==================== rob_ptr_ctrl
[src/rtl/rob_ptr_ctrl.sv]
// rob_ptr_ctrl: head/tail/count bookkeeping for a circular reorder buffer of arbitrary size
module rob_ptr_ctrl #(
  parameter int ROB_SIZE       = 40,
  parameter int ROB_SIZE_WIDTH = 6,
  parameter int ALLOC_W        = 2,
  parameter int RETIRE_W       = 2
) (
  input  logic                             clk,
  input  logic                             reset,
  input  logic [$clog2(ALLOC_W+1)-1:0]     alloc_req,
  output logic                             alloc_ack,
  output logic [ROB_SIZE_WIDTH-1:0]        alloc_base,
  input  logic [$clog2(RETIRE_W+1)-1:0]    retire_req,
  output logic                             retire_err,
  input  logic                             flush,
  input  logic [ROB_SIZE_WIDTH-1:0]        flush_tail,
  output logic [ROB_SIZE_WIDTH-1:0]        head,
  output logic [ROB_SIZE_WIDTH-1:0]        tail,
  output logic [ROB_SIZE_WIDTH:0]          count,
  output logic                             full,
  output logic                             empty
);
  localparam int W = ROB_SIZE_WIDTH;
  localparam logic [W:0] SIZE = (W+1)'(ROB_SIZE);
  logic [W-1:0] head_q, head_d, tail_q, tail_d;
  logic [W:0]   count_q, count_d, free, ar, rr, cnt_ret;
  logic         retire_err_q, retire_err_d, ret_ok;
  // advance a pointer by n, folding back into 0..ROB_SIZE-1 (n never exceeds ROB_SIZE)
  function automatic logic [W-1:0] wrap_add(input logic [W-1:0] p, input logic [W:0] n);
    logic [W:0] s;
    s = {1'b0, p} + n;
    return (s >= SIZE) ? W'(s - SIZE) : W'(s);
  endfunction
  // next-state: retire moves head, flush overrides alloc on tail and recomputes count from head_d
  always_comb begin
    free         = SIZE - count_q;
    ar           = (W+1)'(alloc_req);
    rr           = (W+1)'(retire_req);
    alloc_ack    = reset && (alloc_req != '0) && (ar <= free) && !flush;
    ret_ok       = rr <= count_q;
    head_d       = ret_ok ? wrap_add(head_q, rr) : head_q;
    cnt_ret      = ret_ok ? count_q - rr : count_q;
    tail_d       = flush ? flush_tail : alloc_ack ? wrap_add(tail_q, ar) : tail_q;
    count_d      = flush ? (W+1)'(flush_tail) - (W+1)'(head_d) + ((flush_tail < head_d) ? SIZE : '0)
                         : cnt_ret + (alloc_ack ? ar : '0);
    retire_err_d = !ret_ok;
  end
  // state registers, cleared asynchronously by active-low reset
  always_ff @(posedge clk or negedge reset) begin
    if (!reset) begin
      head_q       <= '0;
      tail_q       <= '0;
      count_q      <= '0;
      retire_err_q <= 1'b0;
    end else begin
      head_q       <= head_d;
      tail_q       <= tail_d;
      count_q      <= count_d;
      retire_err_q <= retire_err_d;
    end
  end
  assign head       = head_q;
  assign tail       = tail_q;
  assign count      = count_q;
  assign alloc_base = tail_q;
  assign retire_err = retire_err_q;
  assign full       = count_q == SIZE;
  assign empty      = count_q == '0;
endmodule

[config.mk]
export PLATFORM = sky130hd
export DESIGN_NAME = rob_ptr_ctrl
export DESIGN_NICKNAME = d
export VERILOG_FILES = /design/src/rtl/rob_ptr_ctrl.sv
export SDC_FILE = /design/constraint.sdc
export NUM_CORES = 1
export LEC_CHECK = 0
export CORE_MARGIN = 2
export CORE_UTILIZATION = 57
export CTS_CLUSTER_DIAMETER = 100
export DETAILED_ROUTE_END_ITERATION = 10
export GPL_ROUTABILITY_DRIVEN = 1
export PLACE_DENSITY = 0.87
export SLEW_MARGIN = 20
export SYNTH_ARGS = -nofsm -noshare
export SYNTH_HDL_FRONTEND = slang
export SYNTH_SLANG_ARGS = --single-unit
[constraint.sdc]
create_clock -name clk -period 8.45 [get_ports clk]
set_input_delay 2.1125 -clock clk [delete_from_list [all_inputs] [get_ports clk]]
set_output_delay 2.1125 -clock clk [all_outputs]
set_load 0.02 [all_outputs]
rob_ptr_ctrl/clk_routes.png
Scale bar: 20 um.
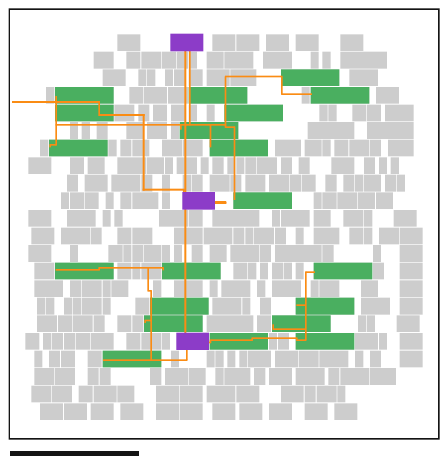
Key: orange = clock wires [length 277 um]; green = flip-flops [count 20]; purple = clock drivers [count 3]
There are 4 routed clock nets.
clock share of power: 6.7%
clock latency on the worst-skew pair: 0.26 ns
P_clk: 0.0636 mW

==> flow_summary.json <==
{
  "cts_tree": "built",
  "switching_share_pct": 48.9,
  "rsz0062_at_grt": "false",
  "p_total_mw": 0.953,
  "core_um2": 3690,
  "ctsResizeCount": 0,
  "crit_fanout": 11,
  "hpwl_um": 3900,
  "ys_top_logic_family": "AND-OR/OR-AND gates",
  "reg2reg_to": "count[6]$_DFF_PN0_",
  "num_antenna_cells": 0,
  "grt_pass1_vias": 1868,
  "grt_overflow": 0,
  "status": "completed",
  "xor_share_pct": 6.74,
  "nClkBuffers": 3,
  "dp.cells": 348,
  "hp-start": "head[1]$_DFF_PN0_",
  "p_leak_nw": 1.16
}
rob_ptr_ctrl/placement_by_type.png
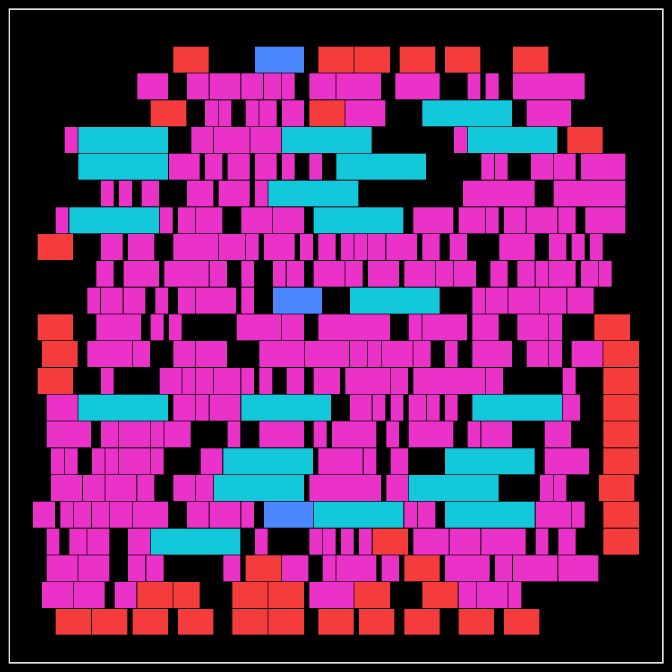
Key: red = remaining buffers and delay cells [cells 42, share of their area 16%]; magenta = combinational and other logic [cells 238, share of their area 63%]; blue = clock drivers [cells 3, share of their area 1.6%]; cyan = sequential cells [cells 20, share of their area 19%]

routing by layer:
| metal | track usage (%) | up-vias | share of wire (%) |
|---|---|---|---|
| met2 | 41.6 | 55 | 49 |
| met5 | 0 | - | 0 |
| li1 | - | 1013 | - |
| met3 | 2.21 | 5 | 3.5 |
| met4 | 7.40 | 0 | 1.1 |
| met1 | 34.2 | 947 | 46 |
critical path: stages:
cell and delay [ns]:
clkdlybuf4s50_1 0.51, inv_1 0.08, ha_1 0.29, a211o_1 0.29, o221ai_1 0.68, nor2_1 0.20
clkdlybuf4s50_1 0.59

==================== aib_mac_link_seq_flat
===== src/rtl/aib_mac_link_seq_if.sv =====
// Signal bundle between the MAC-side link sequencer and the logic that drives it.
// The slave modport is the sequencer's view; the master modport is the MAC/adapter side.
interface aib_mac_link_seq_if #(
    parameter int MAX_RETRY = 3
) ();
    localparam int RW = $clog2(MAX_RETRY + 1);

    logic          i_link_en;
    logic          i_conf_done;
    logic          i_fs_mac_rdy;
    logic          i_tx_transfer_en;
    logic          i_rx_transfer_en;
    logic          i_rx_align_done;
    logic          o_ns_adapter_rstn;
    logic          o_ns_mac_rdy;
    logic          o_tx_lock_req;
    logic          o_rx_lock_req;
    logic          o_data_en;
    logic          o_link_up;
    logic          o_timeout_err;
    logic [RW-1:0] o_retry_cnt;
    logic [2:0]    o_state;

    modport master (
        output i_link_en, i_conf_done, i_fs_mac_rdy, i_tx_transfer_en,
               i_rx_transfer_en, i_rx_align_done,
        input  o_ns_adapter_rstn, o_ns_mac_rdy, o_tx_lock_req, o_rx_lock_req,
               o_data_en, o_link_up, o_timeout_err, o_retry_cnt, o_state
    );

    modport slave (
        input  i_link_en, i_conf_done, i_fs_mac_rdy, i_tx_transfer_en,
               i_rx_transfer_en, i_rx_align_done,
        output o_ns_adapter_rstn, o_ns_mac_rdy, o_tx_lock_req, o_rx_lock_req,
               o_data_en, o_link_up, o_timeout_err, o_retry_cnt, o_state
    );
endinterface


===== src/rtl/aib_mac_link_seq.sv =====
// MAC-side AIB link bring-up sequencer: adapter reset, mac_rdy, lock requests, then
// datapath enable once far side, transfer_en handshake and RX alignment are all seen.
module aib_mac_link_seq #(
    parameter int SYNC_STAGES  = 2,
    parameter int RST_HOLD_CYC = 16,
    parameter int TIMEOUT_CYC  = 1024,
    parameter int MAX_RETRY    = 3
) (
    input  logic              i_osc_clk,
    input  logic              i_rstn,
    aib_mac_link_seq_if.slave bus
);
    localparam int RW      = $clog2(MAX_RETRY + 1);
    localparam int CNT_MAX = (RST_HOLD_CYC > TIMEOUT_CYC) ? RST_HOLD_CYC : TIMEOUT_CYC;
    localparam int CW      = $clog2(CNT_MAX + 1);
    localparam int NIN     = 6;

    typedef enum logic [2:0] {
        S_IDLE     = 3'd0,
        S_RST_HOLD = 3'd1,
        S_MAC_RDY  = 3'd2,
        S_LOCK_REQ = 3'd3,
        S_ALIGN    = 3'd4,
        S_LINK_UP  = 3'd5,
        S_TEARDOWN = 3'd6,
        S_FAIL     = 3'd7
    } state_t;

    logic [SYNC_STAGES-1:0][NIN-1:0] sync_q;
    logic [NIN-1:0]                  raw_in;
    logic link_en_s, conf_done_s, fs_mac_rdy_s, tx_xfer_s, rx_xfer_s, align_done_s;

    state_t        state;
    state_t        next_state;
    logic [CW-1:0] cnt;
    logic [RW-1:0] retry_cnt;
    logic          timeout_hit;
    logic          hold_done;
    logic          wait_expired;
    logic          ns_adapter_rstn;
    logic          ns_mac_rdy;
    logic          lock_req;
    logic          data_en;
    logic          link_up;
    logic          timeout_err;

    function automatic logic [CW-1:0] sat_inc(input logic [CW-1:0] v);
        return (v == CW'(CNT_MAX)) ? v : v + 1'b1;
    endfunction

    assign raw_in = {bus.i_link_en, bus.i_conf_done, bus.i_fs_mac_rdy,
                     bus.i_tx_transfer_en, bus.i_rx_transfer_en, bus.i_rx_align_done};

    always_ff @(posedge i_osc_clk or negedge i_rstn) begin
        if (!i_rstn) begin
            sync_q <= '0;
        end else begin
            sync_q <= {sync_q[SYNC_STAGES-2:0], raw_in};
        end
    end

    assign {link_en_s, conf_done_s, fs_mac_rdy_s, tx_xfer_s, rx_xfer_s, align_done_s} =
        sync_q[SYNC_STAGES-1];

    assign hold_done    = (cnt == CW'(RST_HOLD_CYC - 1));
    assign wait_expired = (cnt == CW'(TIMEOUT_CYC - 1));

    // Exit condition beats timeout; loss of link_en beats both.
    always_comb begin
        next_state  = state;
        timeout_hit = 1'b0;
        case (state)
            S_IDLE:     if (link_en_s && conf_done_s) next_state = S_RST_HOLD;
            S_RST_HOLD: if (hold_done) next_state = S_MAC_RDY;
            S_MAC_RDY: begin
                if (fs_mac_rdy_s)      next_state  = S_LOCK_REQ;
                else if (wait_expired) timeout_hit = 1'b1;
            end
            S_LOCK_REQ: begin
                if (tx_xfer_s && rx_xfer_s) next_state  = S_ALIGN;
                else if (wait_expired)      timeout_hit = 1'b1;
            end
            S_ALIGN: begin
                if (align_done_s)      next_state  = S_LINK_UP;
                else if (wait_expired) timeout_hit = 1'b1;
            end
            S_LINK_UP: begin
                if (!(fs_mac_rdy_s && tx_xfer_s && rx_xfer_s)) next_state = S_TEARDOWN;
            end
            S_TEARDOWN: next_state = S_RST_HOLD;
            S_FAIL:     next_state = S_FAIL;
            default:    next_state = S_IDLE;
        endcase
        if (timeout_hit) begin
            next_state = (retry_cnt < RW'(MAX_RETRY)) ? S_RST_HOLD : S_FAIL;
        end
        if (!link_en_s && state != S_IDLE) begin
            next_state  = S_IDLE;
            timeout_hit = 1'b0;
        end
    end

    // Outputs are decoded from next_state so they move together with the state register.
    always_ff @(posedge i_osc_clk or negedge i_rstn) begin
        if (!i_rstn) begin
            state           <= S_IDLE;
            cnt             <= '0;
            retry_cnt       <= '0;
            ns_adapter_rstn <= 1'b0;
            ns_mac_rdy      <= 1'b0;
            lock_req        <= 1'b0;
            data_en         <= 1'b0;
            link_up         <= 1'b0;
            timeout_err     <= 1'b0;
        end else begin
            state <= next_state;
            cnt   <= (next_state != state) ? '0 : sat_inc(cnt);
            if (next_state == S_IDLE || next_state == S_LINK_UP) begin
                retry_cnt <= '0;
            end else if (timeout_hit && next_state == S_RST_HOLD) begin
                retry_cnt <= retry_cnt + 1'b1;
            end
            ns_adapter_rstn <= next_state inside {S_MAC_RDY, S_LOCK_REQ, S_ALIGN,
                                                  S_LINK_UP, S_TEARDOWN};
            ns_mac_rdy      <= next_state inside {S_MAC_RDY, S_LOCK_REQ, S_ALIGN, S_LINK_UP};
            lock_req        <= next_state inside {S_LOCK_REQ, S_ALIGN, S_LINK_UP};
            data_en         <= (next_state == S_LINK_UP);
            link_up         <= (next_state == S_LINK_UP);
            timeout_err     <= (next_state == S_FAIL);
        end
    end

    assign bus.o_ns_adapter_rstn = ns_adapter_rstn;
    assign bus.o_ns_mac_rdy      = ns_mac_rdy;
    assign bus.o_tx_lock_req     = lock_req;
    assign bus.o_rx_lock_req     = lock_req;
    assign bus.o_data_en         = data_en;
    assign bus.o_link_up         = link_up;
    assign bus.o_timeout_err     = timeout_err;
    assign bus.o_retry_cnt       = retry_cnt;
    assign bus.o_state           = state;
endmodule


===== src/flat_wrapper.sv =====
// flat-port wrapper written by rule: the top's interface ports become plain ports
module aib_mac_link_seq_flat 
#(
    parameter int SYNC_STAGES  = 2,
    parameter int RST_HOLD_CYC = 16,
    parameter int TIMEOUT_CYC  = 1024,
    parameter int MAX_RETRY    = 3
)
  (i_osc_clk, i_rstn, bus_i_link_en, bus_i_conf_done, bus_i_fs_mac_rdy, bus_i_tx_transfer_en, bus_i_rx_transfer_en, bus_i_rx_align_done, bus_o_ns_adapter_rstn, bus_o_ns_mac_rdy, bus_o_tx_lock_req, bus_o_rx_lock_req, bus_o_data_en, bus_o_link_up, bus_o_timeout_err, bus_o_retry_cnt, bus_o_state);
  aib_mac_link_seq_if #(.MAX_RETRY(MAX_RETRY)) bus_i ();
  input  logic i_osc_clk;
  input  logic i_rstn;
  input wire logic [$bits(bus_i.i_link_en)-1:0] bus_i_link_en;
  input wire logic [$bits(bus_i.i_conf_done)-1:0] bus_i_conf_done;
  input wire logic [$bits(bus_i.i_fs_mac_rdy)-1:0] bus_i_fs_mac_rdy;
  input wire logic [$bits(bus_i.i_tx_transfer_en)-1:0] bus_i_tx_transfer_en;
  input wire logic [$bits(bus_i.i_rx_transfer_en)-1:0] bus_i_rx_transfer_en;
  input wire logic [$bits(bus_i.i_rx_align_done)-1:0] bus_i_rx_align_done;
  output wire logic [$bits(bus_i.o_ns_adapter_rstn)-1:0] bus_o_ns_adapter_rstn;
  output wire logic [$bits(bus_i.o_ns_mac_rdy)-1:0] bus_o_ns_mac_rdy;
  output wire logic [$bits(bus_i.o_tx_lock_req)-1:0] bus_o_tx_lock_req;
  output wire logic [$bits(bus_i.o_rx_lock_req)-1:0] bus_o_rx_lock_req;
  output wire logic [$bits(bus_i.o_data_en)-1:0] bus_o_data_en;
  output wire logic [$bits(bus_i.o_link_up)-1:0] bus_o_link_up;
  output wire logic [$bits(bus_i.o_timeout_err)-1:0] bus_o_timeout_err;
  output wire logic [$bits(bus_i.o_retry_cnt)-1:0] bus_o_retry_cnt;
  output wire logic [$bits(bus_i.o_state)-1:0] bus_o_state;
  assign bus_i.i_link_en = bus_i_link_en;
  assign bus_i.i_conf_done = bus_i_conf_done;
  assign bus_i.i_fs_mac_rdy = bus_i_fs_mac_rdy;
  assign bus_i.i_tx_transfer_en = bus_i_tx_transfer_en;
  assign bus_i.i_rx_transfer_en = bus_i_rx_transfer_en;
  assign bus_i.i_rx_align_done = bus_i_rx_align_done;
  assign bus_o_ns_adapter_rstn = bus_i.o_ns_adapter_rstn;
  assign bus_o_ns_mac_rdy = bus_i.o_ns_mac_rdy;
  assign bus_o_tx_lock_req = bus_i.o_tx_lock_req;
  assign bus_o_rx_lock_req = bus_i.o_rx_lock_req;
  assign bus_o_data_en = bus_i.o_data_en;
  assign bus_o_link_up = bus_i.o_link_up;
  assign bus_o_timeout_err = bus_i.o_timeout_err;
  assign bus_o_retry_cnt = bus_i.o_retry_cnt;
  assign bus_o_state = bus_i.o_state;
  aib_mac_link_seq #(.SYNC_STAGES(SYNC_STAGES), .RST_HOLD_CYC(RST_HOLD_CYC), .TIMEOUT_CYC(TIMEOUT_CYC), .MAX_RETRY(MAX_RETRY)) u_core (.i_osc_clk(i_osc_clk), .i_rstn(i_rstn), .bus(bus_i));
endmodule

===== config.mk =====
export PLATFORM = sky130hd
export DESIGN_NAME = aib_mac_link_seq_flat
export DESIGN_NICKNAME = d
export VERILOG_FILES = /design/src/rtl/aib_mac_link_seq_if.sv /design/src/rtl/aib_mac_link_seq.sv /design/src/flat_wrapper.sv
export SDC_FILE = /design/constraint.sdc
export NUM_CORES = 1
export LEC_CHECK = 0
export ABC_AREA = 1
export ABC_CLOCK_PERIOD_IN_PS = 2020
export CAP_MARGIN = 20
export CORE_MARGIN = 10
export CORE_UTILIZATION = 33
export CTS_CLUSTER_DIAMETER = 200
export CTS_CLUSTER_SIZE = 30
export DETAILED_ROUTE_END_ITERATION = 16
export PLACE_DENSITY = 0.49
export SLEW_MARGIN = 25
export SYNTH_ARGS = -nofsm -noshare
export SYNTH_HDL_FRONTEND = slang
export SYNTH_SLANG_ARGS = --single-unit
export TNS_END_PERCENT = 5

===== constraint.sdc =====
create_clock -name i_osc_clk -period 2.02 [get_ports i_osc_clk]
set_input_delay 0.202 -clock i_osc_clk [delete_from_list [all_inputs] [get_ports i_osc_clk]]
set_output_delay 0.202 -clock i_osc_clk [all_outputs]
set_load 0.05 [all_outputs]

aib_mac_link_seq_flat/flops_by_reg.png
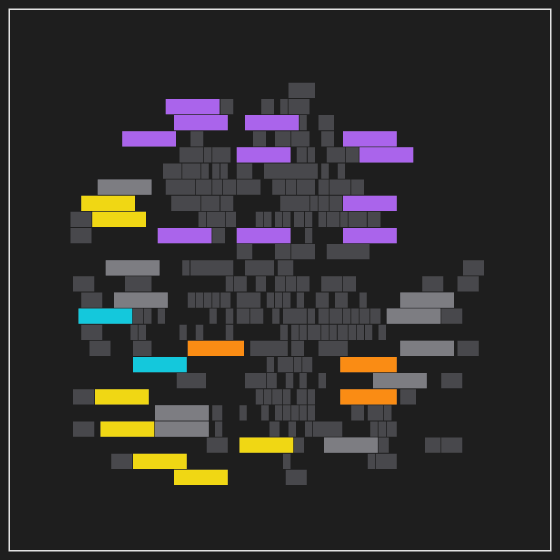
Key: cyan = u_core.bus.o_retry_cnt [placed flops 2]; orange = u_core.bus.o_state [placed flops 3]; purple = u_core.cnt [placed flops 11, where top middle]; yellow = u_core.sync_q [placed flops 7]
Another 10 sequential cells are not coloured.

aib_mac_link_seq_flat/clk_routes.png
Scale bar: 20 um.
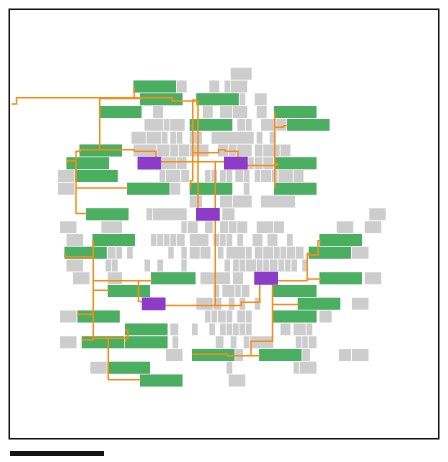
Key: orange = clock wires [length 427 um]; green = flip-flops [count 33]; purple = clock drivers [count 5]
There are 6 routed clock nets.
clock latency on the worst-skew pair: 0.28 ns
clock share of power: 28.9%
Setup Skew: 0.00499 ns
P_clk: 0.535 mW

==> flow_summary.json <==
{
  "synthCells": 187,
  "logic_area_um2": 751,
  "fp_nets": 198,
  "top_level_ports": 20,
  "clockBufferDepth": 2,
  "crit_arrival_ns": 2.10,
  "rrSetupSlack_ns": 0.13,
  "vdd_drop_max_mv": 0.405,
  "grt_pass1_vias": 1300,
  "cp-start-kind": "register",
  "p_switching_mw": 0.606,
  "status": "completed",
  "ys_area_um2": 1670,
  "gp_congestion": 0.873,
  "slew-limit-headroom_pct": 65.9,
  "io_buffers": 19
}
==> flip-flops by register name, indices dropped and copies added, names as in the netlist, 2 cells and up <==
register                cells
u_core.cnt                 11
u_core.sync_q               7
u_core.bus.o_state          3
u_core.bus.o_retry_cnt      2
==> cells by family after synthesis <==
family / share of synthesized area, %
and+or+nand+nor: 33.8
DFF: 49.5
buffers and inverters: 7.13
AOI/OAI and AO/OA: 2.48
xor gates and xnor gates: 4.20
adders and majority gates: 2.25
muxes: 0.600

==================== hd_program_loader
hd_program_loader/clk_routes.png
Scale bar: 50 um.
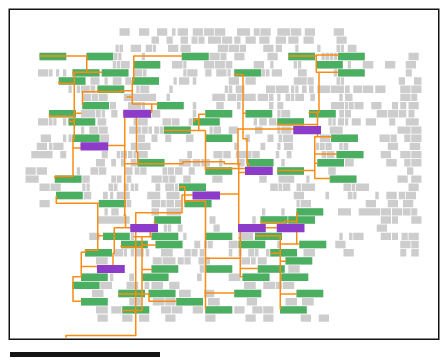
hd_program_loader/flops_by_reg.png
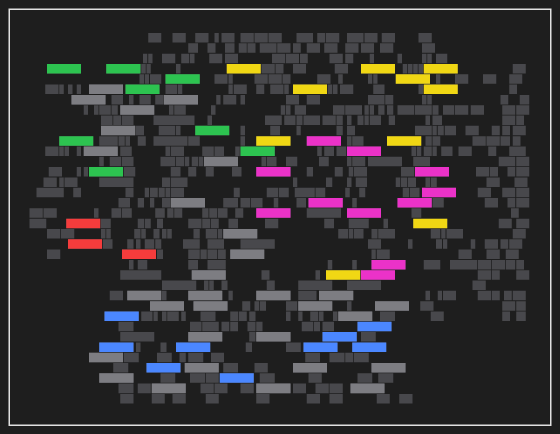
hd_program_loader/logic_types.png
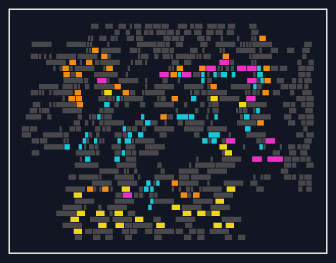
[src/rtl/hd_program_loader.sv]
`default_nettype none
// ============================================================================
// Module   : hd_program_loader
// Brief    : Finds the file_id-th program on the HD and copies it to memory.
//            Optional directory cache enabled by HD_LOADER_DIR_CACHE_EN.
// Revision : 1.0
// ============================================================================
module hd_program_loader #(
  parameter int DATA_WIDTH     = 32,
  parameter int HD_ADDR_WIDTH  = 9,
  parameter int MEM_ADDR_WIDTH = 10
) (
  input  logic                      clk,
  input  logic                      reset,
  input  logic                      start,
  input  logic [7:0]                file_id,
  input  logic [MEM_ADDR_WIDTH-1:0] dest_base,
  output logic [HD_ADDR_WIDTH-1:0]  hd_addr,
  input  logic [DATA_WIDTH-1:0]     hd_q,
  input  logic                      hd_we_snoop,
  output logic [MEM_ADDR_WIDTH-1:0] mem_addr,
  output logic [DATA_WIDTH-1:0]     mem_data,
  output logic                      mem_we,
  output logic                      busy,
  output logic                      done,
  output logic [2:0]                error,
  output logic [MEM_ADDR_WIDTH:0]   word_count,
  output logic [HD_ADDR_WIDTH-1:0]  file_start_addr
);

  localparam logic [5:0] c_MARK_BEGIN  = 6'b010101;
  localparam logic [5:0] c_MARK_END    = 6'b010110;
  localparam logic [5:0] c_MARK_HD_END = 6'b011000;

  typedef enum logic [2:0] {
    S_IDLE   = 3'd0,
    S_SCAN   = 3'd1,
    S_COPY   = 3'd2,
    S_FINISH = 3'd3,
    S_FAULT  = 3'd4
  } state_t;

  state_t                    r_state, w_next;
  logic [7:0]                r_file_id, r_count, w_start_count;
  logic [MEM_ADDR_WIDTH-1:0] r_dest_base;
  logic [HD_ADDR_WIDTH-1:0]  r_hd_addr, r_eval_addr, r_fsa, w_start_addr;
  logic                      r_valid;
  logic [MEM_ADDR_WIDTH:0]   r_word_count, w_wr_addr_ext;
  logic [2:0]                r_error, w_err;
  logic                      w_we, w_capture, w_count_inc, w_overflow, w_last;
  logic [5:0]                w_marker;

  assign w_marker      = hd_q[DATA_WIDTH-1 -: 6];
  assign w_wr_addr_ext = {1'b0, r_dest_base} + r_word_count;
  assign w_overflow    = w_wr_addr_ext[MEM_ADDR_WIDTH];
  assign w_last        = (r_eval_addr == {HD_ADDR_WIDTH{1'b1}});

`ifdef HD_LOADER_DIR_CACHE_EN
  logic [3:0]                     r_dc_valid;
  logic [3:0][5:0]                r_dc_tag;
  logic [3:0][HD_ADDR_WIDTH-1:0]  r_dc_addr;
  logic                           w_dc_hit, w_fill;

  assign w_dc_hit = r_dc_valid[file_id[1:0]] && (r_dc_tag[file_id[1:0]] == file_id[7:2])
                    && !hd_we_snoop;
  // Every header seen while scanning is recorded, whether skipped or matched.
  assign w_fill   = (r_state == S_SCAN) && r_valid && (w_marker == c_MARK_BEGIN);
  assign w_start_addr  = w_dc_hit ? r_dc_addr[file_id[1:0]] : '0;
  assign w_start_count = w_dc_hit ? file_id : 8'd0;

  always_ff @(posedge clk or posedge reset) begin
    if (reset) begin
      r_dc_valid <= '0;
      r_dc_tag   <= '0;
      r_dc_addr  <= '0;
    end else if (hd_we_snoop) begin
      r_dc_valid <= '0;
    end else if (w_fill) begin
      r_dc_valid[r_count[1:0]] <= 1'b1;
      r_dc_tag[r_count[1:0]]   <= r_count[7:2];
      r_dc_addr[r_count[1:0]]  <= r_eval_addr;
    end
  end
`else
  logic w_unused_snoop;
  assign w_unused_snoop = hd_we_snoop;
  assign w_start_addr   = '0;
  assign w_start_count  = 8'd0;
`endif

  always_comb begin
    w_next      = r_state;
    w_we        = 1'b0;
    w_capture   = 1'b0;
    w_count_inc = 1'b0;
    w_err       = 3'd0;
    case (r_state)
      S_IDLE: if (start) w_next = S_SCAN;
      S_SCAN: begin
        if (r_valid) begin
          if (w_marker == c_MARK_HD_END) begin
            w_err = 3'd1;
          end else if (w_marker == c_MARK_BEGIN && r_count == r_file_id) begin
            w_we      = 1'b1;
            w_capture = 1'b1;
            w_next    = S_COPY;
            if (w_last) w_err = 3'd4;
          end else begin
            w_count_inc = (w_marker == c_MARK_BEGIN);
            if (w_last) w_err = 3'd4;
          end
        end
      end
      S_COPY: begin
        if (r_valid) begin
          if (w_marker == c_MARK_BEGIN || w_marker == c_MARK_HD_END) begin
            w_err = 3'd2;
          end else if (w_overflow) begin
            w_err = 3'd3;
          end else begin
            w_we = 1'b1;
            if (w_marker == c_MARK_END) w_next = S_FINISH;
            else if (w_last)            w_err  = 3'd4;
          end
        end
      end
      S_FINISH: w_next = S_IDLE;
      S_FAULT:  w_next = S_IDLE;
      default:  w_next = S_IDLE;
    endcase
    if (w_err != 3'd0) w_next = S_FAULT;
  end

  always_ff @(posedge clk or posedge reset) begin
    if (reset) begin
      r_state      <= S_IDLE;
      r_file_id    <= '0;
      r_dest_base  <= '0;
      r_count      <= '0;
      r_hd_addr    <= '0;
      r_eval_addr  <= '0;
      r_valid      <= 1'b0;
      r_word_count <= '0;
      r_fsa        <= '0;
      r_error      <= '0;
    end else begin
      r_state <= w_next;
      if (r_state == S_IDLE) begin
        r_valid <= 1'b0;
        if (start) begin
          r_file_id    <= file_id;
          r_dest_base  <= dest_base;
          r_count      <= w_start_count;
          r_word_count <= '0;
          r_error      <= '0;
          r_hd_addr    <= w_start_addr;
        end
      end else if (r_state == S_SCAN || r_state == S_COPY) begin
        r_hd_addr   <= r_hd_addr + HD_ADDR_WIDTH'(1);
        r_eval_addr <= r_hd_addr;
        // The read in flight when leaving COPY/SCAN is dropped here.
        r_valid     <= (w_next == S_SCAN) || (w_next == S_COPY);
        if (w_count_inc)    r_count      <= r_count + 8'd1;
        if (w_we)           r_word_count <= r_word_count + (MEM_ADDR_WIDTH+1)'(1);
        if (w_capture)      r_fsa        <= r_eval_addr;
        if (w_err != 3'd0)  r_error      <= w_err;
      end else begin
        r_valid <= 1'b0;
      end
    end
  end

  assign hd_addr         = r_hd_addr;
  assign mem_addr        = w_wr_addr_ext[MEM_ADDR_WIDTH-1:0];
  assign mem_data        = w_we ? hd_q : '0;
  assign mem_we          = w_we;
  assign busy            = (r_state == S_SCAN) || (r_state == S_COPY);
  assign done            = (r_state == S_FINISH);
  assign error           = r_error;
  assign word_count      = r_word_count;
  assign file_start_addr = r_fsa;

endmodule
`default_nettype wire

[config.mk]
export PLATFORM = sky130hd
export DESIGN_NAME = hd_program_loader
export DESIGN_NICKNAME = d
export VERILOG_FILES = /design/src/rtl/hd_program_loader.sv
export SDC_FILE = /design/constraint.sdc
export NUM_CORES = 1
export LEC_CHECK = 0
export CAP_MARGIN = 10
export CORE_ASPECT_RATIO = 0.75
export CORE_MARGIN = 5
export CORE_UTILIZATION = 30
export CTS_CLUSTER_DIAMETER = 200
export DETAILED_ROUTE_END_ITERATION = 8
export PLACE_DENSITY = 0.58
export SLEW_MARGIN = 20
export SYNTH_ARGS = -nofsm -noshare
export SYNTH_HDL_FRONTEND = slang
export SYNTH_SLANG_ARGS = --single-unit
[constraint.sdc]
create_clock -name clk -period 4.25 [get_ports clk]
set_input_delay 0.6375 -clock clk [delete_from_list [all_inputs] [get_ports clk]]
set_output_delay 0.6375 -clock clk [all_outputs]
set_load 0.03 [all_outputs]
==> flow_summary.json <==
{
  "status": "completed",
  "antenna_found_initial": 0,
  "final_cell_mix": "clkdlybuf4s50_1 (113), nand2_1 (77), dfrtp_1 (71)",
  "worst_pin_slew_ns": 0.768,
  "critPathKind": "in -> out",
  "cts_buffers": 9,
  "power-top-group": "combinational cells",
  "switching_share_pct": 34.4,
  "num-multi-input-gates": 318,
  "rsz0062_at_grt": "false",
  "wirelength_um": 11300,
  "crit_arrival_ns": 3.39,
  "syn_area_per_cell_um2": 9.49,
  "worstPathRequired_ns": 3.61,
  "fill_cells": 1225,
  "cp_num_cells": 8,
  "critical-path-slowest-cell": "clkdlybuf4s50_1",
  "clockBufferDepth": 2,
  "clk_share_pct": 5.63,
  "skew_ns": 0.00619,
  "r2r-start": "word_count[0]$_DFFE_PP0P_",
  "rr_worst_depth": 11,
  "synth_stat.cells": 416,
  "timing.critical_path.mode_cell": "clkdlybuf4s50_1"
}
Notes on hd_program_loader/clk_routes.png above:
Key: orange = clock wires [length 1010 um]; purple = clock drivers [count 9]; green = flip-flops [count 71]
There are 10 routed clock nets.

Notes on hd_program_loader/flops_by_reg.png above:
Key: yellow = r_dest_base [placed flops 10]; blue = r_eval_addr [placed flops 9]; red = error [placed flops 3]; green = r_file_id [placed flops 8, where top left]; magenta = word_count [placed flops 11]

Notes on hd_program_loader/logic_types.png above:
Key: cyan = aoi and oai cells [cells 45, most used o21ai_0]; magenta = fa/ha/maj cells [cells 14, most used ha_1]; orange = xor and xnor cells [cells 31, most used xor2_1]; yellow = mux cells [cells 24, most used mux2_2]

-- tightest hold or removal path, cell delays in order (launching register included) --
cell and delay, ns:
dfrtp_1 0.34, nand2_1 0.05, nand2_1 0.06
-- per-stage QoR --
| stage | cells | hold WS, ns | utilization (%) | power [mW] |
|---|---|---|---|---|
| after floorplan | 416 | 0.450 | - | 1.59 |
| after global placement | 707 | 0.466 | 42.0 | 1.96 |
| after detailed placement | 707 | 0.471 | 42.0 | 1.98 |
| after CTS | 723 | 0.486 | 44.5 | 2.81 |
| after global routing | 724 | 0.507 | 44.7 | 2.94 |
| final | 724 | 0.481 | 44.7 | 2.77 |

==================== md_seq
**src/rtl/md_seq.sv**
```systemverilog
// -----------------------------------------------------------------------------
// md_seq -- sequencer between the EX stage and a shared multiply/divide unit.
//
// Multiplies issue and complete in one cycle: md_valid comes back in the
// issue cycle and the result is written back on the next cycle. Divides issue
// once, then hold the pipeline through DIV_WAIT until the divider answers. A
// flush during a divide moves the FSM to DRAIN. In DRAIN the divider runs to
// completion and its result is thrown away, so at most one operation is ever
// in flight.
//
// Optional feature (macro MD_SEQ_DIV_BYPASS_EN): divide-by-zero and signed
// overflow (0x80000000 / -1) are answered locally in IDLE. They complete like
// a multiply and never start the divider.
//
// Ports
//   clk, rst_n           clock, synchronous active-low reset
//   ex_valid/ex_op       EX holds an M instruction / its operation
//   ex_rs1/ex_rs2/ex_rd  operands and destination register
//   flush                kill the current or in-flight M instruction
//   md_start/md_op       issue strobe and operation to muldiv
//   md_a/md_b            operands to muldiv
//   md_result/md_busy/md_valid  muldiv result, busy, result strobe
//   stall_req            hold IF/ID/EX
//   wb_valid/wb_rd/wb_data  one-cycle writeback pulse, register, data
//
// Op encoding (funct3): 0 MUL, 1 MULH, 2 MULHSU, 3 MULHU,
//                       4 DIV, 5 DIVU, 6 REM, 7 REMU
// -----------------------------------------------------------------------------
module md_seq #(
  parameter int DATA_W = 32
) (
  input  logic              clk,
  input  logic              rst_n,
  input  logic              ex_valid,
  input  logic [2:0]        ex_op,
  input  logic [DATA_W-1:0] ex_rs1,
  input  logic [DATA_W-1:0] ex_rs2,
  input  logic [4:0]        ex_rd,
  input  logic              flush,
  output logic              md_start,
  output logic [2:0]        md_op,
  output logic [DATA_W-1:0] md_a,
  output logic [DATA_W-1:0] md_b,
  input  logic [DATA_W-1:0] md_result,
  input  logic              md_busy,
  input  logic              md_valid,
  output logic              stall_req,
  output logic              wb_valid,
  output logic [4:0]        wb_rd,
  output logic [DATA_W-1:0] wb_data
);

  localparam logic [1:0] IDLE     = 2'd0;
  localparam logic [1:0] DIV_WAIT = 2'd1;
  localparam logic [1:0] DRAIN    = 2'd2;

`ifdef MD_SEQ_DIV_BYPASS_EN
  localparam logic signed [DATA_W-1:0] SMIN = {1'b1, {(DATA_W-1){1'b0}}};

  // Signed ops are DIV/REM (op[0]=0); REM/REMU have op[1]=1.
  function automatic logic div_special(input logic [2:0] op,
                                       input logic signed [DATA_W-1:0] a,
                                       input logic signed [DATA_W-1:0] b);
    return (b == '0) || (!op[0] && (a == SMIN) && (b == -1));
  endfunction

  function automatic logic [DATA_W-1:0] div_special_val(
      input logic [2:0] op,
      input logic signed [DATA_W-1:0] a,
      input logic signed [DATA_W-1:0] b);
    if (b == '0) return op[1] ? a : '1;
    else         return op[1] ? '0 : a;
  endfunction
`endif

  logic [1:0]        state_q, state_d;
  logic [4:0]        rd_q, rd_d;
  logic              wb_valid_q, wb_valid_d;
  logic [4:0]        wb_rd_q, wb_rd_d;
  logic [DATA_W-1:0] wb_data_q, wb_data_d;
  logic              is_div;

  // The operands go straight through. Outside IDLE they are ignored because
  // md_start stays low.
  assign md_op  = ex_op;
  assign md_a   = ex_rs1;
  assign md_b   = ex_rs2;
  assign is_div = ex_op[2];

  // ---- issue / completion decode ----
  always_comb begin
    state_d    = state_q;
    rd_d       = rd_q;
    md_start   = 1'b0;
    stall_req  = 1'b0;
    wb_valid_d = 1'b0;
    wb_rd_d    = wb_rd_q;
    wb_data_d  = wb_data_q;
    unique case (state_q)
      IDLE: begin
        if (ex_valid && !flush) begin
          if (md_busy) begin
            // Never start into a busy unit; hold EX until it frees up.
            stall_req = 1'b1;
          end else if (!is_div) begin
            md_start = 1'b1;
            if (md_valid) begin
              wb_valid_d = 1'b1;
              wb_rd_d    = ex_rd;
              wb_data_d  = md_result;
            end
          end
`ifdef MD_SEQ_DIV_BYPASS_EN
          else if (div_special(ex_op, ex_rs1, ex_rs2)) begin
            wb_valid_d = 1'b1;
            wb_rd_d    = ex_rd;
            wb_data_d  = div_special_val(ex_op, ex_rs1, ex_rs2);
          end
`endif
          else begin
            md_start  = 1'b1;
            stall_req = 1'b1;
            rd_d      = ex_rd;
            state_d   = DIV_WAIT;
          end
        end
      end
      DIV_WAIT: begin
        if (md_valid) begin
          state_d = IDLE;
          if (!flush) begin
            wb_valid_d = 1'b1;
            wb_rd_d    = rd_q;
            wb_data_d  = md_result;
          end
        end else if (flush) begin
          // The divider is left running. DRAIN swallows its result.
          state_d = DRAIN;
        end else begin
          stall_req = 1'b1;
        end
      end
      DRAIN: begin
        stall_req = ex_valid;
        if (md_valid) state_d = IDLE;
      end
      default: state_d = IDLE;
    endcase
  end

  // ---- state / writeback registers ----
  always_ff @(posedge clk) begin
    if (!rst_n) begin
      state_q    <= IDLE;
      rd_q       <= '0;
      wb_valid_q <= 1'b0;
      wb_rd_q    <= '0;
      wb_data_q  <= '0;
    end else begin
      state_q    <= state_d;
      rd_q       <= rd_d;
      wb_valid_q <= wb_valid_d;
      wb_rd_q    <= wb_rd_d;
      wb_data_q  <= wb_data_d;
    end
  end

  assign wb_valid = wb_valid_q;
  assign wb_rd    = wb_rd_q;
  assign wb_data  = wb_data_q;

endmodule

```
**config.mk**
```make
export PLATFORM = sky130hd
export DESIGN_NAME = md_seq
export DESIGN_NICKNAME = d
export VERILOG_FILES = /design/src/rtl/md_seq.sv
export SDC_FILE = /design/constraint.sdc
export NUM_CORES = 1
export LEC_CHECK = 0
export ABC_AREA = 1
export CAP_MARGIN = 40
export CELL_PAD_IN_SITES_DETAIL_PLACEMENT = 2
export CELL_PAD_IN_SITES_GLOBAL_PLACEMENT = 2
export CORE_MARGIN = 2
export CORE_UTILIZATION = 16
export CTS_CLUSTER_SIZE = 20
export DETAILED_ROUTE_END_ITERATION = 8
export GPL_TIMING_DRIVEN = 0
export HOLD_SLACK_MARGIN = 0.08
export PLACE_DENSITY_LB_ADDON = 0.1
export SYNTH_ARGS = -nofsm -noshare
export SYNTH_HDL_FRONTEND = slang
export SYNTH_SLANG_ARGS = --single-unit
export TNS_END_PERCENT = 1
```
**constraint.sdc**
```tcl
create_clock -name clk -period 2.14 [get_ports clk]
set_input_delay 0.535 -clock clk [delete_from_list [all_inputs] [get_ports clk]]
set_output_delay 0.535 -clock clk [all_outputs]
set_load 0.02 [all_outputs]
```
md_seq/logic_types.png
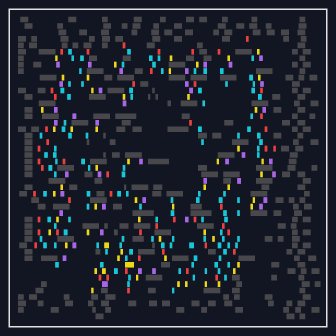
Key: cyan = nand cells [cells 111, most used nand2_1]; purple = aoi and oai cells [cells 40, most used a21oi_1]; red = inv cells [cells 49, most used inv_1, where widely spread]; yellow = nor cells [cells 56, most used nor2_1, where widely spread]
Comb/total area: 19.7%
post-route insts no fill: 769

md_seq/clk_routes.png
Scale bar: 50 um.
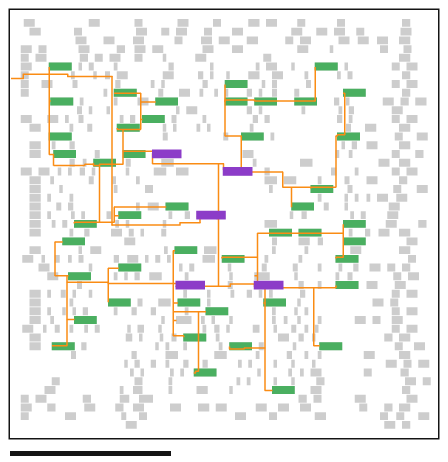
Key: green = flip-flops [count 45]; purple = clock drivers [count 5]; orange = clock wires [length 835 um]
There are 6 routed clock nets.
P_clk: 0.840 mW
clock share of power: 34.7%

==> flow_summary.json <==
{
  "status": "completed",
  "hold_depth": 2,
  "ctsHoldBuffers": 0,
  "grt_pass1_wl_um": 16100,
  "ys_async_sr_fraction_pct": 0,
  "fp_nets": 502,
  "top_level_ports": 217,
  "worst_pin_slew_ns": 0.587,
  "post_drt_via_cell_ratio": 3.78,
  "syn_area_per_cell_um2": 6.81,
  "syn_area_um2": 2670,
  "p_switching_mw": 0.684,
  "fp_util_pct": 16.2,
  "dp.cells": 761,
  "fin_nets": 658,
  "ys_top_cells_by_count": "buf_4 (68), nand2_1 (66), nor2_1 (54)",
  "final_cell_mix": "clkdlybuf4s50_1 (144), buf_4 (69), nand2_1 (65)",
  "hp-class": "reg -> reg",
  "rows": 47
}
## tightest hold or removal path: cells and delay by family (launching register included)
kind               cells  cell delay [ns]
AOI/OAI and AO/OA      1             0.04
and+or+nand+nor        1             0.08
DFF                    1             0.32
## routing by layer
layer	global-route usage [%]	vias to the layer above	share of wire, %
li1	-	1444	-
met1	12.8	1330	41
met2	20.3	129	49
met3	3.92	5	9.5
met4	2.30	0	0.82
met5	0	-	0
## state kept, by name (all words and copies together), names as in the netlist
signal	count
wb_data	32
rd_q	5
wb_rd	5
state_q	2
wb_valid	1

==================== control_sequencer
$ cat src/rtl/control_sequencer.sv
// ============================================================================
// Module   : control_sequencer
// Purpose  : Hardwired Moore control unit that steps the datapath through
//            fetch and the ld/ldi/st/br/nop/halt execute sequences.
// Revision : 1.0  initial release
// ============================================================================
`default_nettype none

module control_sequencer #(
  parameter logic [4:0] ALU_ADD = 5'b00011,
  parameter logic [4:0] OP_LD   = 5'b00000,
  parameter logic [4:0] OP_LDI  = 5'b00001,
  parameter logic [4:0] OP_ST   = 5'b00010,
  parameter logic [4:0] OP_BR   = 5'b10010,
  parameter logic [4:0] OP_NOP  = 5'b11001,
  parameter logic [4:0] OP_HALT = 5'b11010
) (
  input  logic        clk,
  input  logic        rst_n,
  input  logic [31:0] MDR_Data,
  input  logic        con_output,
  output logic        PC_enable,
  output logic        PC_increment_enable,
  output logic        IR_enable,
  output logic        Y_enable,
  output logic        Z_enable,
  output logic        MAR_enable,
  output logic        MDR_enable,
  output logic        r_enable,
  output logic        con_enable,
  output logic        read,
  output logic        write,
  output logic        Gra,
  output logic        Grb,
  output logic        BAout,
  output logic        PC_select,
  output logic        Z_LO_select,
  output logic        MDR_select,
  output logic        c_select,
  output logic        r_select,
  output logic [4:0]  alu_instruction,
  output logic        run,
  output logic        illegal_op,
  output logic [4:0]  present_state
);

  typedef enum logic [4:0] {
    S_RESET  = 5'd0,
    FETCH_T0 = 5'd1,
    FETCH_T1 = 5'd2,
    FETCH_T2 = 5'd3,
    LDI_T3   = 5'd4,
    LDI_T4   = 5'd5,
    LDI_T5   = 5'd6,
    LD_T3    = 5'd7,
    LD_T4    = 5'd8,
    LD_T5    = 5'd9,
    LD_T6    = 5'd10,
    LD_T7    = 5'd11,
    ST_T3    = 5'd12,
    ST_T4    = 5'd13,
    ST_T5    = 5'd14,
    ST_T6    = 5'd15,
    ST_T7    = 5'd16,
    BR_T3    = 5'd17,
    BR_T4    = 5'd18,
    BR_T5    = 5'd19,
    BR_T6    = 5'd20,
    S_HALT   = 5'd21
  } state_t;

  state_t      state;
  state_t      next_state;
  logic [4:0]  opcode;
  logic        bad_opcode;
  logic        unused_mdr;

  assign opcode        = MDR_Data[31:27];
  assign unused_mdr    = ^MDR_Data[26:0];
  assign present_state = state;

  always_ff @(posedge clk or negedge rst_n) begin
    if (!rst_n) begin
      state      <= S_RESET;
      illegal_op <= 1'b0;
    end else begin
      state <= next_state;
      if (bad_opcode) begin
        illegal_op <= 1'b1;
      end
    end
  end

  always_comb begin
    next_state          = S_RESET;
    bad_opcode          = 1'b0;
    PC_enable           = 1'b0;
    PC_increment_enable = 1'b0;
    IR_enable           = 1'b0;
    Y_enable            = 1'b0;
    Z_enable            = 1'b0;
    MAR_enable          = 1'b0;
    MDR_enable          = 1'b0;
    r_enable            = 1'b0;
    con_enable          = 1'b0;
    read                = 1'b0;
    write               = 1'b0;
    Gra                 = 1'b0;
    Grb                 = 1'b0;
    BAout               = 1'b0;
    PC_select           = 1'b0;
    Z_LO_select         = 1'b0;
    MDR_select          = 1'b0;
    c_select            = 1'b0;
    r_select            = 1'b0;
    alu_instruction     = 5'b00000;
    run                 = 1'b0;

    case (state)
      S_RESET: begin
        next_state = FETCH_T0;
      end

      FETCH_T0: begin
        run        = 1'b1;
        PC_select  = 1'b1;
        MAR_enable = 1'b1;
        next_state = FETCH_T1;
      end

      FETCH_T1: begin
        run                 = 1'b1;
        PC_increment_enable = 1'b1;
        read                = 1'b1;
        MDR_enable          = 1'b1;
        next_state          = FETCH_T2;
      end

      FETCH_T2: begin
        run        = 1'b1;
        MDR_select = 1'b1;
        IR_enable  = 1'b1;
        // Unknown opcodes fall through to fetch, behaving like nop.
        case (opcode)
          OP_LD:   next_state = LD_T3;
          OP_LDI:  next_state = LDI_T3;
          OP_ST:   next_state = ST_T3;
          OP_BR:   next_state = BR_T3;
          OP_NOP:  next_state = FETCH_T0;
          OP_HALT: next_state = S_HALT;
          default: begin
            next_state = FETCH_T0;
            bad_opcode = 1'b1;
          end
        endcase
      end

      LDI_T3, LD_T3, ST_T3: begin
        run      = 1'b1;
        Grb      = 1'b1;
        BAout    = 1'b1;
        Y_enable = 1'b1;
        case (state)
          LDI_T3:  next_state = LDI_T4;
          LD_T3:   next_state = LD_T4;
          default: next_state = ST_T4;
        endcase
      end

      LDI_T4, LD_T4, ST_T4: begin
        run             = 1'b1;
        c_select        = 1'b1;
        Z_enable        = 1'b1;
        alu_instruction = ALU_ADD;
        case (state)
          LDI_T4:  next_state = LDI_T5;
          LD_T4:   next_state = LD_T5;
          default: next_state = ST_T5;
        endcase
      end

      LDI_T5: begin
        run         = 1'b1;
        Z_LO_select = 1'b1;
        Gra         = 1'b1;
        r_enable    = 1'b1;
        next_state  = FETCH_T0;
      end

      LD_T5, ST_T5: begin
        run         = 1'b1;
        Z_LO_select = 1'b1;
        MAR_enable  = 1'b1;
        next_state  = (state == LD_T5) ? LD_T6 : ST_T6;
      end

      LD_T6: begin
        run        = 1'b1;
        read       = 1'b1;
        MDR_enable = 1'b1;
        next_state = LD_T7;
      end

      LD_T7: begin
        run        = 1'b1;
        MDR_select = 1'b1;
        Gra        = 1'b1;
        r_enable   = 1'b1;
        next_state = FETCH_T0;
      end

      ST_T6: begin
        // read stays low so the MDR mux takes the register bus.
        run        = 1'b1;
        Gra        = 1'b1;
        r_select   = 1'b1;
        MDR_enable = 1'b1;
        next_state = ST_T7;
      end

      ST_T7: begin
        run        = 1'b1;
        write      = 1'b1;
        next_state = FETCH_T0;
      end

      BR_T3: begin
        run        = 1'b1;
        Gra        = 1'b1;
        r_select   = 1'b1;
        con_enable = 1'b1;
        next_state = BR_T4;
      end

      BR_T4: begin
        run        = 1'b1;
        PC_select  = 1'b1;
        Y_enable   = 1'b1;
        next_state = BR_T5;
      end

      BR_T5: begin
        run             = 1'b1;
        c_select        = 1'b1;
        Z_enable        = 1'b1;
        alu_instruction = ALU_ADD;
        next_state      = BR_T6;
      end

      BR_T6: begin
        run         = 1'b1;
        Z_LO_select = 1'b1;
        PC_enable   = con_output;
        next_state  = FETCH_T0;
      end

      S_HALT: begin
        next_state = S_HALT;
      end

      default: begin
        next_state = S_RESET;
      end
    endcase
  end

endmodule

`default_nettype wire
$ cat config.mk
export PLATFORM = sky130hd
export DESIGN_NAME = control_sequencer
export DESIGN_NICKNAME = d
export VERILOG_FILES = /design/src/rtl/control_sequencer.sv
export SDC_FILE = /design/constraint.sdc
export NUM_CORES = 1
export LEC_CHECK = 0
export CELL_PAD_IN_SITES_DETAIL_PLACEMENT = 1
export CELL_PAD_IN_SITES_GLOBAL_PLACEMENT = 1
export CORE_MARGIN = 2
export CORE_UTILIZATION = 22
export DETAILED_ROUTE_END_ITERATION = 10
export PLACE_DENSITY = 0.9
export SYNTH_ARGS = -nofsm -noshare
export SYNTH_HDL_FRONTEND = slang
export SYNTH_SLANG_ARGS = --single-unit
$ cat constraint.sdc
create_clock -name clk -period 2.3 [get_ports clk]
set_input_delay 0.23 -clock clk [delete_from_list [all_inputs] [get_ports clk]]
set_output_delay 0.23 -clock clk [all_outputs]
set_load 0.01 [all_outputs]
==> flow_summary.json <==
{
  "status": "completed",
  "areaGrowthSynthToFinish_pct": 53.8,
  "clockBufferDepth": 2,
  "period_needed_ns": 2.23,
  "simple_gate_share_pct": 33.3,
  "reg2reg_to": "present_state[1]$_DFF_PN0_",
  "setup_viol": 0,
  "io_buffers": 35,
  "crit_arrival_ns": 2.00,
  "ys_area_um2": 786,
  "r2r-start": "present_state[3]$_DFF_PN0_",
  "critical-path-slowest-cell": "clkdlybuf4s50_1",
  "crit_fanout": 8,
  "ys_sh_aoi_pct": 26.6,
  "grt_pass1_vias": 901,
  "hold_violations": 0,
  "setup_tns_ns": 0,
  "post_cts_buffers": 0,
  "hold_slack_ns": 0.233,
  "vdd_drop_max_mv": 0.296,
  "cts_tree": "built",
  "clockRootBuffer": "clkbuf_4",
  "hpwl_um": 2060
}
cell type report:
cell class                      instances  area, um2  share of cell area, %
Tap cell                               46       57.6                   4.76
Multi-Input combinational cell         84        534                   44.2
Inverter                                2       7.51                  0.621
Timing Repair Buffer                   45        430                   35.6
Sequential cell                         6        156                   12.9
Clock buffer                            3       22.5                   1.86
power groups by stage:
stage                     combinational, mW  sequential, mW  clock (mW)
after global placement                 1.23           0.246           0
final                                  1.33           0.245      0.0958
after global routing                   1.43           0.257       0.106
after floorplan                       0.768           0.195           0
after CTS                              1.29           0.264      0.0992
after detailed placement               1.28           0.259           0
control_sequencer/placement_by_type.png
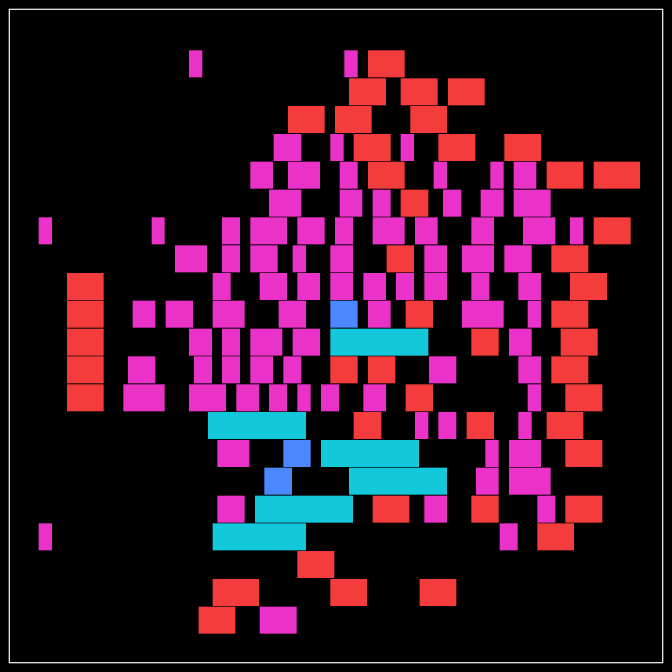
Key: red = remaining buffers and delay cells [cells 45, share of their area 37%]; blue = clock drivers [cells 3, share of their area 2.0%]; cyan = sequential cells [cells 6, share of their area 14%]; magenta = combinational and other logic [cells 86, share of their area 47%]
final core occ: 35.7%
Placement Rows: 21
Seq/total area: 12.9%

control_sequencer/logic_types.png
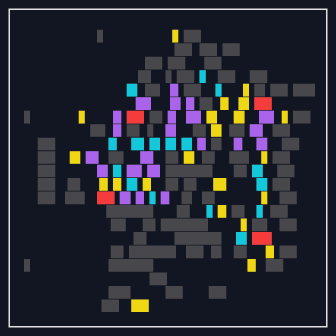
Key: yellow = nor cells [cells 22]; red = mux cells [cells 4, most used mux2i_1]; cyan = nand cells [cells 16, most used nand2b_1]; purple = aoi and oai cells [cells 22, most used a21oi_1]
most frequent logic cell in the layout: clkdlybuf4s50_1
Comb/total area: 44.2%
post-route insts no fill: 186


==================== uart_tx_ctrl_flat
uart_tx_ctrl_flat/flops_by_reg.png
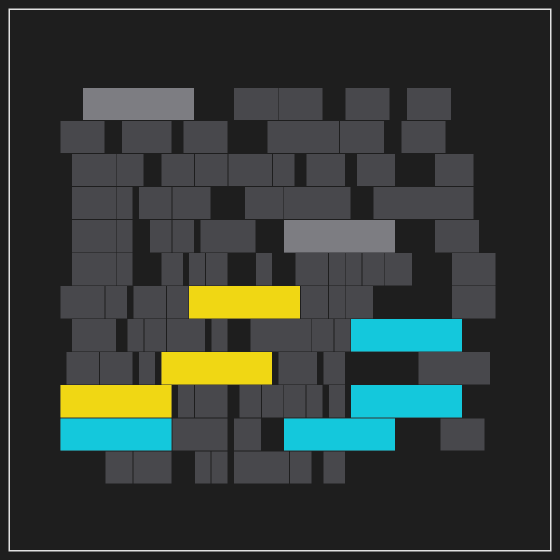
uart_tx_ctrl_flat/placement_by_type.png
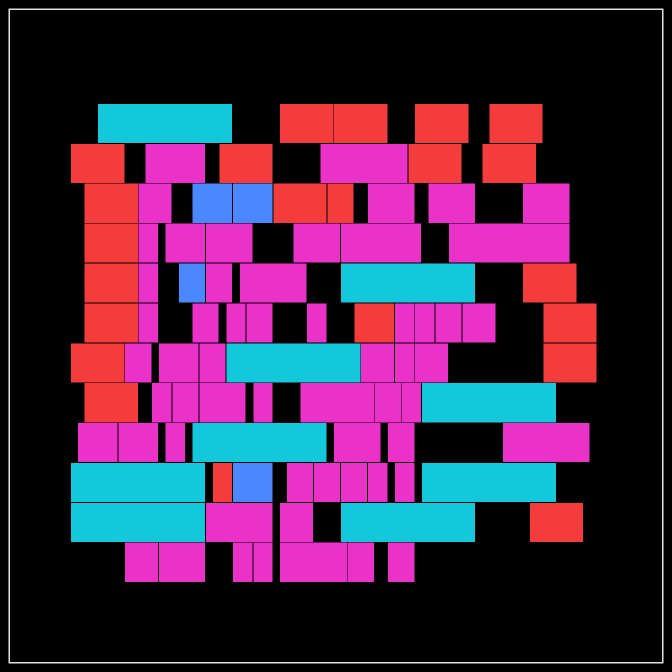
uart_tx_ctrl_flat/logic_types.png
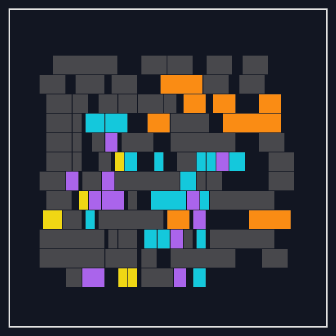
$ cat config.mk
export PLATFORM = sky130hd
export DESIGN_NAME = uart_tx_ctrl_flat
export DESIGN_NICKNAME = d
export VERILOG_FILES = /design/src/rtl/uart_tx_pkg.sv /design/src/rtl/uart_tx_ctrl_if.sv /design/src/rtl/uart_tx_ctrl_parity_calc.sv /design/src/rtl/uart_tx_ctrl.sv /design/src/flat_wrapper.sv
export SDC_FILE = /design/constraint.sdc
export NUM_CORES = 1
export LEC_CHECK = 0
export CAP_MARGIN = 20
export CORE_MARGIN = 4
export CORE_UTILIZATION = 48
export CTS_CLUSTER_DIAMETER = 30
export DETAILED_ROUTE_END_ITERATION = 10
export GPL_TIMING_DRIVEN = 0
export PLACE_DENSITY = 0.82
export SYNTH_ARGS = -nofsm -noshare
export SYNTH_HDL_FRONTEND = slang
export SYNTH_SLANG_ARGS = --single-unit
$ cat constraint.sdc
create_clock -name CLK -period 2.35 [get_ports CLK]
set_input_delay 0.3525 -clock CLK [delete_from_list [all_inputs] [get_ports CLK]]
set_output_delay 0.3525 -clock CLK [all_outputs]
set_load 0.01 [all_outputs]
$ cat src/rtl/uart_tx_pkg.sv
// Shared state encodings and line levels for the UART transmit frame sequencer.
package uart_tx_pkg;

    typedef enum logic [2:0] {
        ST_IDLE   = 3'd0,
        ST_START  = 3'd1,
        ST_DATA   = 3'd2,
        ST_PARITY = 3'd3,
        ST_STOP   = 3'd4
    } state_e;

    localparam logic PAR_EVEN  = 1'b0;
    localparam logic PAR_ODD   = 1'b1;
    localparam logic STOP_LVL  = 1'b1;
    localparam logic START_LVL = 1'b0;

    // Bit counter must hold the value width itself so the overrun check can fire.
    function automatic int bit_cnt_width(input int width);
        return $clog2(width) + 1;
    endfunction

endpackage

$ cat src/rtl/uart_tx_ctrl_if.sv
// Handshake bundle between data source, serializer and the UART frame sequencer.
interface uart_tx_ctrl_if #(
    parameter int width = 8
);
    logic             Data_valid;
    logic [width-1:0] P_Data;
    logic             PAR_EN;
    logic             PAR_TYP;
    logic             Ser_data;
    logic             Ser_done;
    logic             Ser_EN;
    logic             Ser_load;
    logic             TX_OUT;
    logic             Busy;
    logic             Frame_err;

    modport slave (
        input  Data_valid, P_Data, PAR_EN, PAR_TYP, Ser_data, Ser_done,
        output Ser_EN, Ser_load, TX_OUT, Busy, Frame_err
    );

    modport master (
        output Data_valid, P_Data, PAR_EN, PAR_TYP, Ser_data, Ser_done,
        input  Ser_EN, Ser_load, TX_OUT, Busy, Frame_err
    );
endinterface

$ cat src/rtl/uart_tx_ctrl_parity_calc.sv
// Combinational parity of the payload; odd mode inverts the even-parity bit.
module parity_calc
    import uart_tx_pkg::*;
#(
    parameter int width = 8
) (
    input  logic [width-1:0] Data,
    input  logic             PAR_TYP,
    output logic             par_bit
);

    assign par_bit = (^Data) ^ (PAR_TYP == PAR_ODD);

endmodule

$ cat src/rtl/uart_tx_ctrl.sv
// UART frame sequencer: start / data (from serializer) / optional parity / stop on TX_OUT.
module uart_tx_ctrl
    import uart_tx_pkg::*;
#(
    parameter int width = 8
) (
    input  logic          CLK,
    input  logic          Reset,
    uart_tx_ctrl_if.slave bus
);

    localparam int CW = bit_cnt_width(width);

    state_e          state_q, state_d;
    logic [CW-1:0]   bit_cnt_q, bit_cnt_d;
    logic            par_bit_q, par_bit_d;
    logic            par_en_q, par_en_d;
    logic            par_bit_w;
    logic            accept;
    logic            ser_en;
    logic            frame_err;
    logic            tx_out;

    parity_calc #(.width(width)) u_parity_calc (
        .Data    (bus.P_Data),
        .PAR_TYP (bus.PAR_TYP),
        .par_bit (par_bit_w)
    );

    // Reset gates accept so a coincident request never pulses Ser_load.
    assign accept = bus.Data_valid && !Reset &&
                    ((state_q == ST_IDLE) || (state_q == ST_STOP));

    always_ff @(posedge CLK or posedge Reset) begin
        if (Reset) begin
            state_q   <= ST_IDLE;
            bit_cnt_q <= '0;
            par_bit_q <= 1'b0;
            par_en_q  <= 1'b0;
        end else begin
            state_q   <= state_d;
            bit_cnt_q <= bit_cnt_d;
            par_bit_q <= par_bit_d;
            par_en_q  <= par_en_d;
        end
    end

    always_comb begin
        state_d   = state_q;
        bit_cnt_d = bit_cnt_q;
        par_bit_d = par_bit_q;
        par_en_d  = par_en_q;
        ser_en    = 1'b0;
        frame_err = 1'b0;
        tx_out    = STOP_LVL;

        if (accept) begin
            par_bit_d = par_bit_w;
            par_en_d  = bus.PAR_EN;
        end

        case (state_q)
            ST_IDLE: begin
                if (accept) state_d = ST_START;
            end
            ST_START: begin
                tx_out    = START_LVL;
                ser_en    = 1'b1;
                bit_cnt_d = '0;
                state_d   = ST_DATA;
            end
            ST_DATA: begin
                tx_out = bus.Ser_data;
                ser_en = !bus.Ser_done;
                if (bit_cnt_q != '1) bit_cnt_d = bit_cnt_q + 1'b1;
                if (bus.Ser_done) begin
                    state_d = par_en_q ? ST_PARITY : ST_STOP;
                end else if (bit_cnt_q == CW'(width)) begin
                    // Serializer overran its word: drop the frame and idle the line.
                    frame_err = 1'b1;
                    state_d   = ST_STOP;
                end
            end
            ST_PARITY: begin
                tx_out  = par_bit_q;
                state_d = ST_STOP;
            end
            ST_STOP: begin
                state_d = accept ? ST_START : ST_IDLE;
            end
            default: state_d = ST_IDLE;
        endcase
    end

    assign bus.Ser_EN    = ser_en;
    assign bus.Ser_load  = accept;
    assign bus.TX_OUT    = tx_out;
    assign bus.Frame_err = frame_err;
    assign bus.Busy      = (state_q == ST_START) || (state_q == ST_DATA) ||
                           (state_q == ST_PARITY);

endmodule
$ cat src/flat_wrapper.sv
// flat-port wrapper written by rule: the top's interface ports become plain ports
module uart_tx_ctrl_flat import uart_tx_pkg::*;
#(
    parameter int width = 8
)
  (CLK, Reset, bus_Data_valid, bus_P_Data, bus_PAR_EN, bus_PAR_TYP, bus_Ser_data, bus_Ser_done, bus_Ser_EN, bus_Ser_load, bus_TX_OUT, bus_Busy, bus_Frame_err);
  uart_tx_ctrl_if #(.width(width)) bus_i ();
  input  logic CLK;
  input  logic Reset;
  input wire logic [$bits(bus_i.Data_valid)-1:0] bus_Data_valid;
  input wire logic [$bits(bus_i.P_Data)-1:0] bus_P_Data;
  input wire logic [$bits(bus_i.PAR_EN)-1:0] bus_PAR_EN;
  input wire logic [$bits(bus_i.PAR_TYP)-1:0] bus_PAR_TYP;
  input wire logic [$bits(bus_i.Ser_data)-1:0] bus_Ser_data;
  input wire logic [$bits(bus_i.Ser_done)-1:0] bus_Ser_done;
  output wire logic [$bits(bus_i.Ser_EN)-1:0] bus_Ser_EN;
  output wire logic [$bits(bus_i.Ser_load)-1:0] bus_Ser_load;
  output wire logic [$bits(bus_i.TX_OUT)-1:0] bus_TX_OUT;
  output wire logic [$bits(bus_i.Busy)-1:0] bus_Busy;
  output wire logic [$bits(bus_i.Frame_err)-1:0] bus_Frame_err;
  assign bus_i.Data_valid = bus_Data_valid;
  assign bus_i.P_Data = bus_P_Data;
  assign bus_i.PAR_EN = bus_PAR_EN;
  assign bus_i.PAR_TYP = bus_PAR_TYP;
  assign bus_i.Ser_data = bus_Ser_data;
  assign bus_i.Ser_done = bus_Ser_done;
  assign bus_Ser_EN = bus_i.Ser_EN;
  assign bus_Ser_load = bus_i.Ser_load;
  assign bus_TX_OUT = bus_i.TX_OUT;
  assign bus_Busy = bus_i.Busy;
  assign bus_Frame_err = bus_i.Frame_err;
  uart_tx_ctrl #(.width(width)) u_core (.CLK(CLK), .Reset(Reset), .bus(bus_i));
endmodule
==> flow_summary.json <==
{
  "power_density_nw_per_um2": 867,
  "status": "completed",
  "synthCells": 69,
  "regArea_um2": 225,
  "period_needed_ns": 2.26,
  "ys_top_cells_by_count": "dfrtp_1 (9), nand2_1 (6), nor2_1 (6)",
  "drcViolationCount": 0,
  "ctsResizeCount": 0,
  "top_area_cell_class": "combinational gates",
  "antenna_found_initial": 0,
  "highest_layer": "met4",
  "r2r-start": "u_core.state_q[0]$_DFFE_PP0P_",
  "num-multi-input-gates": 52,
  "end_kind": "primary output",
  "globalRouteMet1Util_pct": 21.2,
  "placed_area_um2": 846,
  "fill_cells": 91,
  "hpwl_um": 1160,
  "critPathKind": "in -> out",
  "buf_share_pct": 23.5,
  "grt_overflow": 0
}
Notes on uart_tx_ctrl_flat/flops_by_reg.png above:
Key: yellow = u_core.state_q [placed flops 3]; cyan = u_core.bit_cnt_q [placed flops 4]
Another 2 sequential cells are not coloured.

Notes on uart_tx_ctrl_flat/placement_by_type.png above:
Key: red = remaining buffers and delay cells [cells 22, share of their area 24%]; blue = clock drivers and dummy loads [cells 4, share of their area 3.2%]; cyan = sequential cells [cells 9, share of their area 26%]; magenta = combinational and other logic [cells 57, share of their area 47%]

Notes on uart_tx_ctrl_flat/logic_types.png above:
Key: cyan = nand cells [cells 15, most used nand2_1, where middle]; yellow = inv cells [cells 5, most used inv_1]; purple = aoi and oai cells [cells 11, most used a21oi_1]; orange = xor and xnor cells [cells 8, most used xnor2_1]
post-route insts no fill: 106
Comb/total area: 43.1%
most frequent logic cell in the layout: clkdlybuf4s50_1

per-stage QoR:
step	setup slack, ns	utilization [%]
after floorplan	0.967	-
after global placement	0.0536	72.2
after detailed placement	0.0368	72.2
after CTS	0.0400	74.6
after global routing	-0.0112	74.9
final	0.0859	74.9
power groups by stage:
stage	Combinational, mW	Sequential, mW	Clock (mW)
detailed placement	0.379	0.254	0
CTS	0.382	0.251	0.124
global route	0.432	0.262	0.138
finish	0.382	0.253	0.125
floorplan	0.254	0.242	0
global placement	0.367	0.251	0

==================== exec_shift_seq
exec_shift_seq/logic_types.png
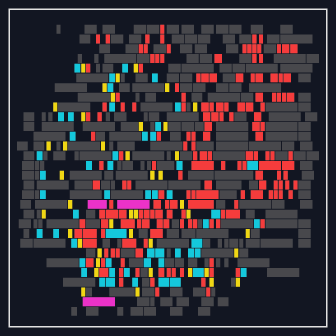
exec_shift_seq/clk_routes.png
Scale bar: 20 um.
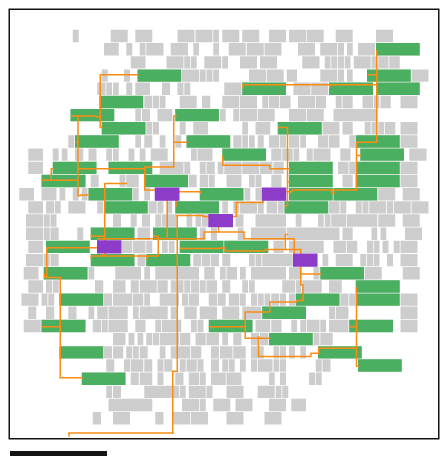
exec_shift_seq/clocks.png
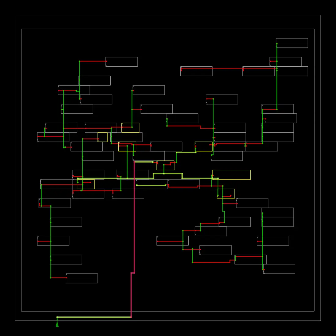
--- src/rtl/exec_shift_seq_pkg.sv ---
// rtl/exec_shift_seq_pkg.sv - shared encodings and defaults for the shift sequencer
// Purpose : shift/rotate op codes, sequencer state encoding, default chunk limits.
package exec_shift_seq_pkg;

    // Low three bits of the shift function code presented to exec_shift.
    typedef enum logic [2:0] {
        SH_ROL = 3'd0,
        SH_ROR = 3'd1,
        SH_RCL = 3'd2,
        SH_RCR = 3'd3,
        SH_SHL = 3'd4,
        SH_SHR = 3'd5,
        SH_SAL = 3'd6,
        SH_SAR = 3'd7
    } shift_op_e;

    typedef enum logic [1:0] {
        ST_IDLE = 2'd0,
        ST_RUN  = 2'd1,
        ST_DONE = 2'd2
    } seq_state_e;

    localparam int CNT_W_DEF = 8;
    // exec_shift handles at most 15 positions on a word and 7 on a byte.
    localparam int WSTEP_DEF = 15;
    localparam int BSTEP_DEF = 7;

endpackage

--- src/rtl/exec_shift_seq.sv ---
// rtl/exec_shift_seq.sv - multi-cycle chunking sequencer in front of exec_shift
// Purpose : splits an 8086 shift/rotate of 0..255 positions into chunks that
//           exec_shift can perform, feeds each chunk result back in, and returns
//           the final result and flags to the execute unit.
// Ports   : iClk/iRstn         clock, asynchronous active-low reset
//           iStart/iFlush      request (IDLE only) / abort to IDLE
//           iFunc/iBW/iESel    op code, word/byte, count source (CL or 1)
//           iData/iCount       operand, CL value
//           iCarry/iOvf        incoming CF/OF
//           oShf*              chunk request to exec_shift
//           iShfOut/iShfC/iShfO chunk result from exec_shift
//           oBusy/oDone        RUN or DONE / one-cycle completion pulse
//           oResult/oCarry/oOvf/oFlagWe  final result, flags, flag write enable
module exec_shift_seq
    import exec_shift_seq_pkg::*;
#(
    parameter int CNT_W = CNT_W_DEF,
    parameter int WSTEP = WSTEP_DEF,
    parameter int BSTEP = BSTEP_DEF
) (
    input  logic             iClk,
    input  logic             iRstn,
    input  logic             iStart,
    input  logic             iFlush,
    input  logic [3:0]       iFunc,
    input  logic             iBW,
    input  logic             iESel,
    input  logic [15:0]      iData,
    input  logic [CNT_W-1:0] iCount,
    input  logic             iCarry,
    input  logic             iOvf,
    output logic [3:0]       oShfFunc,
    output logic             oShfBW,
    output logic             oShfESel,
    output logic [15:0]      oShfData,
    output logic [4:0]       oShfAmt,
    output logic             oShfCarry,
    input  logic [15:0]      iShfOut,
    input  logic             iShfC,
    input  logic             iShfO,
    output logic             oBusy,
    output logic             oDone,
    output logic [15:0]      oResult,
    output logic             oCarry,
    output logic             oOvf,
    output logic             oFlagWe
);

    localparam logic [CNT_W-1:0] WSTEP_C = CNT_W'(WSTEP);
    localparam logic [CNT_W-1:0] BSTEP_C = CNT_W'(BSTEP);

    seq_state_e       state_q;
    logic [3:0]       func_q;
    logic             bw_q;
    logic [15:0]      data_q;
    logic             carry_q;
    logic             ovf_q;
    logic [CNT_W-1:0] rem_q;
    logic             busy_q;
    logic             done_q;
    logic [15:0]      res_q;
    logic             res_c_q;
    logic             res_o_q;
    logic             flag_we_q;

    logic             run;
    logic [CNT_W-1:0] step_max;
    logic [4:0]       amt;
    logic [CNT_W-1:0] rem_d;
    logic [CNT_W-1:0] rem_start;
    logic [15:0]      data_start;
    logic [15:0]      shf_res;

    assign run = (state_q == ST_RUN);

    // Chunk size: whatever is left, capped at what exec_shift can do in one pass.
    always_comb begin
        step_max = bw_q ? WSTEP_C : BSTEP_C;
        amt      = (rem_q < step_max) ? 5'(rem_q) : 5'(step_max);
        rem_d    = rem_q - CNT_W'(amt);
    end

    assign rem_start  = iESel ? iCount : CNT_W'(1);
    // Byte operands are held zero-extended so the result needs no further masking.
    assign data_start = iBW ? iData : {8'h00, iData[7:0]};
    assign shf_res    = bw_q ? iShfOut : {8'h00, iShfOut[7:0]};

    // The exec_shift bus is forced to zero outside RUN so it is quiet at reset and idle.
    assign oShfFunc  = run ? func_q  : 4'h0;
    assign oShfBW    = run ? bw_q    : 1'b0;
    assign oShfESel  = run;
    assign oShfData  = run ? data_q  : 16'h0000;
    assign oShfAmt   = run ? amt     : 5'd0;
    assign oShfCarry = run ? carry_q : 1'b0;

    assign oBusy   = busy_q;
    assign oDone   = done_q;
    assign oResult = res_q;
    assign oCarry  = res_c_q;
    assign oOvf    = res_o_q;
    assign oFlagWe = flag_we_q;

    always_ff @(posedge iClk or negedge iRstn) begin
        if (!iRstn) begin
            state_q   <= ST_IDLE;
            func_q    <= 4'h0;
            bw_q      <= 1'b0;
            data_q    <= 16'h0000;
            carry_q   <= 1'b0;
            ovf_q     <= 1'b0;
            rem_q     <= '0;
            busy_q    <= 1'b0;
            done_q    <= 1'b0;
            res_q     <= 16'h0000;
            res_c_q   <= 1'b0;
            res_o_q   <= 1'b0;
            flag_we_q <= 1'b0;
        end else begin
            done_q <= 1'b0;
            if (iFlush) begin
                // Abort leaves the previously delivered result visible.
                state_q <= ST_IDLE;
                busy_q  <= 1'b0;
            end else begin
                case (state_q)
                    ST_IDLE: begin
                        if (iStart) begin
                            func_q  <= iFunc;
                            bw_q    <= iBW;
                            data_q  <= data_start;
                            carry_q <= iCarry;
                            ovf_q   <= iOvf;
                            rem_q   <= rem_start;
                            busy_q  <= 1'b1;
                            if (rem_start == '0) begin
                                // Zero count: operand and flags pass through untouched.
                                state_q   <= ST_DONE;
                                done_q    <= 1'b1;
                                res_q     <= data_start;
                                res_c_q   <= iCarry;
                                res_o_q   <= iOvf;
                                flag_we_q <= 1'b0;
                            end else begin
                                state_q <= ST_RUN;
                            end
                        end
                    end
                    ST_RUN: begin
                        data_q  <= shf_res;
                        carry_q <= iShfC;
                        ovf_q   <= iShfO;
                        rem_q   <= rem_d;
                        if (rem_d == '0) begin
                            state_q   <= ST_DONE;
                            done_q    <= 1'b1;
                            res_q     <= shf_res;
                            res_c_q   <= iShfC;
                            res_o_q   <= iShfO;
                            flag_we_q <= 1'b1;
                        end
                    end
                    ST_DONE: begin
                        state_q <= ST_IDLE;
                        busy_q  <= 1'b0;
                    end
                    default: begin
                        state_q <= ST_IDLE;
                        busy_q  <= 1'b0;
                    end
                endcase
            end
        end
    end

    // Working OF is only observed through the final chunk's iShfO.
    logic unused_ok;
    assign unused_ok = ovf_q;

endmodule

--- config.mk ---
export PLATFORM = sky130hd
export DESIGN_NAME = exec_shift_seq
export DESIGN_NICKNAME = d
export VERILOG_FILES = /design/src/rtl/exec_shift_seq_pkg.sv /design/src/rtl/exec_shift_seq.sv
export SDC_FILE = /design/constraint.sdc
export NUM_CORES = 1
export LEC_CHECK = 0
export ABC_AREA = 1
export CORE_MARGIN = 1.5
export CORE_UTILIZATION = 40
export DETAILED_ROUTE_END_ITERATION = 10
export GPL_ROUTABILITY_DRIVEN = 0
export PLACE_DENSITY = 0.75
export SLEW_MARGIN = 20
export SYNTH_ARGS = -nofsm -noshare
export SYNTH_HDL_FRONTEND = slang
export SYNTH_SLANG_ARGS = --single-unit
--- constraint.sdc ---
create_clock -name iClk -period 2.78 [get_ports iClk]
set_clock_uncertainty 0.1 [all_clocks]
set_input_delay 0.834 -clock iClk [delete_from_list [all_inputs] [get_ports iClk]]
set_output_delay 0.834 -clock iClk [all_outputs]
set_load 0.02 [all_outputs]
==> flow_summary.json <==
{
  "cts_buffers": 5,
  "switching_share_pct": 42.4,
  "fmax_mhz": 355,
  "route.met2.wl_um": 4620,
  "hp-start": "oResult[8]$_DFFE_PN0P_",
  "yosysTopAreaCell": "dfrtp_1",
  "fill_cells": 607,
  "period_needed_ns": 2.81,
  "hold_slack_ns": 0.383,
  "crit_path_start": "bw_q$_DFFE_PN0P_",
  "detail_route.wirelength.met1_um": 3950,
  "areaGrowthSynthToFinish_pct": 52.2,
  "wl_met3_um": 586,
  "placed_area_um2": 4130,
  "status": "complete, but fails checks",
  "min_to": "oResult[8]$_DFFE_PN0P_",
  "p_total_mw": 3.73,
  "hold_violations": 0,
  "combPwrFrac_pct": 53.4,
  "syn_area_per_cell_um2": 7.41,
  "setup_viol": 16,
  "hpwl_um": 6380,
  "vdd_drop_max_mv": 0.497,
  "timing.final.ws_setup_ns": -0.0349,
  "violations": "negative setup slack",
  "grt_pass1_wl_um": 13500,
  "flop_cell": "dfrtp_1"
}
Notes on exec_shift_seq/logic_types.png above:
Key: yellow = inv cells [cells 42, most used inv_1]; magenta = fa/ha/maj cells [cells 3, most used ha_4]; red = nand cells [cells 170, most used nand2_1]; cyan = aoi and oai cells [cells 53, most used o21ai_0]
most frequent logic cell in the layout: nand2_1
Comb/total area: 34.5%
post-route insts no fill: 602

Notes on exec_shift_seq/clk_routes.png above:
Key: green = flip-flops [count 53]; orange = clock wires [length 600 um]; purple = clock drivers [count 5]
There are 6 routed clock nets.
clock share of power: 14.7%
P_clk: 0.548 mW
clock latency on the worst-skew pair: 0.31 ns

Notes on exec_shift_seq/clocks.png above:
clkbuf count: 6
clk sinks: 53

-- kinds of logic (layout without fill, tap and decap cells) --
logic type                 after synthesis  in the layout  synth area share [%]
AOI/OAI and AO/OA                       60             60                  12.4
DFF                                     53             53                  45.5
and+or+nand+nor                        214            218                  32.1
adders and majority gates                3              3                  1.29
buffers and inverters                   62            171                  8.59
other                                    1              1                 0.129
-- final cells by class --
type,instances,share of cell area (%)
Sequential cell,53,29.9
Tap cell,96,2.71
Timing Repair Buffer,121,26.6
Inverter,42,3.56
Clock inverter,2,0.847
Clock buffer,6,1.86
Multi-Input combinational cell,282,34.5

==================== serial_subtractor_flat
File: src/rtl/serial_subtractor_if.sv
// Operand and result handshakes for serial_subtractor.
interface serial_subtractor_if #(
    parameter int WIDTH = 32
) ();
    logic             in_valid;
    logic             in_ready;
    logic [WIDTH-1:0] value_a;
    logic [WIDTH-1:0] value_b;
    logic             out_valid;
    logic             out_ready;
    logic [WIDTH-1:0] difference;
    logic             borrow;

    modport master (
        output in_valid, value_a, value_b, out_ready,
        input  in_ready, out_valid, difference, borrow
    );

    modport slave (
        input  in_valid, value_a, value_b, out_ready,
        output in_ready, out_valid, difference, borrow
    );
endinterface

File: src/rtl/serial_subtractor.sv
// Unsigned WIDTH-bit subtractor computing CHUNK bits per cycle,
// least-significant slice first, with a rippled borrow between slices.
module serial_subtractor #(
    parameter int WIDTH = 32,
    parameter int CHUNK = 8
) (
    input logic                clk,
    input logic                rst,
    serial_subtractor_if.slave bus
);
    localparam int K  = WIDTH / CHUNK;
    localparam int IW = (K > 1) ? $clog2(K) : 1;
    localparam logic [IW-1:0] LAST = IW'(K - 1);

    typedef enum logic [1:0] {
        IDLE,
        BUSY,
        DONE
    } state_t;

    state_t state;
    state_t state_next;

    logic [WIDTH-1:0] a_q;
    logic [WIDTH-1:0] b_q;
    logic [WIDTH-1:0] work_q;
    logic [WIDTH-1:0] work_next;
    logic [WIDTH-1:0] diff_q;
    logic [IW-1:0]    idx_q;
    logic             brw_q;
    logic             borrow_q;
    logic             in_ready_q;
    logic             out_valid_q;
    logic [CHUNK:0]   slice;

    // Operands shift down so the active slice is always at bit 0;
    // finished slices enter the working register from the top.
    always_comb begin
        slice = {1'b0, a_q[CHUNK-1:0]}
              - {1'b0, b_q[CHUNK-1:0]}
              - {{CHUNK{1'b0}}, brw_q};
        work_next = WIDTH'({slice[CHUNK-1:0], work_q} >> CHUNK);
    end

    always_comb begin
        state_next = state;
        unique case (state)
            IDLE: if (bus.in_valid && in_ready_q) state_next = BUSY;
            BUSY: if (idx_q == LAST) state_next = DONE;
            DONE: if (bus.out_ready) state_next = IDLE;
            default: state_next = IDLE;
        endcase
    end

    always_ff @(posedge clk or posedge rst) begin
        if (rst) begin
            state       <= IDLE;
            a_q         <= '0;
            b_q         <= '0;
            work_q      <= '0;
            diff_q      <= '0;
            idx_q       <= '0;
            brw_q       <= 1'b0;
            borrow_q    <= 1'b0;
            in_ready_q  <= 1'b0;
            out_valid_q <= 1'b0;
        end else begin
            state       <= state_next;
            in_ready_q  <= (state_next == IDLE);
            out_valid_q <= (state_next == DONE);
            if (state == IDLE && state_next == BUSY) begin
                a_q    <= bus.value_a;
                b_q    <= bus.value_b;
                work_q <= '0;
                idx_q  <= '0;
                brw_q  <= 1'b0;
            end else if (state == BUSY) begin
                a_q    <= a_q >> CHUNK;
                b_q    <= b_q >> CHUNK;
                work_q <= work_next;
                brw_q  <= slice[CHUNK];
                idx_q  <= idx_q + 1'b1;
                if (state_next == DONE) begin
                    diff_q   <= work_next;
                    borrow_q <= slice[CHUNK];
                end
            end
        end
    end

    assign bus.in_ready   = in_ready_q;
    assign bus.out_valid  = out_valid_q;
    assign bus.difference = diff_q;
    assign bus.borrow     = borrow_q;
endmodule

File: src/flat_wrapper.sv
// flat-port wrapper written by rule: the top's interface ports become plain ports
module serial_subtractor_flat 
#(
    parameter int WIDTH = 32,
    parameter int CHUNK = 8
)
  (clk, rst, bus_in_valid, bus_value_a, bus_value_b, bus_out_ready, bus_in_ready, bus_out_valid, bus_difference, bus_borrow);
  serial_subtractor_if #(.WIDTH(WIDTH)) bus_i ();
  input logic clk;
  input logic rst;
  input wire logic [$bits(bus_i.in_valid)-1:0] bus_in_valid;
  input wire logic [$bits(bus_i.value_a)-1:0] bus_value_a;
  input wire logic [$bits(bus_i.value_b)-1:0] bus_value_b;
  input wire logic [$bits(bus_i.out_ready)-1:0] bus_out_ready;
  output wire logic [$bits(bus_i.in_ready)-1:0] bus_in_ready;
  output wire logic [$bits(bus_i.out_valid)-1:0] bus_out_valid;
  output wire logic [$bits(bus_i.difference)-1:0] bus_difference;
  output wire logic [$bits(bus_i.borrow)-1:0] bus_borrow;
  assign bus_i.in_valid = bus_in_valid;
  assign bus_i.value_a = bus_value_a;
  assign bus_i.value_b = bus_value_b;
  assign bus_i.out_ready = bus_out_ready;
  assign bus_in_ready = bus_i.in_ready;
  assign bus_out_valid = bus_i.out_valid;
  assign bus_difference = bus_i.difference;
  assign bus_borrow = bus_i.borrow;
  serial_subtractor #(.WIDTH(WIDTH), .CHUNK(CHUNK)) u_core (.clk(clk), .rst(rst), .bus(bus_i));
endmodule
File: config.mk
export PLATFORM = sky130hd
export DESIGN_NAME = serial_subtractor_flat
export DESIGN_NICKNAME = d
export VERILOG_FILES = /design/src/rtl/serial_subtractor_if.sv /design/src/rtl/serial_subtractor.sv /design/src/flat_wrapper.sv
export SDC_FILE = /design/constraint.sdc
export NUM_CORES = 1
export LEC_CHECK = 0
export CAP_MARGIN = 20
export CORE_UTILIZATION = 40
export CTS_BUF_LIST = sky130_fd_sc_hd__clkbuf_4 sky130_fd_sc_hd__clkbuf_8 sky130_fd_sc_hd__clkbuf_16
export DETAILED_ROUTE_END_ITERATION = 7
export GPL_TIMING_DRIVEN = 0
export PLACE_DENSITY_LB_ADDON = 0.15
export SYNTH_ARGS = -nofsm -noshare
export SYNTH_HDL_FRONTEND = slang
export SYNTH_SLANG_ARGS = --single-unit
export TNS_END_PERCENT = 20
File: constraint.sdc
create_clock -name clk -period 9.55 [get_ports clk]
set_input_delay 2.3875 -clock clk [delete_from_list [all_inputs] [get_ports clk]]
set_output_delay 2.3875 -clock clk [all_outputs]
set_load 0.05 [all_outputs]
serial_subtractor_flat/flops_by_reg.png
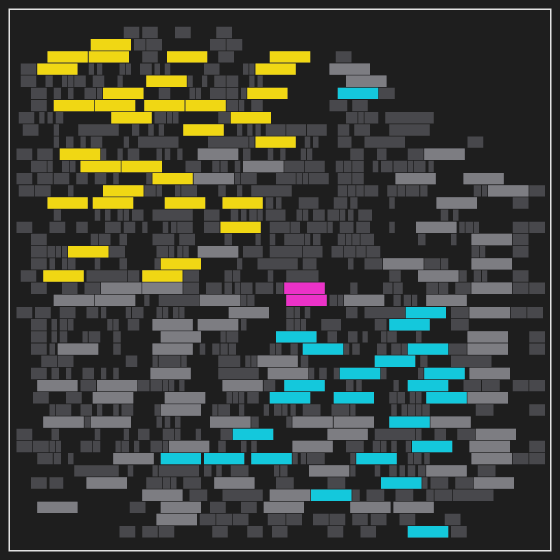
Key: yellow = u_core.b_q [placed flops 32]; magenta = u_core.idx_q [placed flops 2]; cyan = u_core.work_q [placed flops 24]
Another 70 sequential cells are not coloured.
seq pwr: 0.915 mW
final core occ: 55.1%
Seq/total area: 43.0%
Reg area: 3200 um2

serial_subtractor_flat/clocks.png
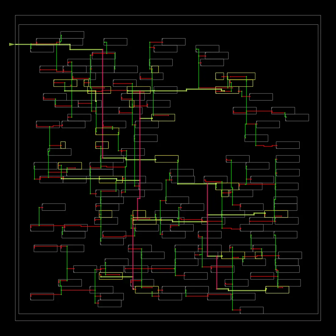
clock latency on the worst-skew pair: 0.42 ns
P_clk: 0.600 mW
clk sinks: 128
Setup Skew: 0.00650 ns
clkbuf count: 22

serial_subtractor_flat/logic_types.png
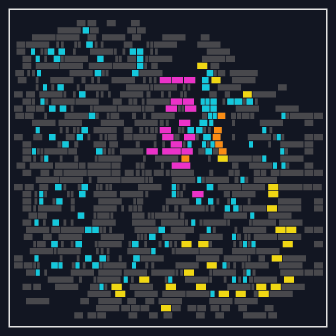
Key: magenta = fa/ha/maj cells [cells 17, most used ha_1]; cyan = aoi and oai cells [cells 112, most used o21ai_0, where widely spread]; orange = xor and xnor cells [cells 6, most used xnor2_1]; yellow = mux cells [cells 27, most used mux2_2]

==> flow_summary.json <==
{
  "cts.clk_slew.worst_paths_ns": 0.06,
  "rows": 42,
  "final_cell_mix": "nand2_1 (165), dfrtp_1 (128), clkdlybuf4s50_1 (102)",
  "gp_congestion": 0.835,
  "ys_top_cells_by_area": "dfrtp_1 (57%), nand2_1 (11%), a22oi_1 (5.6%)",
  "vdd_drop_max_mv": 0.187,
  "layout_top_cell": "nand2_1",
  "fa_ha_area_share_pct": 4.04,
  "top_area_share_pct": 56.9,
  "core_um2": 13500,
  "hold_slack_ns": 0.473,
  "cp_num_buf_inv": 1,
  "num-multi-input-gates": 362,
  "wl_met3_um": 738,
  "ys_ff": 128,
  "cts_tree": "built",
  "grt_pass1_wl_um": 22500,
  "clk_share_pct": 7.29,
  "post_drt_via_cell_ratio": 5.06,
  "top_area_cell_class": "registers",
  "status": "completed",
  "grt_use_total_pct": 20.5,
  "fin_crit_sh_pct": 41.8,
  "vias": 4335,
  "slew-limit-headroom_pct": 62.1,
  "preCtsSetupSlack_ns": 5.29,
  "powerComb_mw": 1.43
}
## path summary, 6_finish.rpt
kind	endpoint	slack, ns	depth (start not counted)
worst max-delay path	bus_difference[25]	5.55	1
max in group asynchronous	u_core.bus.borrow$_DFFE_PP0P_	6.50	3
worst max register to register	u_core.bus.difference[30]$_DFFE_PP0P_	7.15	7
worst min register to register	u_core.a_q[22]$_DFFE_PP0P_	0.47	2
min in group asynchronous	u_core.a_q[27]$_DFFE_PP0P_	2.29	2
worst min-delay path	u_core.a_q[22]$_DFFE_PP0P_	0.47	2

==================== router_ingress_flat
router_ingress_flat/flops_by_reg.png
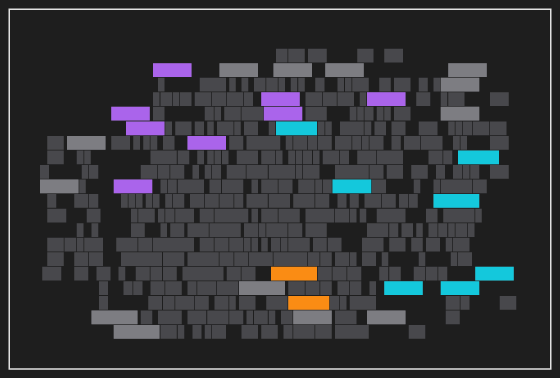
router_ingress_flat/clk_routes.png
Scale bar: 20 um.
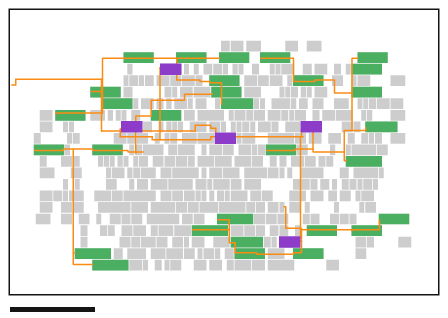
router_ingress_flat/placement_by_type.png
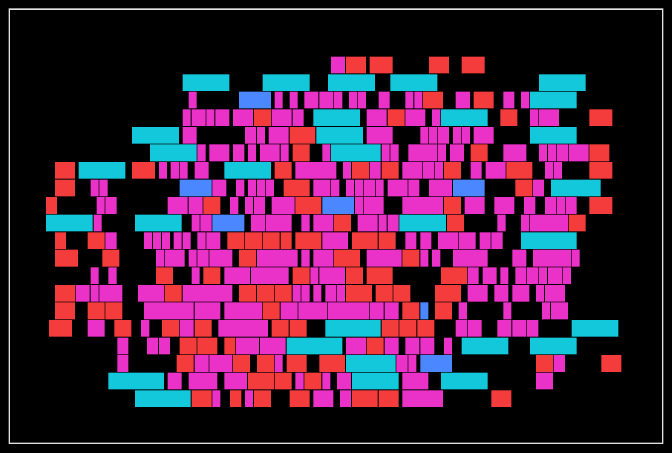
File: config.mk
export PLATFORM = sky130hd
export DESIGN_NAME = router_ingress_flat
export DESIGN_NICKNAME = d
export VERILOG_FILES = /design/src/rtl/router_ingress_if.sv /design/src/rtl/router_ingress.sv /design/src/flat_wrapper.sv
export SDC_FILE = /design/constraint.sdc
export NUM_CORES = 1
export LEC_CHECK = 0
export ABC_AREA = 1
export CELL_PAD_IN_SITES_DETAIL_PLACEMENT = 0
export CELL_PAD_IN_SITES_GLOBAL_PLACEMENT = 1
export CORE_AREA = 5 5 96 62
export DETAILED_ROUTE_END_ITERATION = 6
export DIE_AREA = 0 0 101 67
export PLACE_DENSITY = 0.85
export SETUP_SLACK_MARGIN = 0.5
export SYNTH_ARGS = -nofsm -noshare
export SYNTH_HDL_FRONTEND = slang
export SYNTH_SLANG_ARGS = --single-unit
File: constraint.sdc
create_clock -name i_clock -period 1.85 [get_ports i_clock]
set_clock_uncertainty 0.15 [all_clocks]
set_input_delay 0.2775 -clock i_clock [delete_from_list [all_inputs] [get_ports i_clock]]
set_output_delay 0.2775 -clock i_clock [all_outputs]
set_load 0.01 [all_outputs]
File: src/rtl/router_ingress_if.sv
// rtl/router_ingress_if.sv - source and FIFO-side signal bundle of the router ingress stage
interface router_ingress_if;
   logic       pkt_valid;
   logic [7:0] data_in;
   logic [2:0] fifo_full;
   logic [2:0] fifo_empty;
   logic       busy;
   logic [7:0] data_out;
   logic [2:0] write_enb;
   logic       lfd_state;
   logic       err;
   logic       parity_done;

   modport slave (
      input  pkt_valid, data_in, fifo_full, fifo_empty,
      output busy, data_out, write_enb, lfd_state, err, parity_done
   );

   modport master (
      output pkt_valid, data_in, fifo_full, fifo_empty,
      input  busy, data_out, write_enb, lfd_state, err, parity_done
   );
endinterface

File: src/rtl/router_ingress.sv
// rtl/router_ingress.sv - 1x3 router ingress: header decode, one-entry skid to the FIFOs, parity check
module router_ingress (
   input  logic            i_clock,
   input  logic            i_reset,
   router_ingress_if.slave bus
);
   typedef enum logic [1:0] {
      ST_IDLE    = 2'd0,
      ST_PAYLOAD = 2'd1,
      ST_DROP    = 2'd2
   } state_t;

   state_t     r_state;
   state_t     w_state_nxt;
   logic [7:0] r_dreg;
   logic       r_dreg_valid;
   logic [1:0] r_addr;
   logic [6:0] r_rem;
   logic [7:0] r_parity;
   logic       r_err;
   logic       r_parity_done;

   logic [1:0] w_hdr_addr;
   logic       w_hdr_fwd;
   logic [3:0] w_full4;
   logic [3:0] w_empty4;
   logic       w_last;
   logic       w_busy;
   logic       w_accept;
   logic       w_lfd;
   logic       w_load;
   logic       w_write;
   logic [2:0] w_write_enb;

   // Address 3 is padded so every 2-bit address indexes a defined flag.
   assign w_hdr_addr = bus.data_in[1:0];
   assign w_hdr_fwd  = (w_hdr_addr != 2'd3);
   assign w_full4    = {1'b0, bus.fifo_full};
   assign w_empty4   = {1'b1, bus.fifo_empty};
   assign w_last     = (r_rem == 7'd1);

   always_comb begin
      w_write_enb = 3'b000;
      for (int i = 0; i < 3; i++) begin
         w_write_enb[i] = r_dreg_valid & (r_addr == i[1:0]) & ~bus.fifo_full[i];
      end
   end

   always_comb begin
      w_state_nxt = r_state;
      w_busy      = 1'b0;
      w_lfd       = 1'b0;
      w_accept    = 1'b0;
      case (r_state)
         ST_IDLE: begin
            w_busy   = bus.pkt_valid & (r_dreg_valid | (w_hdr_fwd & ~w_empty4[w_hdr_addr]));
            w_accept = bus.pkt_valid & ~w_busy;
            w_lfd    = w_accept & w_hdr_fwd;
            if (w_accept) begin
               w_state_nxt = w_hdr_fwd ? ST_PAYLOAD : ST_DROP;
            end
         end
         ST_PAYLOAD: begin
            w_busy   = r_dreg_valid & w_full4[r_addr];
            w_accept = bus.pkt_valid & ~w_busy;
            if (w_accept && w_last) begin
               w_state_nxt = ST_IDLE;
            end
         end
         ST_DROP: begin
            w_accept = bus.pkt_valid;
            if (w_accept && w_last) begin
               w_state_nxt = ST_IDLE;
            end
         end
         default: w_state_nxt = ST_IDLE;
      endcase
   end

   assign w_load  = w_accept & (((r_state == ST_IDLE) & w_hdr_fwd) | (r_state == ST_PAYLOAD));
   assign w_write = |w_write_enb;

   always_ff @(posedge i_clock) begin
      if (i_reset) begin
         r_state <= ST_IDLE;
      end else begin
         r_state <= w_state_nxt;
      end
   end

   always_ff @(posedge i_clock) begin
      if (i_reset) begin
         r_dreg        <= 8'h00;
         r_dreg_valid  <= 1'b0;
         r_addr        <= 2'd0;
         r_rem         <= 7'd0;
         r_parity      <= 8'h00;
         r_err         <= 1'b0;
         r_parity_done <= 1'b0;
      end else begin
         r_parity_done <= 1'b0;
         // A write and a new load in the same cycle simply replace the byte.
         if (w_load) begin
            r_dreg       <= bus.data_in;
            r_dreg_valid <= 1'b1;
         end else if (w_write) begin
            r_dreg_valid <= 1'b0;
         end
         if (w_accept) begin
            case (r_state)
               ST_IDLE: begin
                  r_addr <= w_hdr_addr;
                  r_rem  <= {1'b0, bus.data_in[7:2]} + 7'd1;
                  r_err  <= 1'b0;
                  if (w_hdr_fwd) begin
                     r_parity <= bus.data_in;
                  end
               end
               ST_PAYLOAD: begin
                  r_rem <= r_rem - 7'd1;
                  if (!w_last) begin
                     r_parity <= r_parity ^ bus.data_in;
                  end else begin
                     r_err         <= (r_parity != bus.data_in);
                     r_parity_done <= 1'b1;
                  end
               end
               default: r_rem <= r_rem - 7'd1;
            endcase
         end
      end
   end

   assign bus.busy        = w_busy;
   assign bus.data_out    = r_dreg;
   assign bus.write_enb   = w_write_enb;
   assign bus.lfd_state   = w_lfd;
   assign bus.err         = r_err;
   assign bus.parity_done = r_parity_done;
endmodule

File: src/flat_wrapper.sv
// flat-port wrapper written by rule: the top's interface ports become plain ports
module router_ingress_flat 
  (i_clock, i_reset, bus_pkt_valid, bus_data_in, bus_fifo_full, bus_fifo_empty, bus_busy, bus_data_out, bus_write_enb, bus_lfd_state, bus_err, bus_parity_done);
  router_ingress_if bus_i ();
  input  logic i_clock;
  input  logic i_reset;
  input wire logic [$bits(bus_i.pkt_valid)-1:0] bus_pkt_valid;
  input wire logic [$bits(bus_i.data_in)-1:0] bus_data_in;
  input wire logic [$bits(bus_i.fifo_full)-1:0] bus_fifo_full;
  input wire logic [$bits(bus_i.fifo_empty)-1:0] bus_fifo_empty;
  output wire logic [$bits(bus_i.busy)-1:0] bus_busy;
  output wire logic [$bits(bus_i.data_out)-1:0] bus_data_out;
  output wire logic [$bits(bus_i.write_enb)-1:0] bus_write_enb;
  output wire logic [$bits(bus_i.lfd_state)-1:0] bus_lfd_state;
  output wire logic [$bits(bus_i.err)-1:0] bus_err;
  output wire logic [$bits(bus_i.parity_done)-1:0] bus_parity_done;
  assign bus_i.pkt_valid = bus_pkt_valid;
  assign bus_i.data_in = bus_data_in;
  assign bus_i.fifo_full = bus_fifo_full;
  assign bus_i.fifo_empty = bus_fifo_empty;
  assign bus_busy = bus_i.busy;
  assign bus_data_out = bus_i.data_out;
  assign bus_write_enb = bus_i.write_enb;
  assign bus_lfd_state = bus_i.lfd_state;
  assign bus_err = bus_i.err;
  assign bus_parity_done = bus_i.parity_done;
  router_ingress u_core (.i_clock(i_clock), .i_reset(i_reset), .bus(bus_i));
endmodule
==> flow_summary.json <==
{
  "min_to": "u_core.bus.data_out[0]$_SDFFE_PP0P_",
  "xor_share_pct": 6.91,
  "status": "completed",
  "grtUsageMet2_pct": 31.2,
  "r2r-start": "u_core.r_state[1]$_SDFFE_PP0P_",
  "clock-sinks": 30,
  "placed_area_um2": 2450,
  "endpoint": "bus_busy",
  "dr.pass1.iters": 4,
  "hold_slack_ns": 0.227,
  "p_total_mw": 2.49,
  "cts_tree": "built",
  "power-top-group": "combinational cells",
  "post_drt_via_cell_ratio": 5.03,
  "drt_iter0_markers": 87,
  "fin_crit_sh_pct": 93.2,
  "dp.cells": 390
}
Notes on router_ingress_flat/flops_by_reg.png above:
Key: cyan = u_core.r_rem [placed flops 7, where right middle]; orange = u_core.r_state [placed flops 2]; purple = u_core.r_parity [placed flops 8]
final core occ: 62.4%
Seq/total area: 20.2%

Notes on router_ingress_flat/clk_routes.png above:
Key: green = flip-flops [count 30]; purple = clock drivers [count 5]; orange = clock wires [length 491 um]
There are 6 routed clock nets.

Notes on router_ingress_flat/placement_by_type.png above:
Key: red = remaining buffers and delay cells [cells 98, share of their area 27%]; blue = clock drivers and dummy loads [cells 7, share of their area 2.9%]; cyan = sequential cells [cells 30, share of their area 21%]; magenta = combinational and other logic [cells 227, share of their area 49%]

synth_stat cells, drive strengths merged:
cell type,count,area [um2]
mux2i,1,10.0
xor2,10,87.6
a211oi,1,7.51
buf,3,27.5
o21ai,27,135
nor4,3,18.8
nand2,49,199
o211ai,4,30.0
dfxtp,30,601
clkbuf,4,15.0
nor3,4,20.0
o32ai,1,8.76
nand3b,1,7.51
and3,2,12.5
ha,3,37.5
xnor2,4,35.0
nor2,40,155
nand4,10,77.6
a21oi,16,80.1
nand3,15,85.1
inv,33,124

==================== cache_plru_victim
===== config.mk =====
export PLATFORM = sky130hd
export DESIGN_NAME = cache_plru_victim
export DESIGN_NICKNAME = d
export VERILOG_FILES = /design/src/rtl/cache_plru_victim.sv
export SDC_FILE = /design/constraint.sdc
export NUM_CORES = 1
export LEC_CHECK = 0
export ABC_AREA = 1
export CORE_MARGIN = 3
export CORE_UTILIZATION = 46
export CTS_BUF_LIST = sky130_fd_sc_hd__clkbuf_4 sky130_fd_sc_hd__clkbuf_8 sky130_fd_sc_hd__clkbuf_16
export DETAILED_ROUTE_END_ITERATION = 10
export PLACE_DENSITY = 0.65
export SYNTH_ARGS = -nofsm -noshare
export SYNTH_HDL_FRONTEND = slang
export SYNTH_SLANG_ARGS = --single-unit

===== constraint.sdc =====
create_clock -name clk -period 2.8 [get_ports clk]
set_input_delay 0.28 -clock clk [delete_from_list [all_inputs] [get_ports clk]]
set_output_delay 0.28 -clock clk [all_outputs]
set_load 0.005 [all_outputs]

===== src/rtl/cache_plru_victim.sv =====
// Tree pseudo-LRU victim selection for an 8-way set-associative L1.
// One 7-bit tree per set; registered victim/response one cycle after lookup.
module cache_plru_victim #(
  parameter int WAYS     = 8,
  parameter int WAYS_REP = 3,
  parameter int INDEX    = 3
) (
  input  logic                clk,
  input  logic                rstb,
  input  logic                req_valid,
  input  logic [INDEX-1:0]    req_index,
  input  logic                cmpr_read_hit,
  input  logic [WAYS_REP-1:0] way,
  input  logic [WAYS-1:0]     valid_bits,
  input  logic                plru_clear,
  output logic                resp_valid,
  output logic                resp_hit,
  output logic [WAYS_REP-1:0] victim_way,
  output logic [WAYS-2:0]     plru_state
);

  localparam int SETS = 2 ** INDEX;

  typedef logic [WAYS-2:0]     tree_t;
  typedef logic [WAYS_REP-1:0] way_t;

  tree_t plru [SETS];

  tree_t cur_tree;
  tree_t nxt_tree;
  way_t  walk_way;
  way_t  low_inv;
  way_t  sel_way;
  logic  any_inv;

  // Follow the pointers from the root: 0 steers to the lower-numbered half.
  function automatic way_t plru_walk(input tree_t b);
    logic       w2;
    logic       w1;
    logic [2:0] l2;
    w2 = b[0];
    w1 = w2 ? b[2] : b[1];
    l2 = {1'b0, w2, w1} + 3'd3;
    return {w2, w1, b[l2]};
  endfunction

  // Point every node on the accessed path away from that way.
  function automatic tree_t plru_touch(input tree_t b, input way_t w);
    tree_t      n;
    logic [2:0] l1;
    logic [2:0] l2;
    n  = b;
    l1 = {2'b00, w[2]} + 3'd1;
    l2 = {1'b0, w[2], w[1]} + 3'd3;
    n[0]  = ~w[2];
    n[l1] = ~w[1];
    n[l2] = ~w[0];
    return n;
  endfunction

  always_comb begin
    low_inv = '0;
    for (int i = WAYS - 1; i >= 0; i--) begin
      if (!valid_bits[i]) low_inv = i[WAYS_REP-1:0];
    end
  end

  assign any_inv  = ~&valid_bits;
  assign cur_tree = plru[req_index];
  assign walk_way = plru_walk(cur_tree);

  always_comb begin
    sel_way = walk_way;
    if (cmpr_read_hit)
      sel_way = way;
    else if (any_inv)
      sel_way = low_inv;
  end

  assign nxt_tree = plru_touch(cur_tree, sel_way);

  always_ff @(posedge clk or posedge rstb) begin
    if (rstb) begin
      for (int s = 0; s < SETS; s++) plru[s] <= '0;
    end else if (plru_clear) begin
      for (int s = 0; s < SETS; s++) plru[s] <= '0;
    end else if (req_valid) begin
      plru[req_index] <= nxt_tree;
    end
  end

  // The response reflects the update even when a clear wipes the array.
  always_ff @(posedge clk or posedge rstb) begin
    if (rstb) begin
      resp_valid <= 1'b0;
      resp_hit   <= 1'b0;
      victim_way <= '0;
      plru_state <= '0;
    end else begin
      resp_valid <= req_valid;
      if (req_valid) begin
        resp_hit   <= cmpr_read_hit;
        victim_way <= sel_way;
        plru_state <= nxt_tree;
      end
    end
  end

endmodule


==> flow_summary.json <==
{
  "ys_async_sr_fraction_pct": 100,
  "p_total_mw": 2.41,
  "p_switching_mw": 0.647,
  "synth.distinct_cells": 32,
  "r2r-start": "plru[22]$_DFFE_PP0P_",
  "syn_area_per_cell_um2": 7.23,
  "postSynthSeqShare_pct": 44.3,
  "power-top-group": "sequential cells",
  "vias": 3685,
  "fin_nets": 632,
  "status": "completed",
  "worstPathRequired_ns": 3.04,
  "grt_pass1_vias": 3849,
  "areaGrowthSynthToFinish_pct": 25.7,
  "clock-sinks": 68,
  "cts_tree": "built",
  "placed_area_um2": 4580,
  "finalCoreUtilization_pct": 60.9,
  "slew_violations": 0,
  "edf_count": 0,
  "ys_warn_count": 0,
  "gp_congestion": 0.907,
  "end_kind": "register",
  "simple_gate_share_pct": 43.4,
  "seq_area_share_pct": 35.3,
  "num-multi-input-gates": 412,
  "grt_overflow": 0,
  "critPathKind": "in -> reg",
  "post_drt_via_cell_ratio": 5.15
}
[flip-flops by register name, summed over array words and instances (netlist names)]
name	flops
victim_way	3
resp_valid	1
plru	56
plru_state	7
resp_hit	1
[worst max-delay path, cell delays in order]
cell	delay (ns)
clkdlybuf4s50_1	0.59
buf_4	0.21
nand4_1	0.10
nand2_1	0.13
inv_1	0.07
nand2_2	0.08
nor2_4	0.04
nand2_1	0.07
nand3_2	0.07
nand2_2	0.09
nand2_4	0.07
ha_1	0.22
o21ai_0	0.26
clkinv_1	0.13
buf_4	0.20
nand3_1	0.09
nand2_1	0.05
cache_plru_victim/clk_routes.png
Scale bar: 20 um.
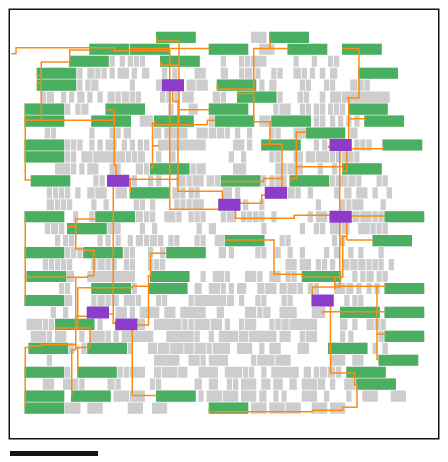
Key: purple = clock drivers [count 9]; green = flip-flops [count 68]; orange = clock wires [length 988 um]
Position of the flops: widely spread.
Setup Skew: 0.00983 ns
clock latency on the worst-skew pair: 0.36 ns
clock share of power: 41.1%

cache_plru_victim/clocks.png
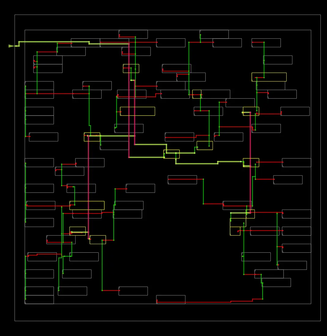
clkbuf count: 9
Num CTS Buffers: 9
flop count: 68

cache_plru_victim/logic_types.png
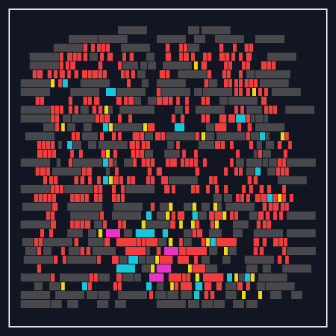
Key: magenta = fa/ha/maj cells [cells 4, most used ha_1, where bottom middle]; red = nand cells [cells 360, most used nand2_1]; cyan = aoi and oai cells [cells 24, most used o21ai_0]; yellow = inv cells [cells 35, most used inv_1]


==================== carregador_instrucoes
<file path="src/rtl/carregador_instrucoes_pkg.sv">
// Shared definitions for the instruction loader and the instruction decoder:
// loader FSM states, instruction width, opcode field position and the HALT opcode.
package carregador_instrucoes_pkg;

  localparam int INSTR_W    = 32;
  localparam int OPCODE_MSB = 31;
  localparam int OPCODE_LSB = 27;
  localparam int OPCODE_W   = OPCODE_MSB - OPCODE_LSB + 1;

  localparam logic [OPCODE_W-1:0] OPCODE_HALT = 5'd18;

  typedef enum logic [2:0] {
    OCIOSO     = 3'd0,
    RECEBENDO  = 3'd1,
    ESCREVENDO = 3'd2,
    CONCLUIDO  = 3'd3,
    ERRO       = 3'd4
  } estado_t;

  function automatic logic [OPCODE_W-1:0] opcode_de(input logic [INSTR_W-1:0] instr);
    return instr[OPCODE_MSB:OPCODE_LSB];
  endfunction

  function automatic logic [7:0] incr_saturado(input logic [7:0] valor);
    if (valor == 8'hFF) begin
      return valor;
    end else begin
      return valor + 8'd1;
    end
  endfunction

endpackage

</file>
<file path="src/rtl/carregador_instrucoes_montador.sv">
// Byte-to-word assembler: shifts bytes in MSB-first and flags the transfer
// that completes a 32-bit word (palavra is the complete word on that cycle).
module montador_palavra
  import carregador_instrucoes_pkg::*;
(
  input  logic               clock,
  input  logic               reset,
  input  logic               limpar,
  input  logic               aceitar,
  input  logic [7:0]         byte_dado,
  output logic [INSTR_W-1:0] palavra,
  output logic               palavra_pronta
);

  logic [1:0]         contagem_r;
  logic [INSTR_W-1:0] registro_r;

  // The completed word is visible combinationally on the 4th transfer so the
  // write can be registered on that same edge.
  assign palavra        = {registro_r[INSTR_W-9:0], byte_dado};
  assign palavra_pronta = aceitar & (contagem_r == 2'd3);

  // Byte counter and shift register; the counter wraps to 0 after each word.
  always_ff @(posedge clock or negedge reset) begin
    if (!reset) begin
      contagem_r <= 2'd0;
      registro_r <= {INSTR_W{1'b0}};
    end else if (limpar) begin
      contagem_r <= 2'd0;
      registro_r <= {INSTR_W{1'b0}};
    end else if (aceitar) begin
      contagem_r <= contagem_r + 2'd1;
      registro_r <= palavra;
    end
  end

endmodule

</file>
<file path="src/rtl/carregador_instrucoes.sv">
// Boot loader: receives the program as a byte stream, assembles big-endian words
// and writes them sequentially into the instruction store until HALT or window full.
module carregador_instrucoes
  import carregador_instrucoes_pkg::*;
#(
  parameter logic [31:0]         BASE_ADDR   = 32'd1,
  parameter logic [31:0]         LAST_ADDR   = 32'd150,
  parameter logic [OPCODE_W-1:0] HALT_OPCODE = OPCODE_HALT
) (
  input  logic        clock,
  input  logic        reset,
  input  logic        iniciar,
  input  logic        byte_valid,
  input  logic [7:0]  byte_dado,
  output logic        byte_ready,
  output logic        mem_we,
  output logic [31:0] mem_addr,
  output logic [31:0] mem_wdata,
  output logic [7:0]  palavras,
  output logic        concluido,
  output logic        erro
);

  estado_t            estado_r;
  estado_t            estado_next_s;
  logic               iniciar_carga_s;
  logic               transferencia_s;
  logic               palavra_pronta_s;
  logic [INSTR_W-1:0] palavra_s;
  logic [31:0]        addr_r;
  logic               byte_ready_r;
  logic               mem_we_r;
  logic [31:0]        mem_addr_r;
  logic [31:0]        mem_wdata_r;
  logic [7:0]         palavras_r;
  logic               concluido_r;
  logic               erro_r;

  assign transferencia_s = byte_valid & byte_ready_r;

  montador_palavra u_montador (
    .clock          (clock),
    .reset          (reset),
    .limpar         (iniciar_carga_s),
    .aceitar        (transferencia_s),
    .byte_dado      (byte_dado),
    .palavra        (palavra_s),
    .palavra_pronta (palavra_pronta_s)
  );

  // Next-state logic; HALT is checked before the window limit so a HALT at the
  // last address still completes the load.
  always_comb begin
    estado_next_s   = estado_r;
    iniciar_carga_s = 1'b0;
    case (estado_r)
      OCIOSO, CONCLUIDO, ERRO: begin
        if (iniciar) begin
          estado_next_s   = RECEBENDO;
          iniciar_carga_s = 1'b1;
        end else begin
          estado_next_s   = estado_r;
        end
      end
      RECEBENDO: begin
        if (palavra_pronta_s) begin
          estado_next_s = ESCREVENDO;
        end else begin
          estado_next_s = RECEBENDO;
        end
      end
      ESCREVENDO: begin
        if (opcode_de(mem_wdata_r) == HALT_OPCODE) begin
          estado_next_s = CONCLUIDO;
        end else if (addr_r == LAST_ADDR) begin
          estado_next_s = ERRO;
        end else begin
          estado_next_s = RECEBENDO;
        end
      end
      default: begin
        estado_next_s = OCIOSO;
      end
    endcase
  end

  // State register and registered outputs decoded from the next state.
  always_ff @(posedge clock or negedge reset) begin
    if (!reset) begin
      estado_r     <= OCIOSO;
      byte_ready_r <= 1'b0;
      mem_we_r     <= 1'b0;
      concluido_r  <= 1'b0;
      erro_r       <= 1'b0;
    end else begin
      estado_r     <= estado_next_s;
      byte_ready_r <= (estado_next_s == RECEBENDO);
      mem_we_r     <= (estado_next_s == ESCREVENDO);
      concluido_r  <= (estado_next_s == CONCLUIDO);
      erro_r       <= (estado_next_s == ERRO);
    end
  end

  // Address counter: loaded on arm, advanced after each non-final write.
  always_ff @(posedge clock or negedge reset) begin
    if (!reset) begin
      addr_r <= 32'd0;
    end else if (iniciar_carga_s) begin
      addr_r <= BASE_ADDR;
    end else if ((estado_r == ESCREVENDO) && (estado_next_s == RECEBENDO)) begin
      addr_r <= addr_r + 32'd1;
    end
  end

  // Write port and word counter; address/data hold between strobes.
  always_ff @(posedge clock or negedge reset) begin
    if (!reset) begin
      mem_addr_r  <= 32'd0;
      mem_wdata_r <= 32'd0;
      palavras_r  <= 8'd0;
    end else if (iniciar_carga_s) begin
      palavras_r  <= 8'd0;
    end else if (palavra_pronta_s) begin
      mem_addr_r  <= addr_r;
      mem_wdata_r <= palavra_s;
      palavras_r  <= incr_saturado(palavras_r);
    end
  end

  assign byte_ready = byte_ready_r;
  assign mem_we     = mem_we_r;
  assign mem_addr   = mem_addr_r;
  assign mem_wdata  = mem_wdata_r;
  assign palavras   = palavras_r;
  assign concluido  = concluido_r;
  assign erro       = erro_r;

endmodule
</file>
<file path="config.mk">
export PLATFORM = sky130hd
export DESIGN_NAME = carregador_instrucoes
export DESIGN_NICKNAME = d
export VERILOG_FILES = /design/src/rtl/carregador_instrucoes_pkg.sv /design/src/rtl/carregador_instrucoes_montador.sv /design/src/rtl/carregador_instrucoes.sv
export SDC_FILE = /design/constraint.sdc
export NUM_CORES = 1
export LEC_CHECK = 0
export CAP_MARGIN = 5
export CORE_MARGIN = 1.5
export CORE_UTILIZATION = 54
export DETAILED_ROUTE_END_ITERATION = 7
export GPL_ROUTABILITY_DRIVEN = 0
export PLACE_DENSITY = 0.84
export SETUP_SLACK_MARGIN = 0.1
export SLEW_MARGIN = 20
export SYNTH_ARGS = -nofsm -noshare
export SYNTH_HDL_FRONTEND = slang
export SYNTH_SLANG_ARGS = --single-unit
export TNS_END_PERCENT = 5
</file>
<file path="constraint.sdc">
create_clock -name clock -period 2.3 [get_ports clock]
set_input_delay 0.345 -clock clock [delete_from_list [all_inputs] [get_ports clock]]
set_output_delay 0.345 -clock clock [all_outputs]
set_load 0.03 [all_outputs]
</file>
carregador_instrucoes/flops_by_reg.png
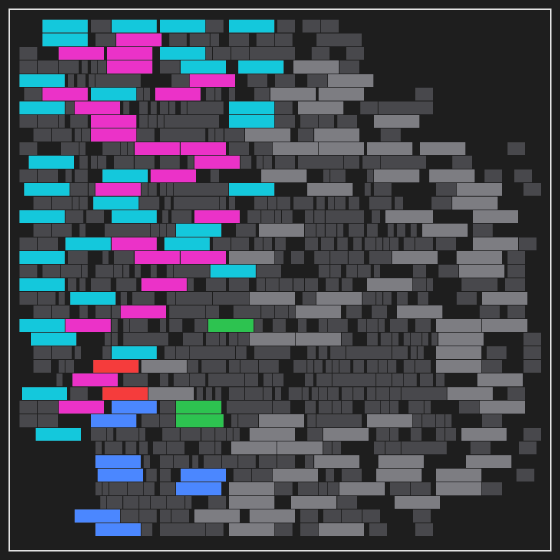
Key: blue = palavras [placed flops 8, where bottom left]; cyan = mem_wdata [placed flops 32]; red = u_montador.contagem_r [placed flops 2]; green = estado_r [placed flops 3]; magenta = u_montador.registro_r [placed flops 24]
Another 68 sequential cells are not coloured.

carregador_instrucoes/clocks.png
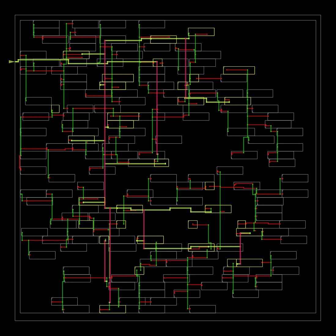
flop count: 137
Setup Skew: 0.00614 ns

==> flow_summary.json <==
{
  "status": "completed",
  "clockRootBuffer": "clkbuf_8",
  "fa_ha_area_share_pct": 0.841,
  "wl_met3_um": 788,
  "synthCells": 520,
  "slowest_delay_ns": 0.58,
  "fin_nets": 636,
  "ys_area_um2": 5950,
  "syn_area_per_cell_um2": 11.4,
  "highest_layer": "met4",
  "cts_buffers": 17,
  "wirelength_um": 13800,
  "hold_violations": 0,
  "powerComb_mw": 3.05,
  "post_cts_buffers": 0,
  "p_switching_mw": 3.28,
  "areaGrowthSynthToFinish_pct": 30.7,
  "grt_use_met3_pct": 7.17,
  "buf_share_pct": 14.2,
  "num-multi-input-gates": 351,
  "end_kind": "register",
  "critPathKind": "reg -> reg",
  "top_area_cell_class": "registers",
  "switching_share_pct": 35.0,
  "top_usage_layer": "met2",
  "die_area_um2": 11700
}
## registers in the layout, indices dropped and copies added, names as in the netlist
signal,cells
estado_r,3
u_montador.contagem_r,2
palavras,8
addr_r,32
byte_ready,1
mem_addr,32
concluido,1
erro,1
mem_wdata,32
u_montador.registro_r,24
mem_we,1
## cells by family (layout without fill, tap and decap cells)
group	count (synthesis)	count (layout)
simple gates	184	184
flops	137	137
compound gates	82	82
mux	71	71
buf+inv	32	145
xor+xnor	10	10
fa+ha+maj	4	4

==================== counter_chain
counter_chain/logic_types.png
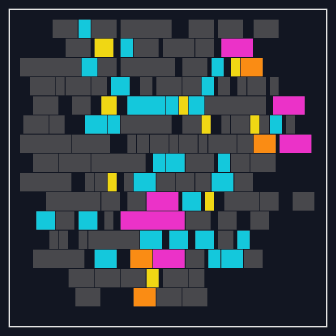
counter_chain/io_fan.png
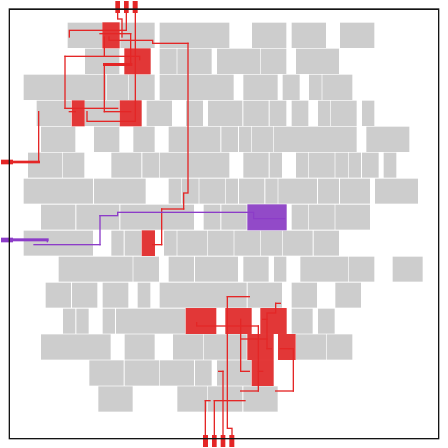
[src/rtl/counter_chain_pkg.sv]
// Shared types and helpers for the cascaded modulo counter.
// Provides the direction enum and the per-digit load clamp.
package counter_chain_pkg;

  typedef enum logic {
    DOWN = 1'b0,
    UP   = 1'b1
  } dir_e;

  localparam int MAX_W = 4;

  // Digits at or above the modulus saturate to the largest legal digit.
  function automatic logic [MAX_W-1:0] clamp_digit(
    input logic [MAX_W-1:0] d,
    input int               modulus
  );
    if (32'(d) >= modulus) return MAX_W'(modulus - 1);
    return d;
  endfunction

endpackage

[src/rtl/counter_digit.sv]
// One modulo-MODULUS digit stage: clear/load/step with wrap per digit.
// Ports: clk, rst, clear, load, load_digit, step, up -> digit, at_bound.
module counter_digit
  import counter_chain_pkg::*;
#(
  parameter int MODULUS = 10,
  parameter int W       = 4
) (
  input  logic         clk,
  input  logic         rst,
  input  logic         clear,
  input  logic         load,
  input  logic [W-1:0] load_digit,
  input  logic         step,
  input  dir_e         up,
  output logic [W-1:0] digit,
  output logic         at_bound
);

  localparam logic [W-1:0] MAX = W'(MODULUS - 1);

  assign at_bound = (up == UP) ? (digit == MAX)
                               : (digit == '0);

  always_ff @(posedge clk) begin
    if (rst) begin
      digit <= '0;
    end else if (clear) begin
      digit <= '0;
    end else if (load) begin
      digit <= W'(clamp_digit(MAX_W'(load_digit), MODULUS));
    end else if (step) begin
      if (up == UP)
        digit <= at_bound ? '0 : digit + W'(1);
      else
        digit <= at_bound ? MAX : digit - W'(1);
    end
  end

endmodule

[src/rtl/counter_chain.sv]
// Cascaded modulo counter: DIGITS stages, up/down, load, clear, wrap/saturate.
// Ports: clk, rst, enabled, up, clear, load, load_value -> value, carry, overflow.
module counter_chain
  import counter_chain_pkg::*;
#(
  parameter  int DIGITS  = 2,
  parameter  int MODULUS = 10,
  parameter  int WRAP    = 1,
  localparam int W       = (MODULUS < 3) ? 1 : $clog2(MODULUS)
) (
  input  logic                     clk,
  input  logic                     rst,
  input  logic                     enabled,
  input  logic                     up,
  input  logic                     clear,
  input  logic                     load,
  input  logic [DIGITS-1:0][W-1:0] load_value,
  output logic [DIGITS-1:0][W-1:0] value,
  output logic                     carry,
  output logic                     overflow
);

  dir_e              dir;
  logic [DIGITS:0]   chain;
  logic [DIGITS-1:0] bound;
  logic              allow;

  assign dir      = dir_e'(up);
  assign chain[0] = enabled;
  assign carry    = chain[DIGITS];
  // In saturate mode a step that would roll the whole chain is dropped.
  assign allow    = (WRAP != 0) || !carry;

  for (genvar i = 0; i < DIGITS; i++) begin : g_digit
    assign chain[i+1] = chain[i] & bound[i];

    counter_digit #(
      .MODULUS (MODULUS),
      .W       (W)
    ) u_digit (
      .clk        (clk),
      .rst        (rst),
      .clear      (clear),
      .load       (load),
      .load_digit (load_value[i]),
      .step       (chain[i] & allow),
      .up         (dir),
      .digit      (value[i]),
      .at_bound   (bound[i])
    );
  end

  always_ff @(posedge clk) begin
    if (rst || clear || load)
      overflow <= 1'b0;
    else
      overflow <= carry;
  end

endmodule
[config.mk]
export PLATFORM = sky130hd
export DESIGN_NAME = counter_chain
export DESIGN_NICKNAME = d
export VERILOG_FILES = /design/src/rtl/counter_chain_pkg.sv /design/src/rtl/counter_digit.sv /design/src/rtl/counter_chain.sv
export SDC_FILE = /design/constraint.sdc
export NUM_CORES = 1
export LEC_CHECK = 0
export CORE_UTILIZATION = 46
export CTS_CLUSTER_SIZE = 25
export DETAILED_ROUTE_END_ITERATION = 10
export PLACE_DENSITY = 0.78
export SLEW_MARGIN = 20
export SYNTH_ARGS = -nofsm -noshare
export SYNTH_HDL_FRONTEND = slang
export SYNTH_SLANG_ARGS = --single-unit
[constraint.sdc]
create_clock -name clk -period 2.14 [get_ports clk]
set_input_delay 0.428 -clock clk [delete_from_list [all_inputs] [get_ports clk]]
set_output_delay 0.428 -clock clk [all_outputs]
set_load 0.05 [all_outputs]
==> flow_summary.json <==
{
  "power_density_nw_per_um2": 449,
  "antenna_found_initial": 0,
  "reg2reg_to": "g_digit[1].u_digit.digit[3]$_SDFFE_PP0P_",
  "hold_slack_ns": 0.601,
  "vdd_drop_max_mv": 0.356,
  "gp_congestion": 0.816,
  "status": "completed",
  "postSynthSeqShare_pct": 21.4,
  "top_regs": "g_digit.u_digit.digit: 8 flops, overflow: 1 flops",
  "rsz0062_at_grt": "true",
  "largest_register_ff_count": 8,
  "setup_tns_ns": 0,
  "min_to": "g_digit[0].u_digit.digit[0]$_SDFFE_PP0P_",
  "insertion_delay_ns": 0.26,
  "grt_pass1_vias": 779,
  "pwr-share-seq_pct": 35.2,
  "ys_ff": 9,
  "most_common_cell": "dfxtp_1",
  "ys_async_sr_fraction_pct": 0,
  "cp-start-kind": "register",
  "slew-limit-headroom_pct": 66.7
}
## Picture notes: counter_chain/logic_types.png
Key: magenta = fa/ha/maj cells [cells 6, most used ha_1]; yellow = nand cells [cells 9, most used nand2_1]; orange = xor and xnor cells [cells 4]; cyan = aoi and oai cells [cells 27, most used a21oi_1]
most frequent logic cell in the layout: clkdlybuf4s50_1
post-route insts no fill: 158
Comb/total area: 49.5%

## Picture notes: counter_chain/io_fan.png
Key: red = load_value [bits 8, direction input, edge 4 bottom, 3 top, 1 left, end cells 11, buffers 8, wire 184 um]; purple = carry [bits 1, direction output, edge left, end cells 1, buffers 1, wire 33.9 um]
Ports: 24
IO buf count: 23

## cell type report
cell class / count / area [um2]
Clock buffer: 4 / 26.3
Timing Repair Buffer: 36 / 339
Sequential cell: 9 / 188
Multi-Input combinational cell: 78 / 594
Fill cell: 137 / 526
Tap cell: 25 / 31.3
Inverter: 6 / 22.5
## power groups by stage
stage / Combinational (mW) / Sequential (mW) / Clock, mW
CTS: 0.213 / 0.190 / 0.134
finish: 0.219 / 0.190 / 0.131
detailed placement: 0.199 / 0.192 / 0
floorplan: 0.109 / 0.216 / 0
global route: 0.235 / 0.191 / 0.141
global placement: 0.196 / 0.192 / 0


==> gallery <==
Clock wires, drivers and flops.
panel A
Scale bar: 20 um.
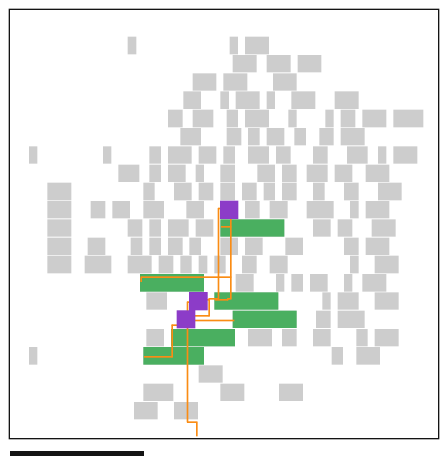
panel B
Scale bar: 20 um.
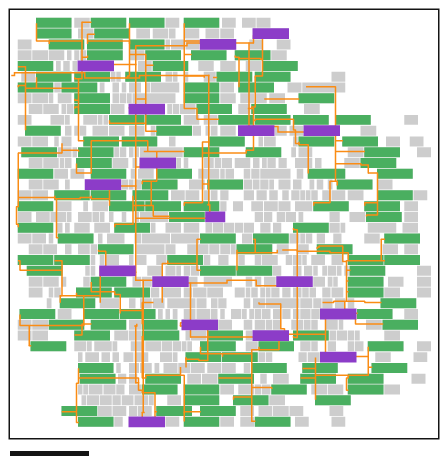
panel C
Scale bar: 20 um.
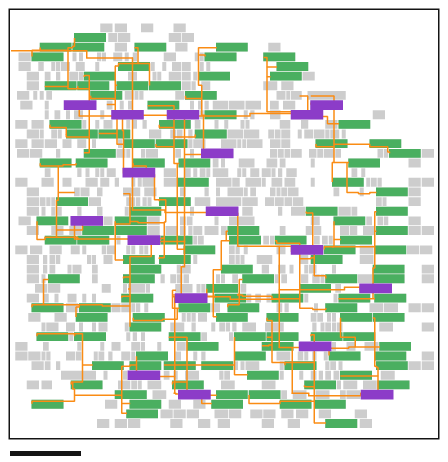
panel D
Scale bar: 10 um.
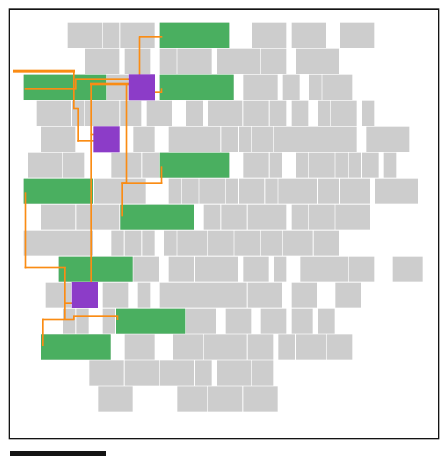
panel E
Scale bar: 10 um.
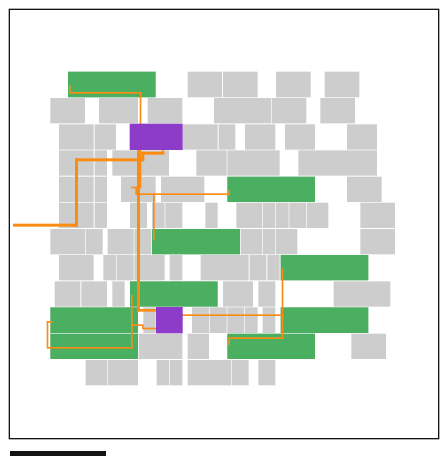
- panel C = serial_subtractor_flat
- panel A = control_sequencer
- panel E = uart_tx_ctrl_flat
- panel B = carregador_instrucoes
- panel D = counter_chain
- largest die: panel C
- fewest sequential cells: panel A

Key to panel A:
Key: green = flip-flops [count 6]; orange = clock wires [length 93.3 um]; purple = clock drivers [count 3]
There are 4 routed clock nets.


==> screenshots <==
Placement by cell class.
(a)
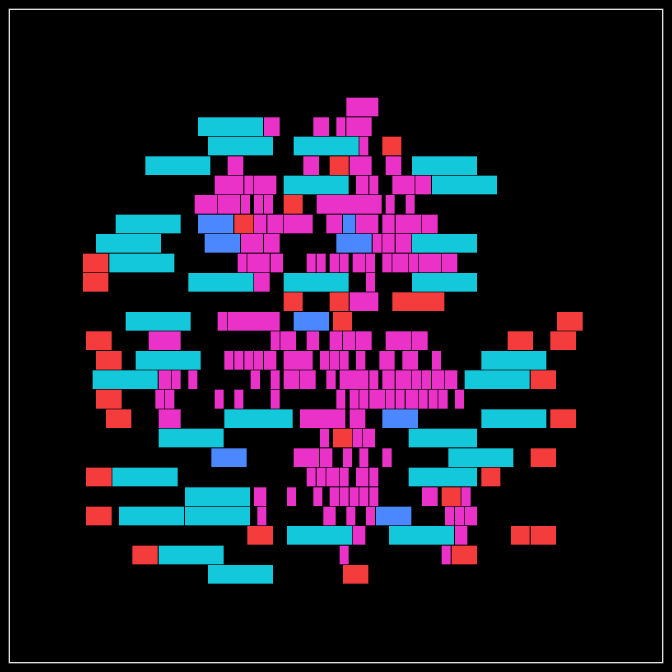
(b)
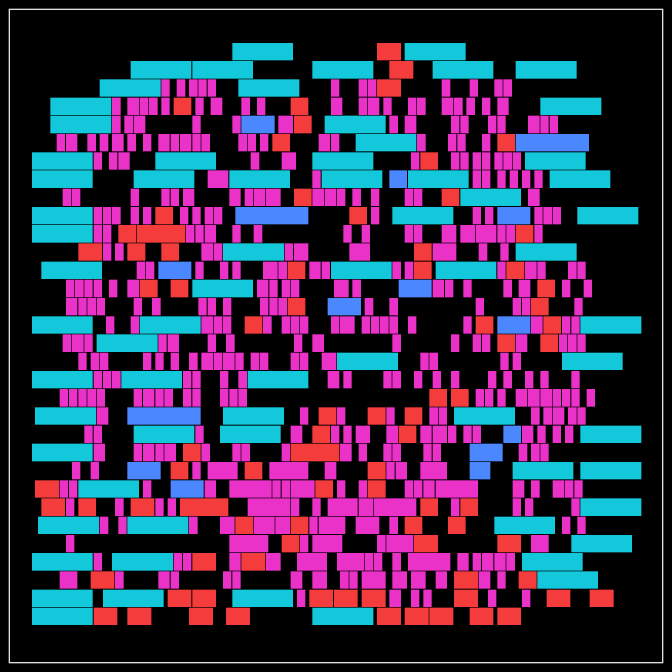
(c)
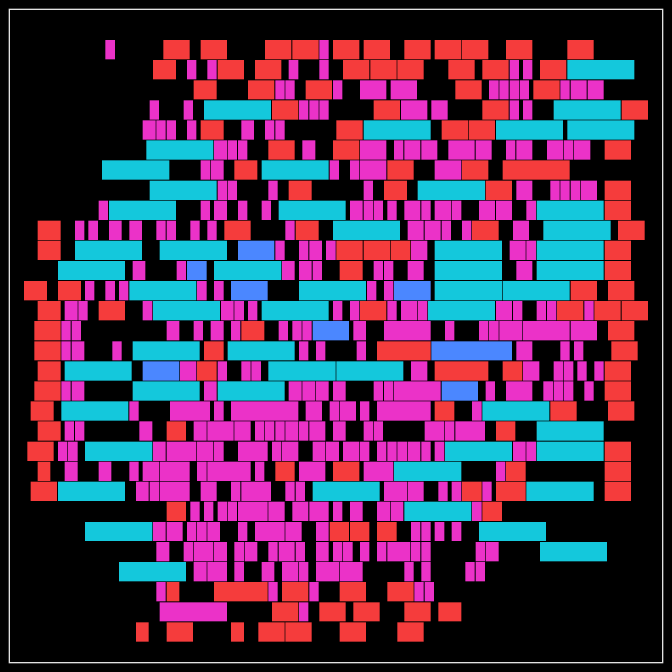
(d)
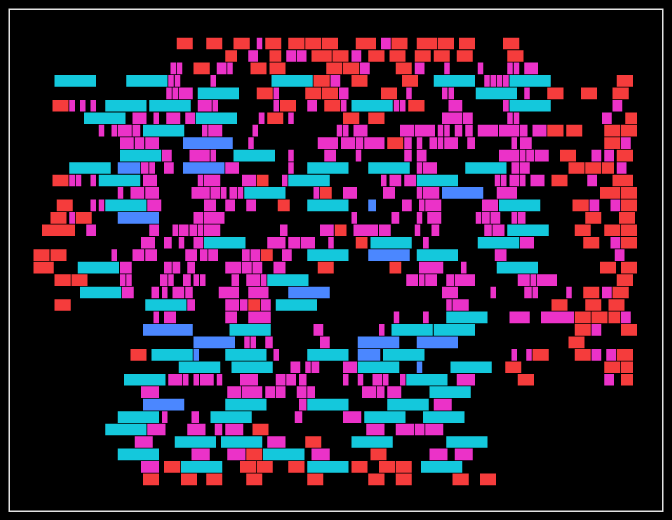
(e)
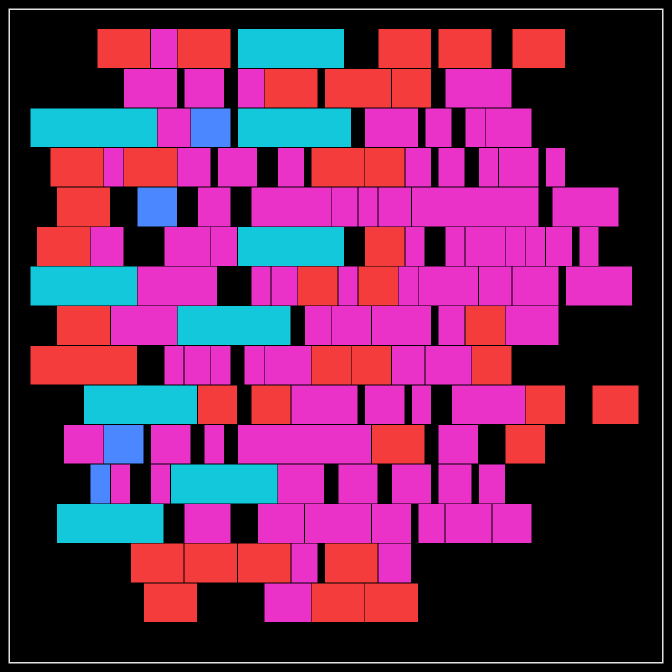
(f)
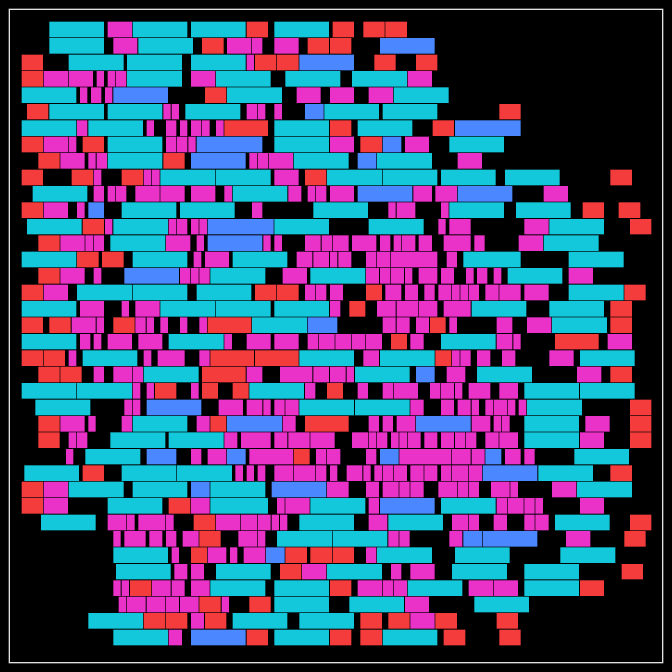
For counter_chain, see (e).
For hd_program_loader, see (d).
For carregador_instrucoes, see (f).
For exec_shift_seq, see (c).
For aib_mac_link_seq_flat, see (a).
For cache_plru_victim, see (b).
The one with the fewest cells is (e).

Key to (a):
Key: blue = clock drivers and dummy loads [cells 8, share of their area 4.9%]; cyan = sequential cells [cells 33, share of their area 40%]; red = remaining buffers and delay cells [cells 31, share of their area 14%]; magenta = combinational and other logic [cells 149, share of their area 41%]

No activity file was given, so power comes from the tool's default toggle rates.
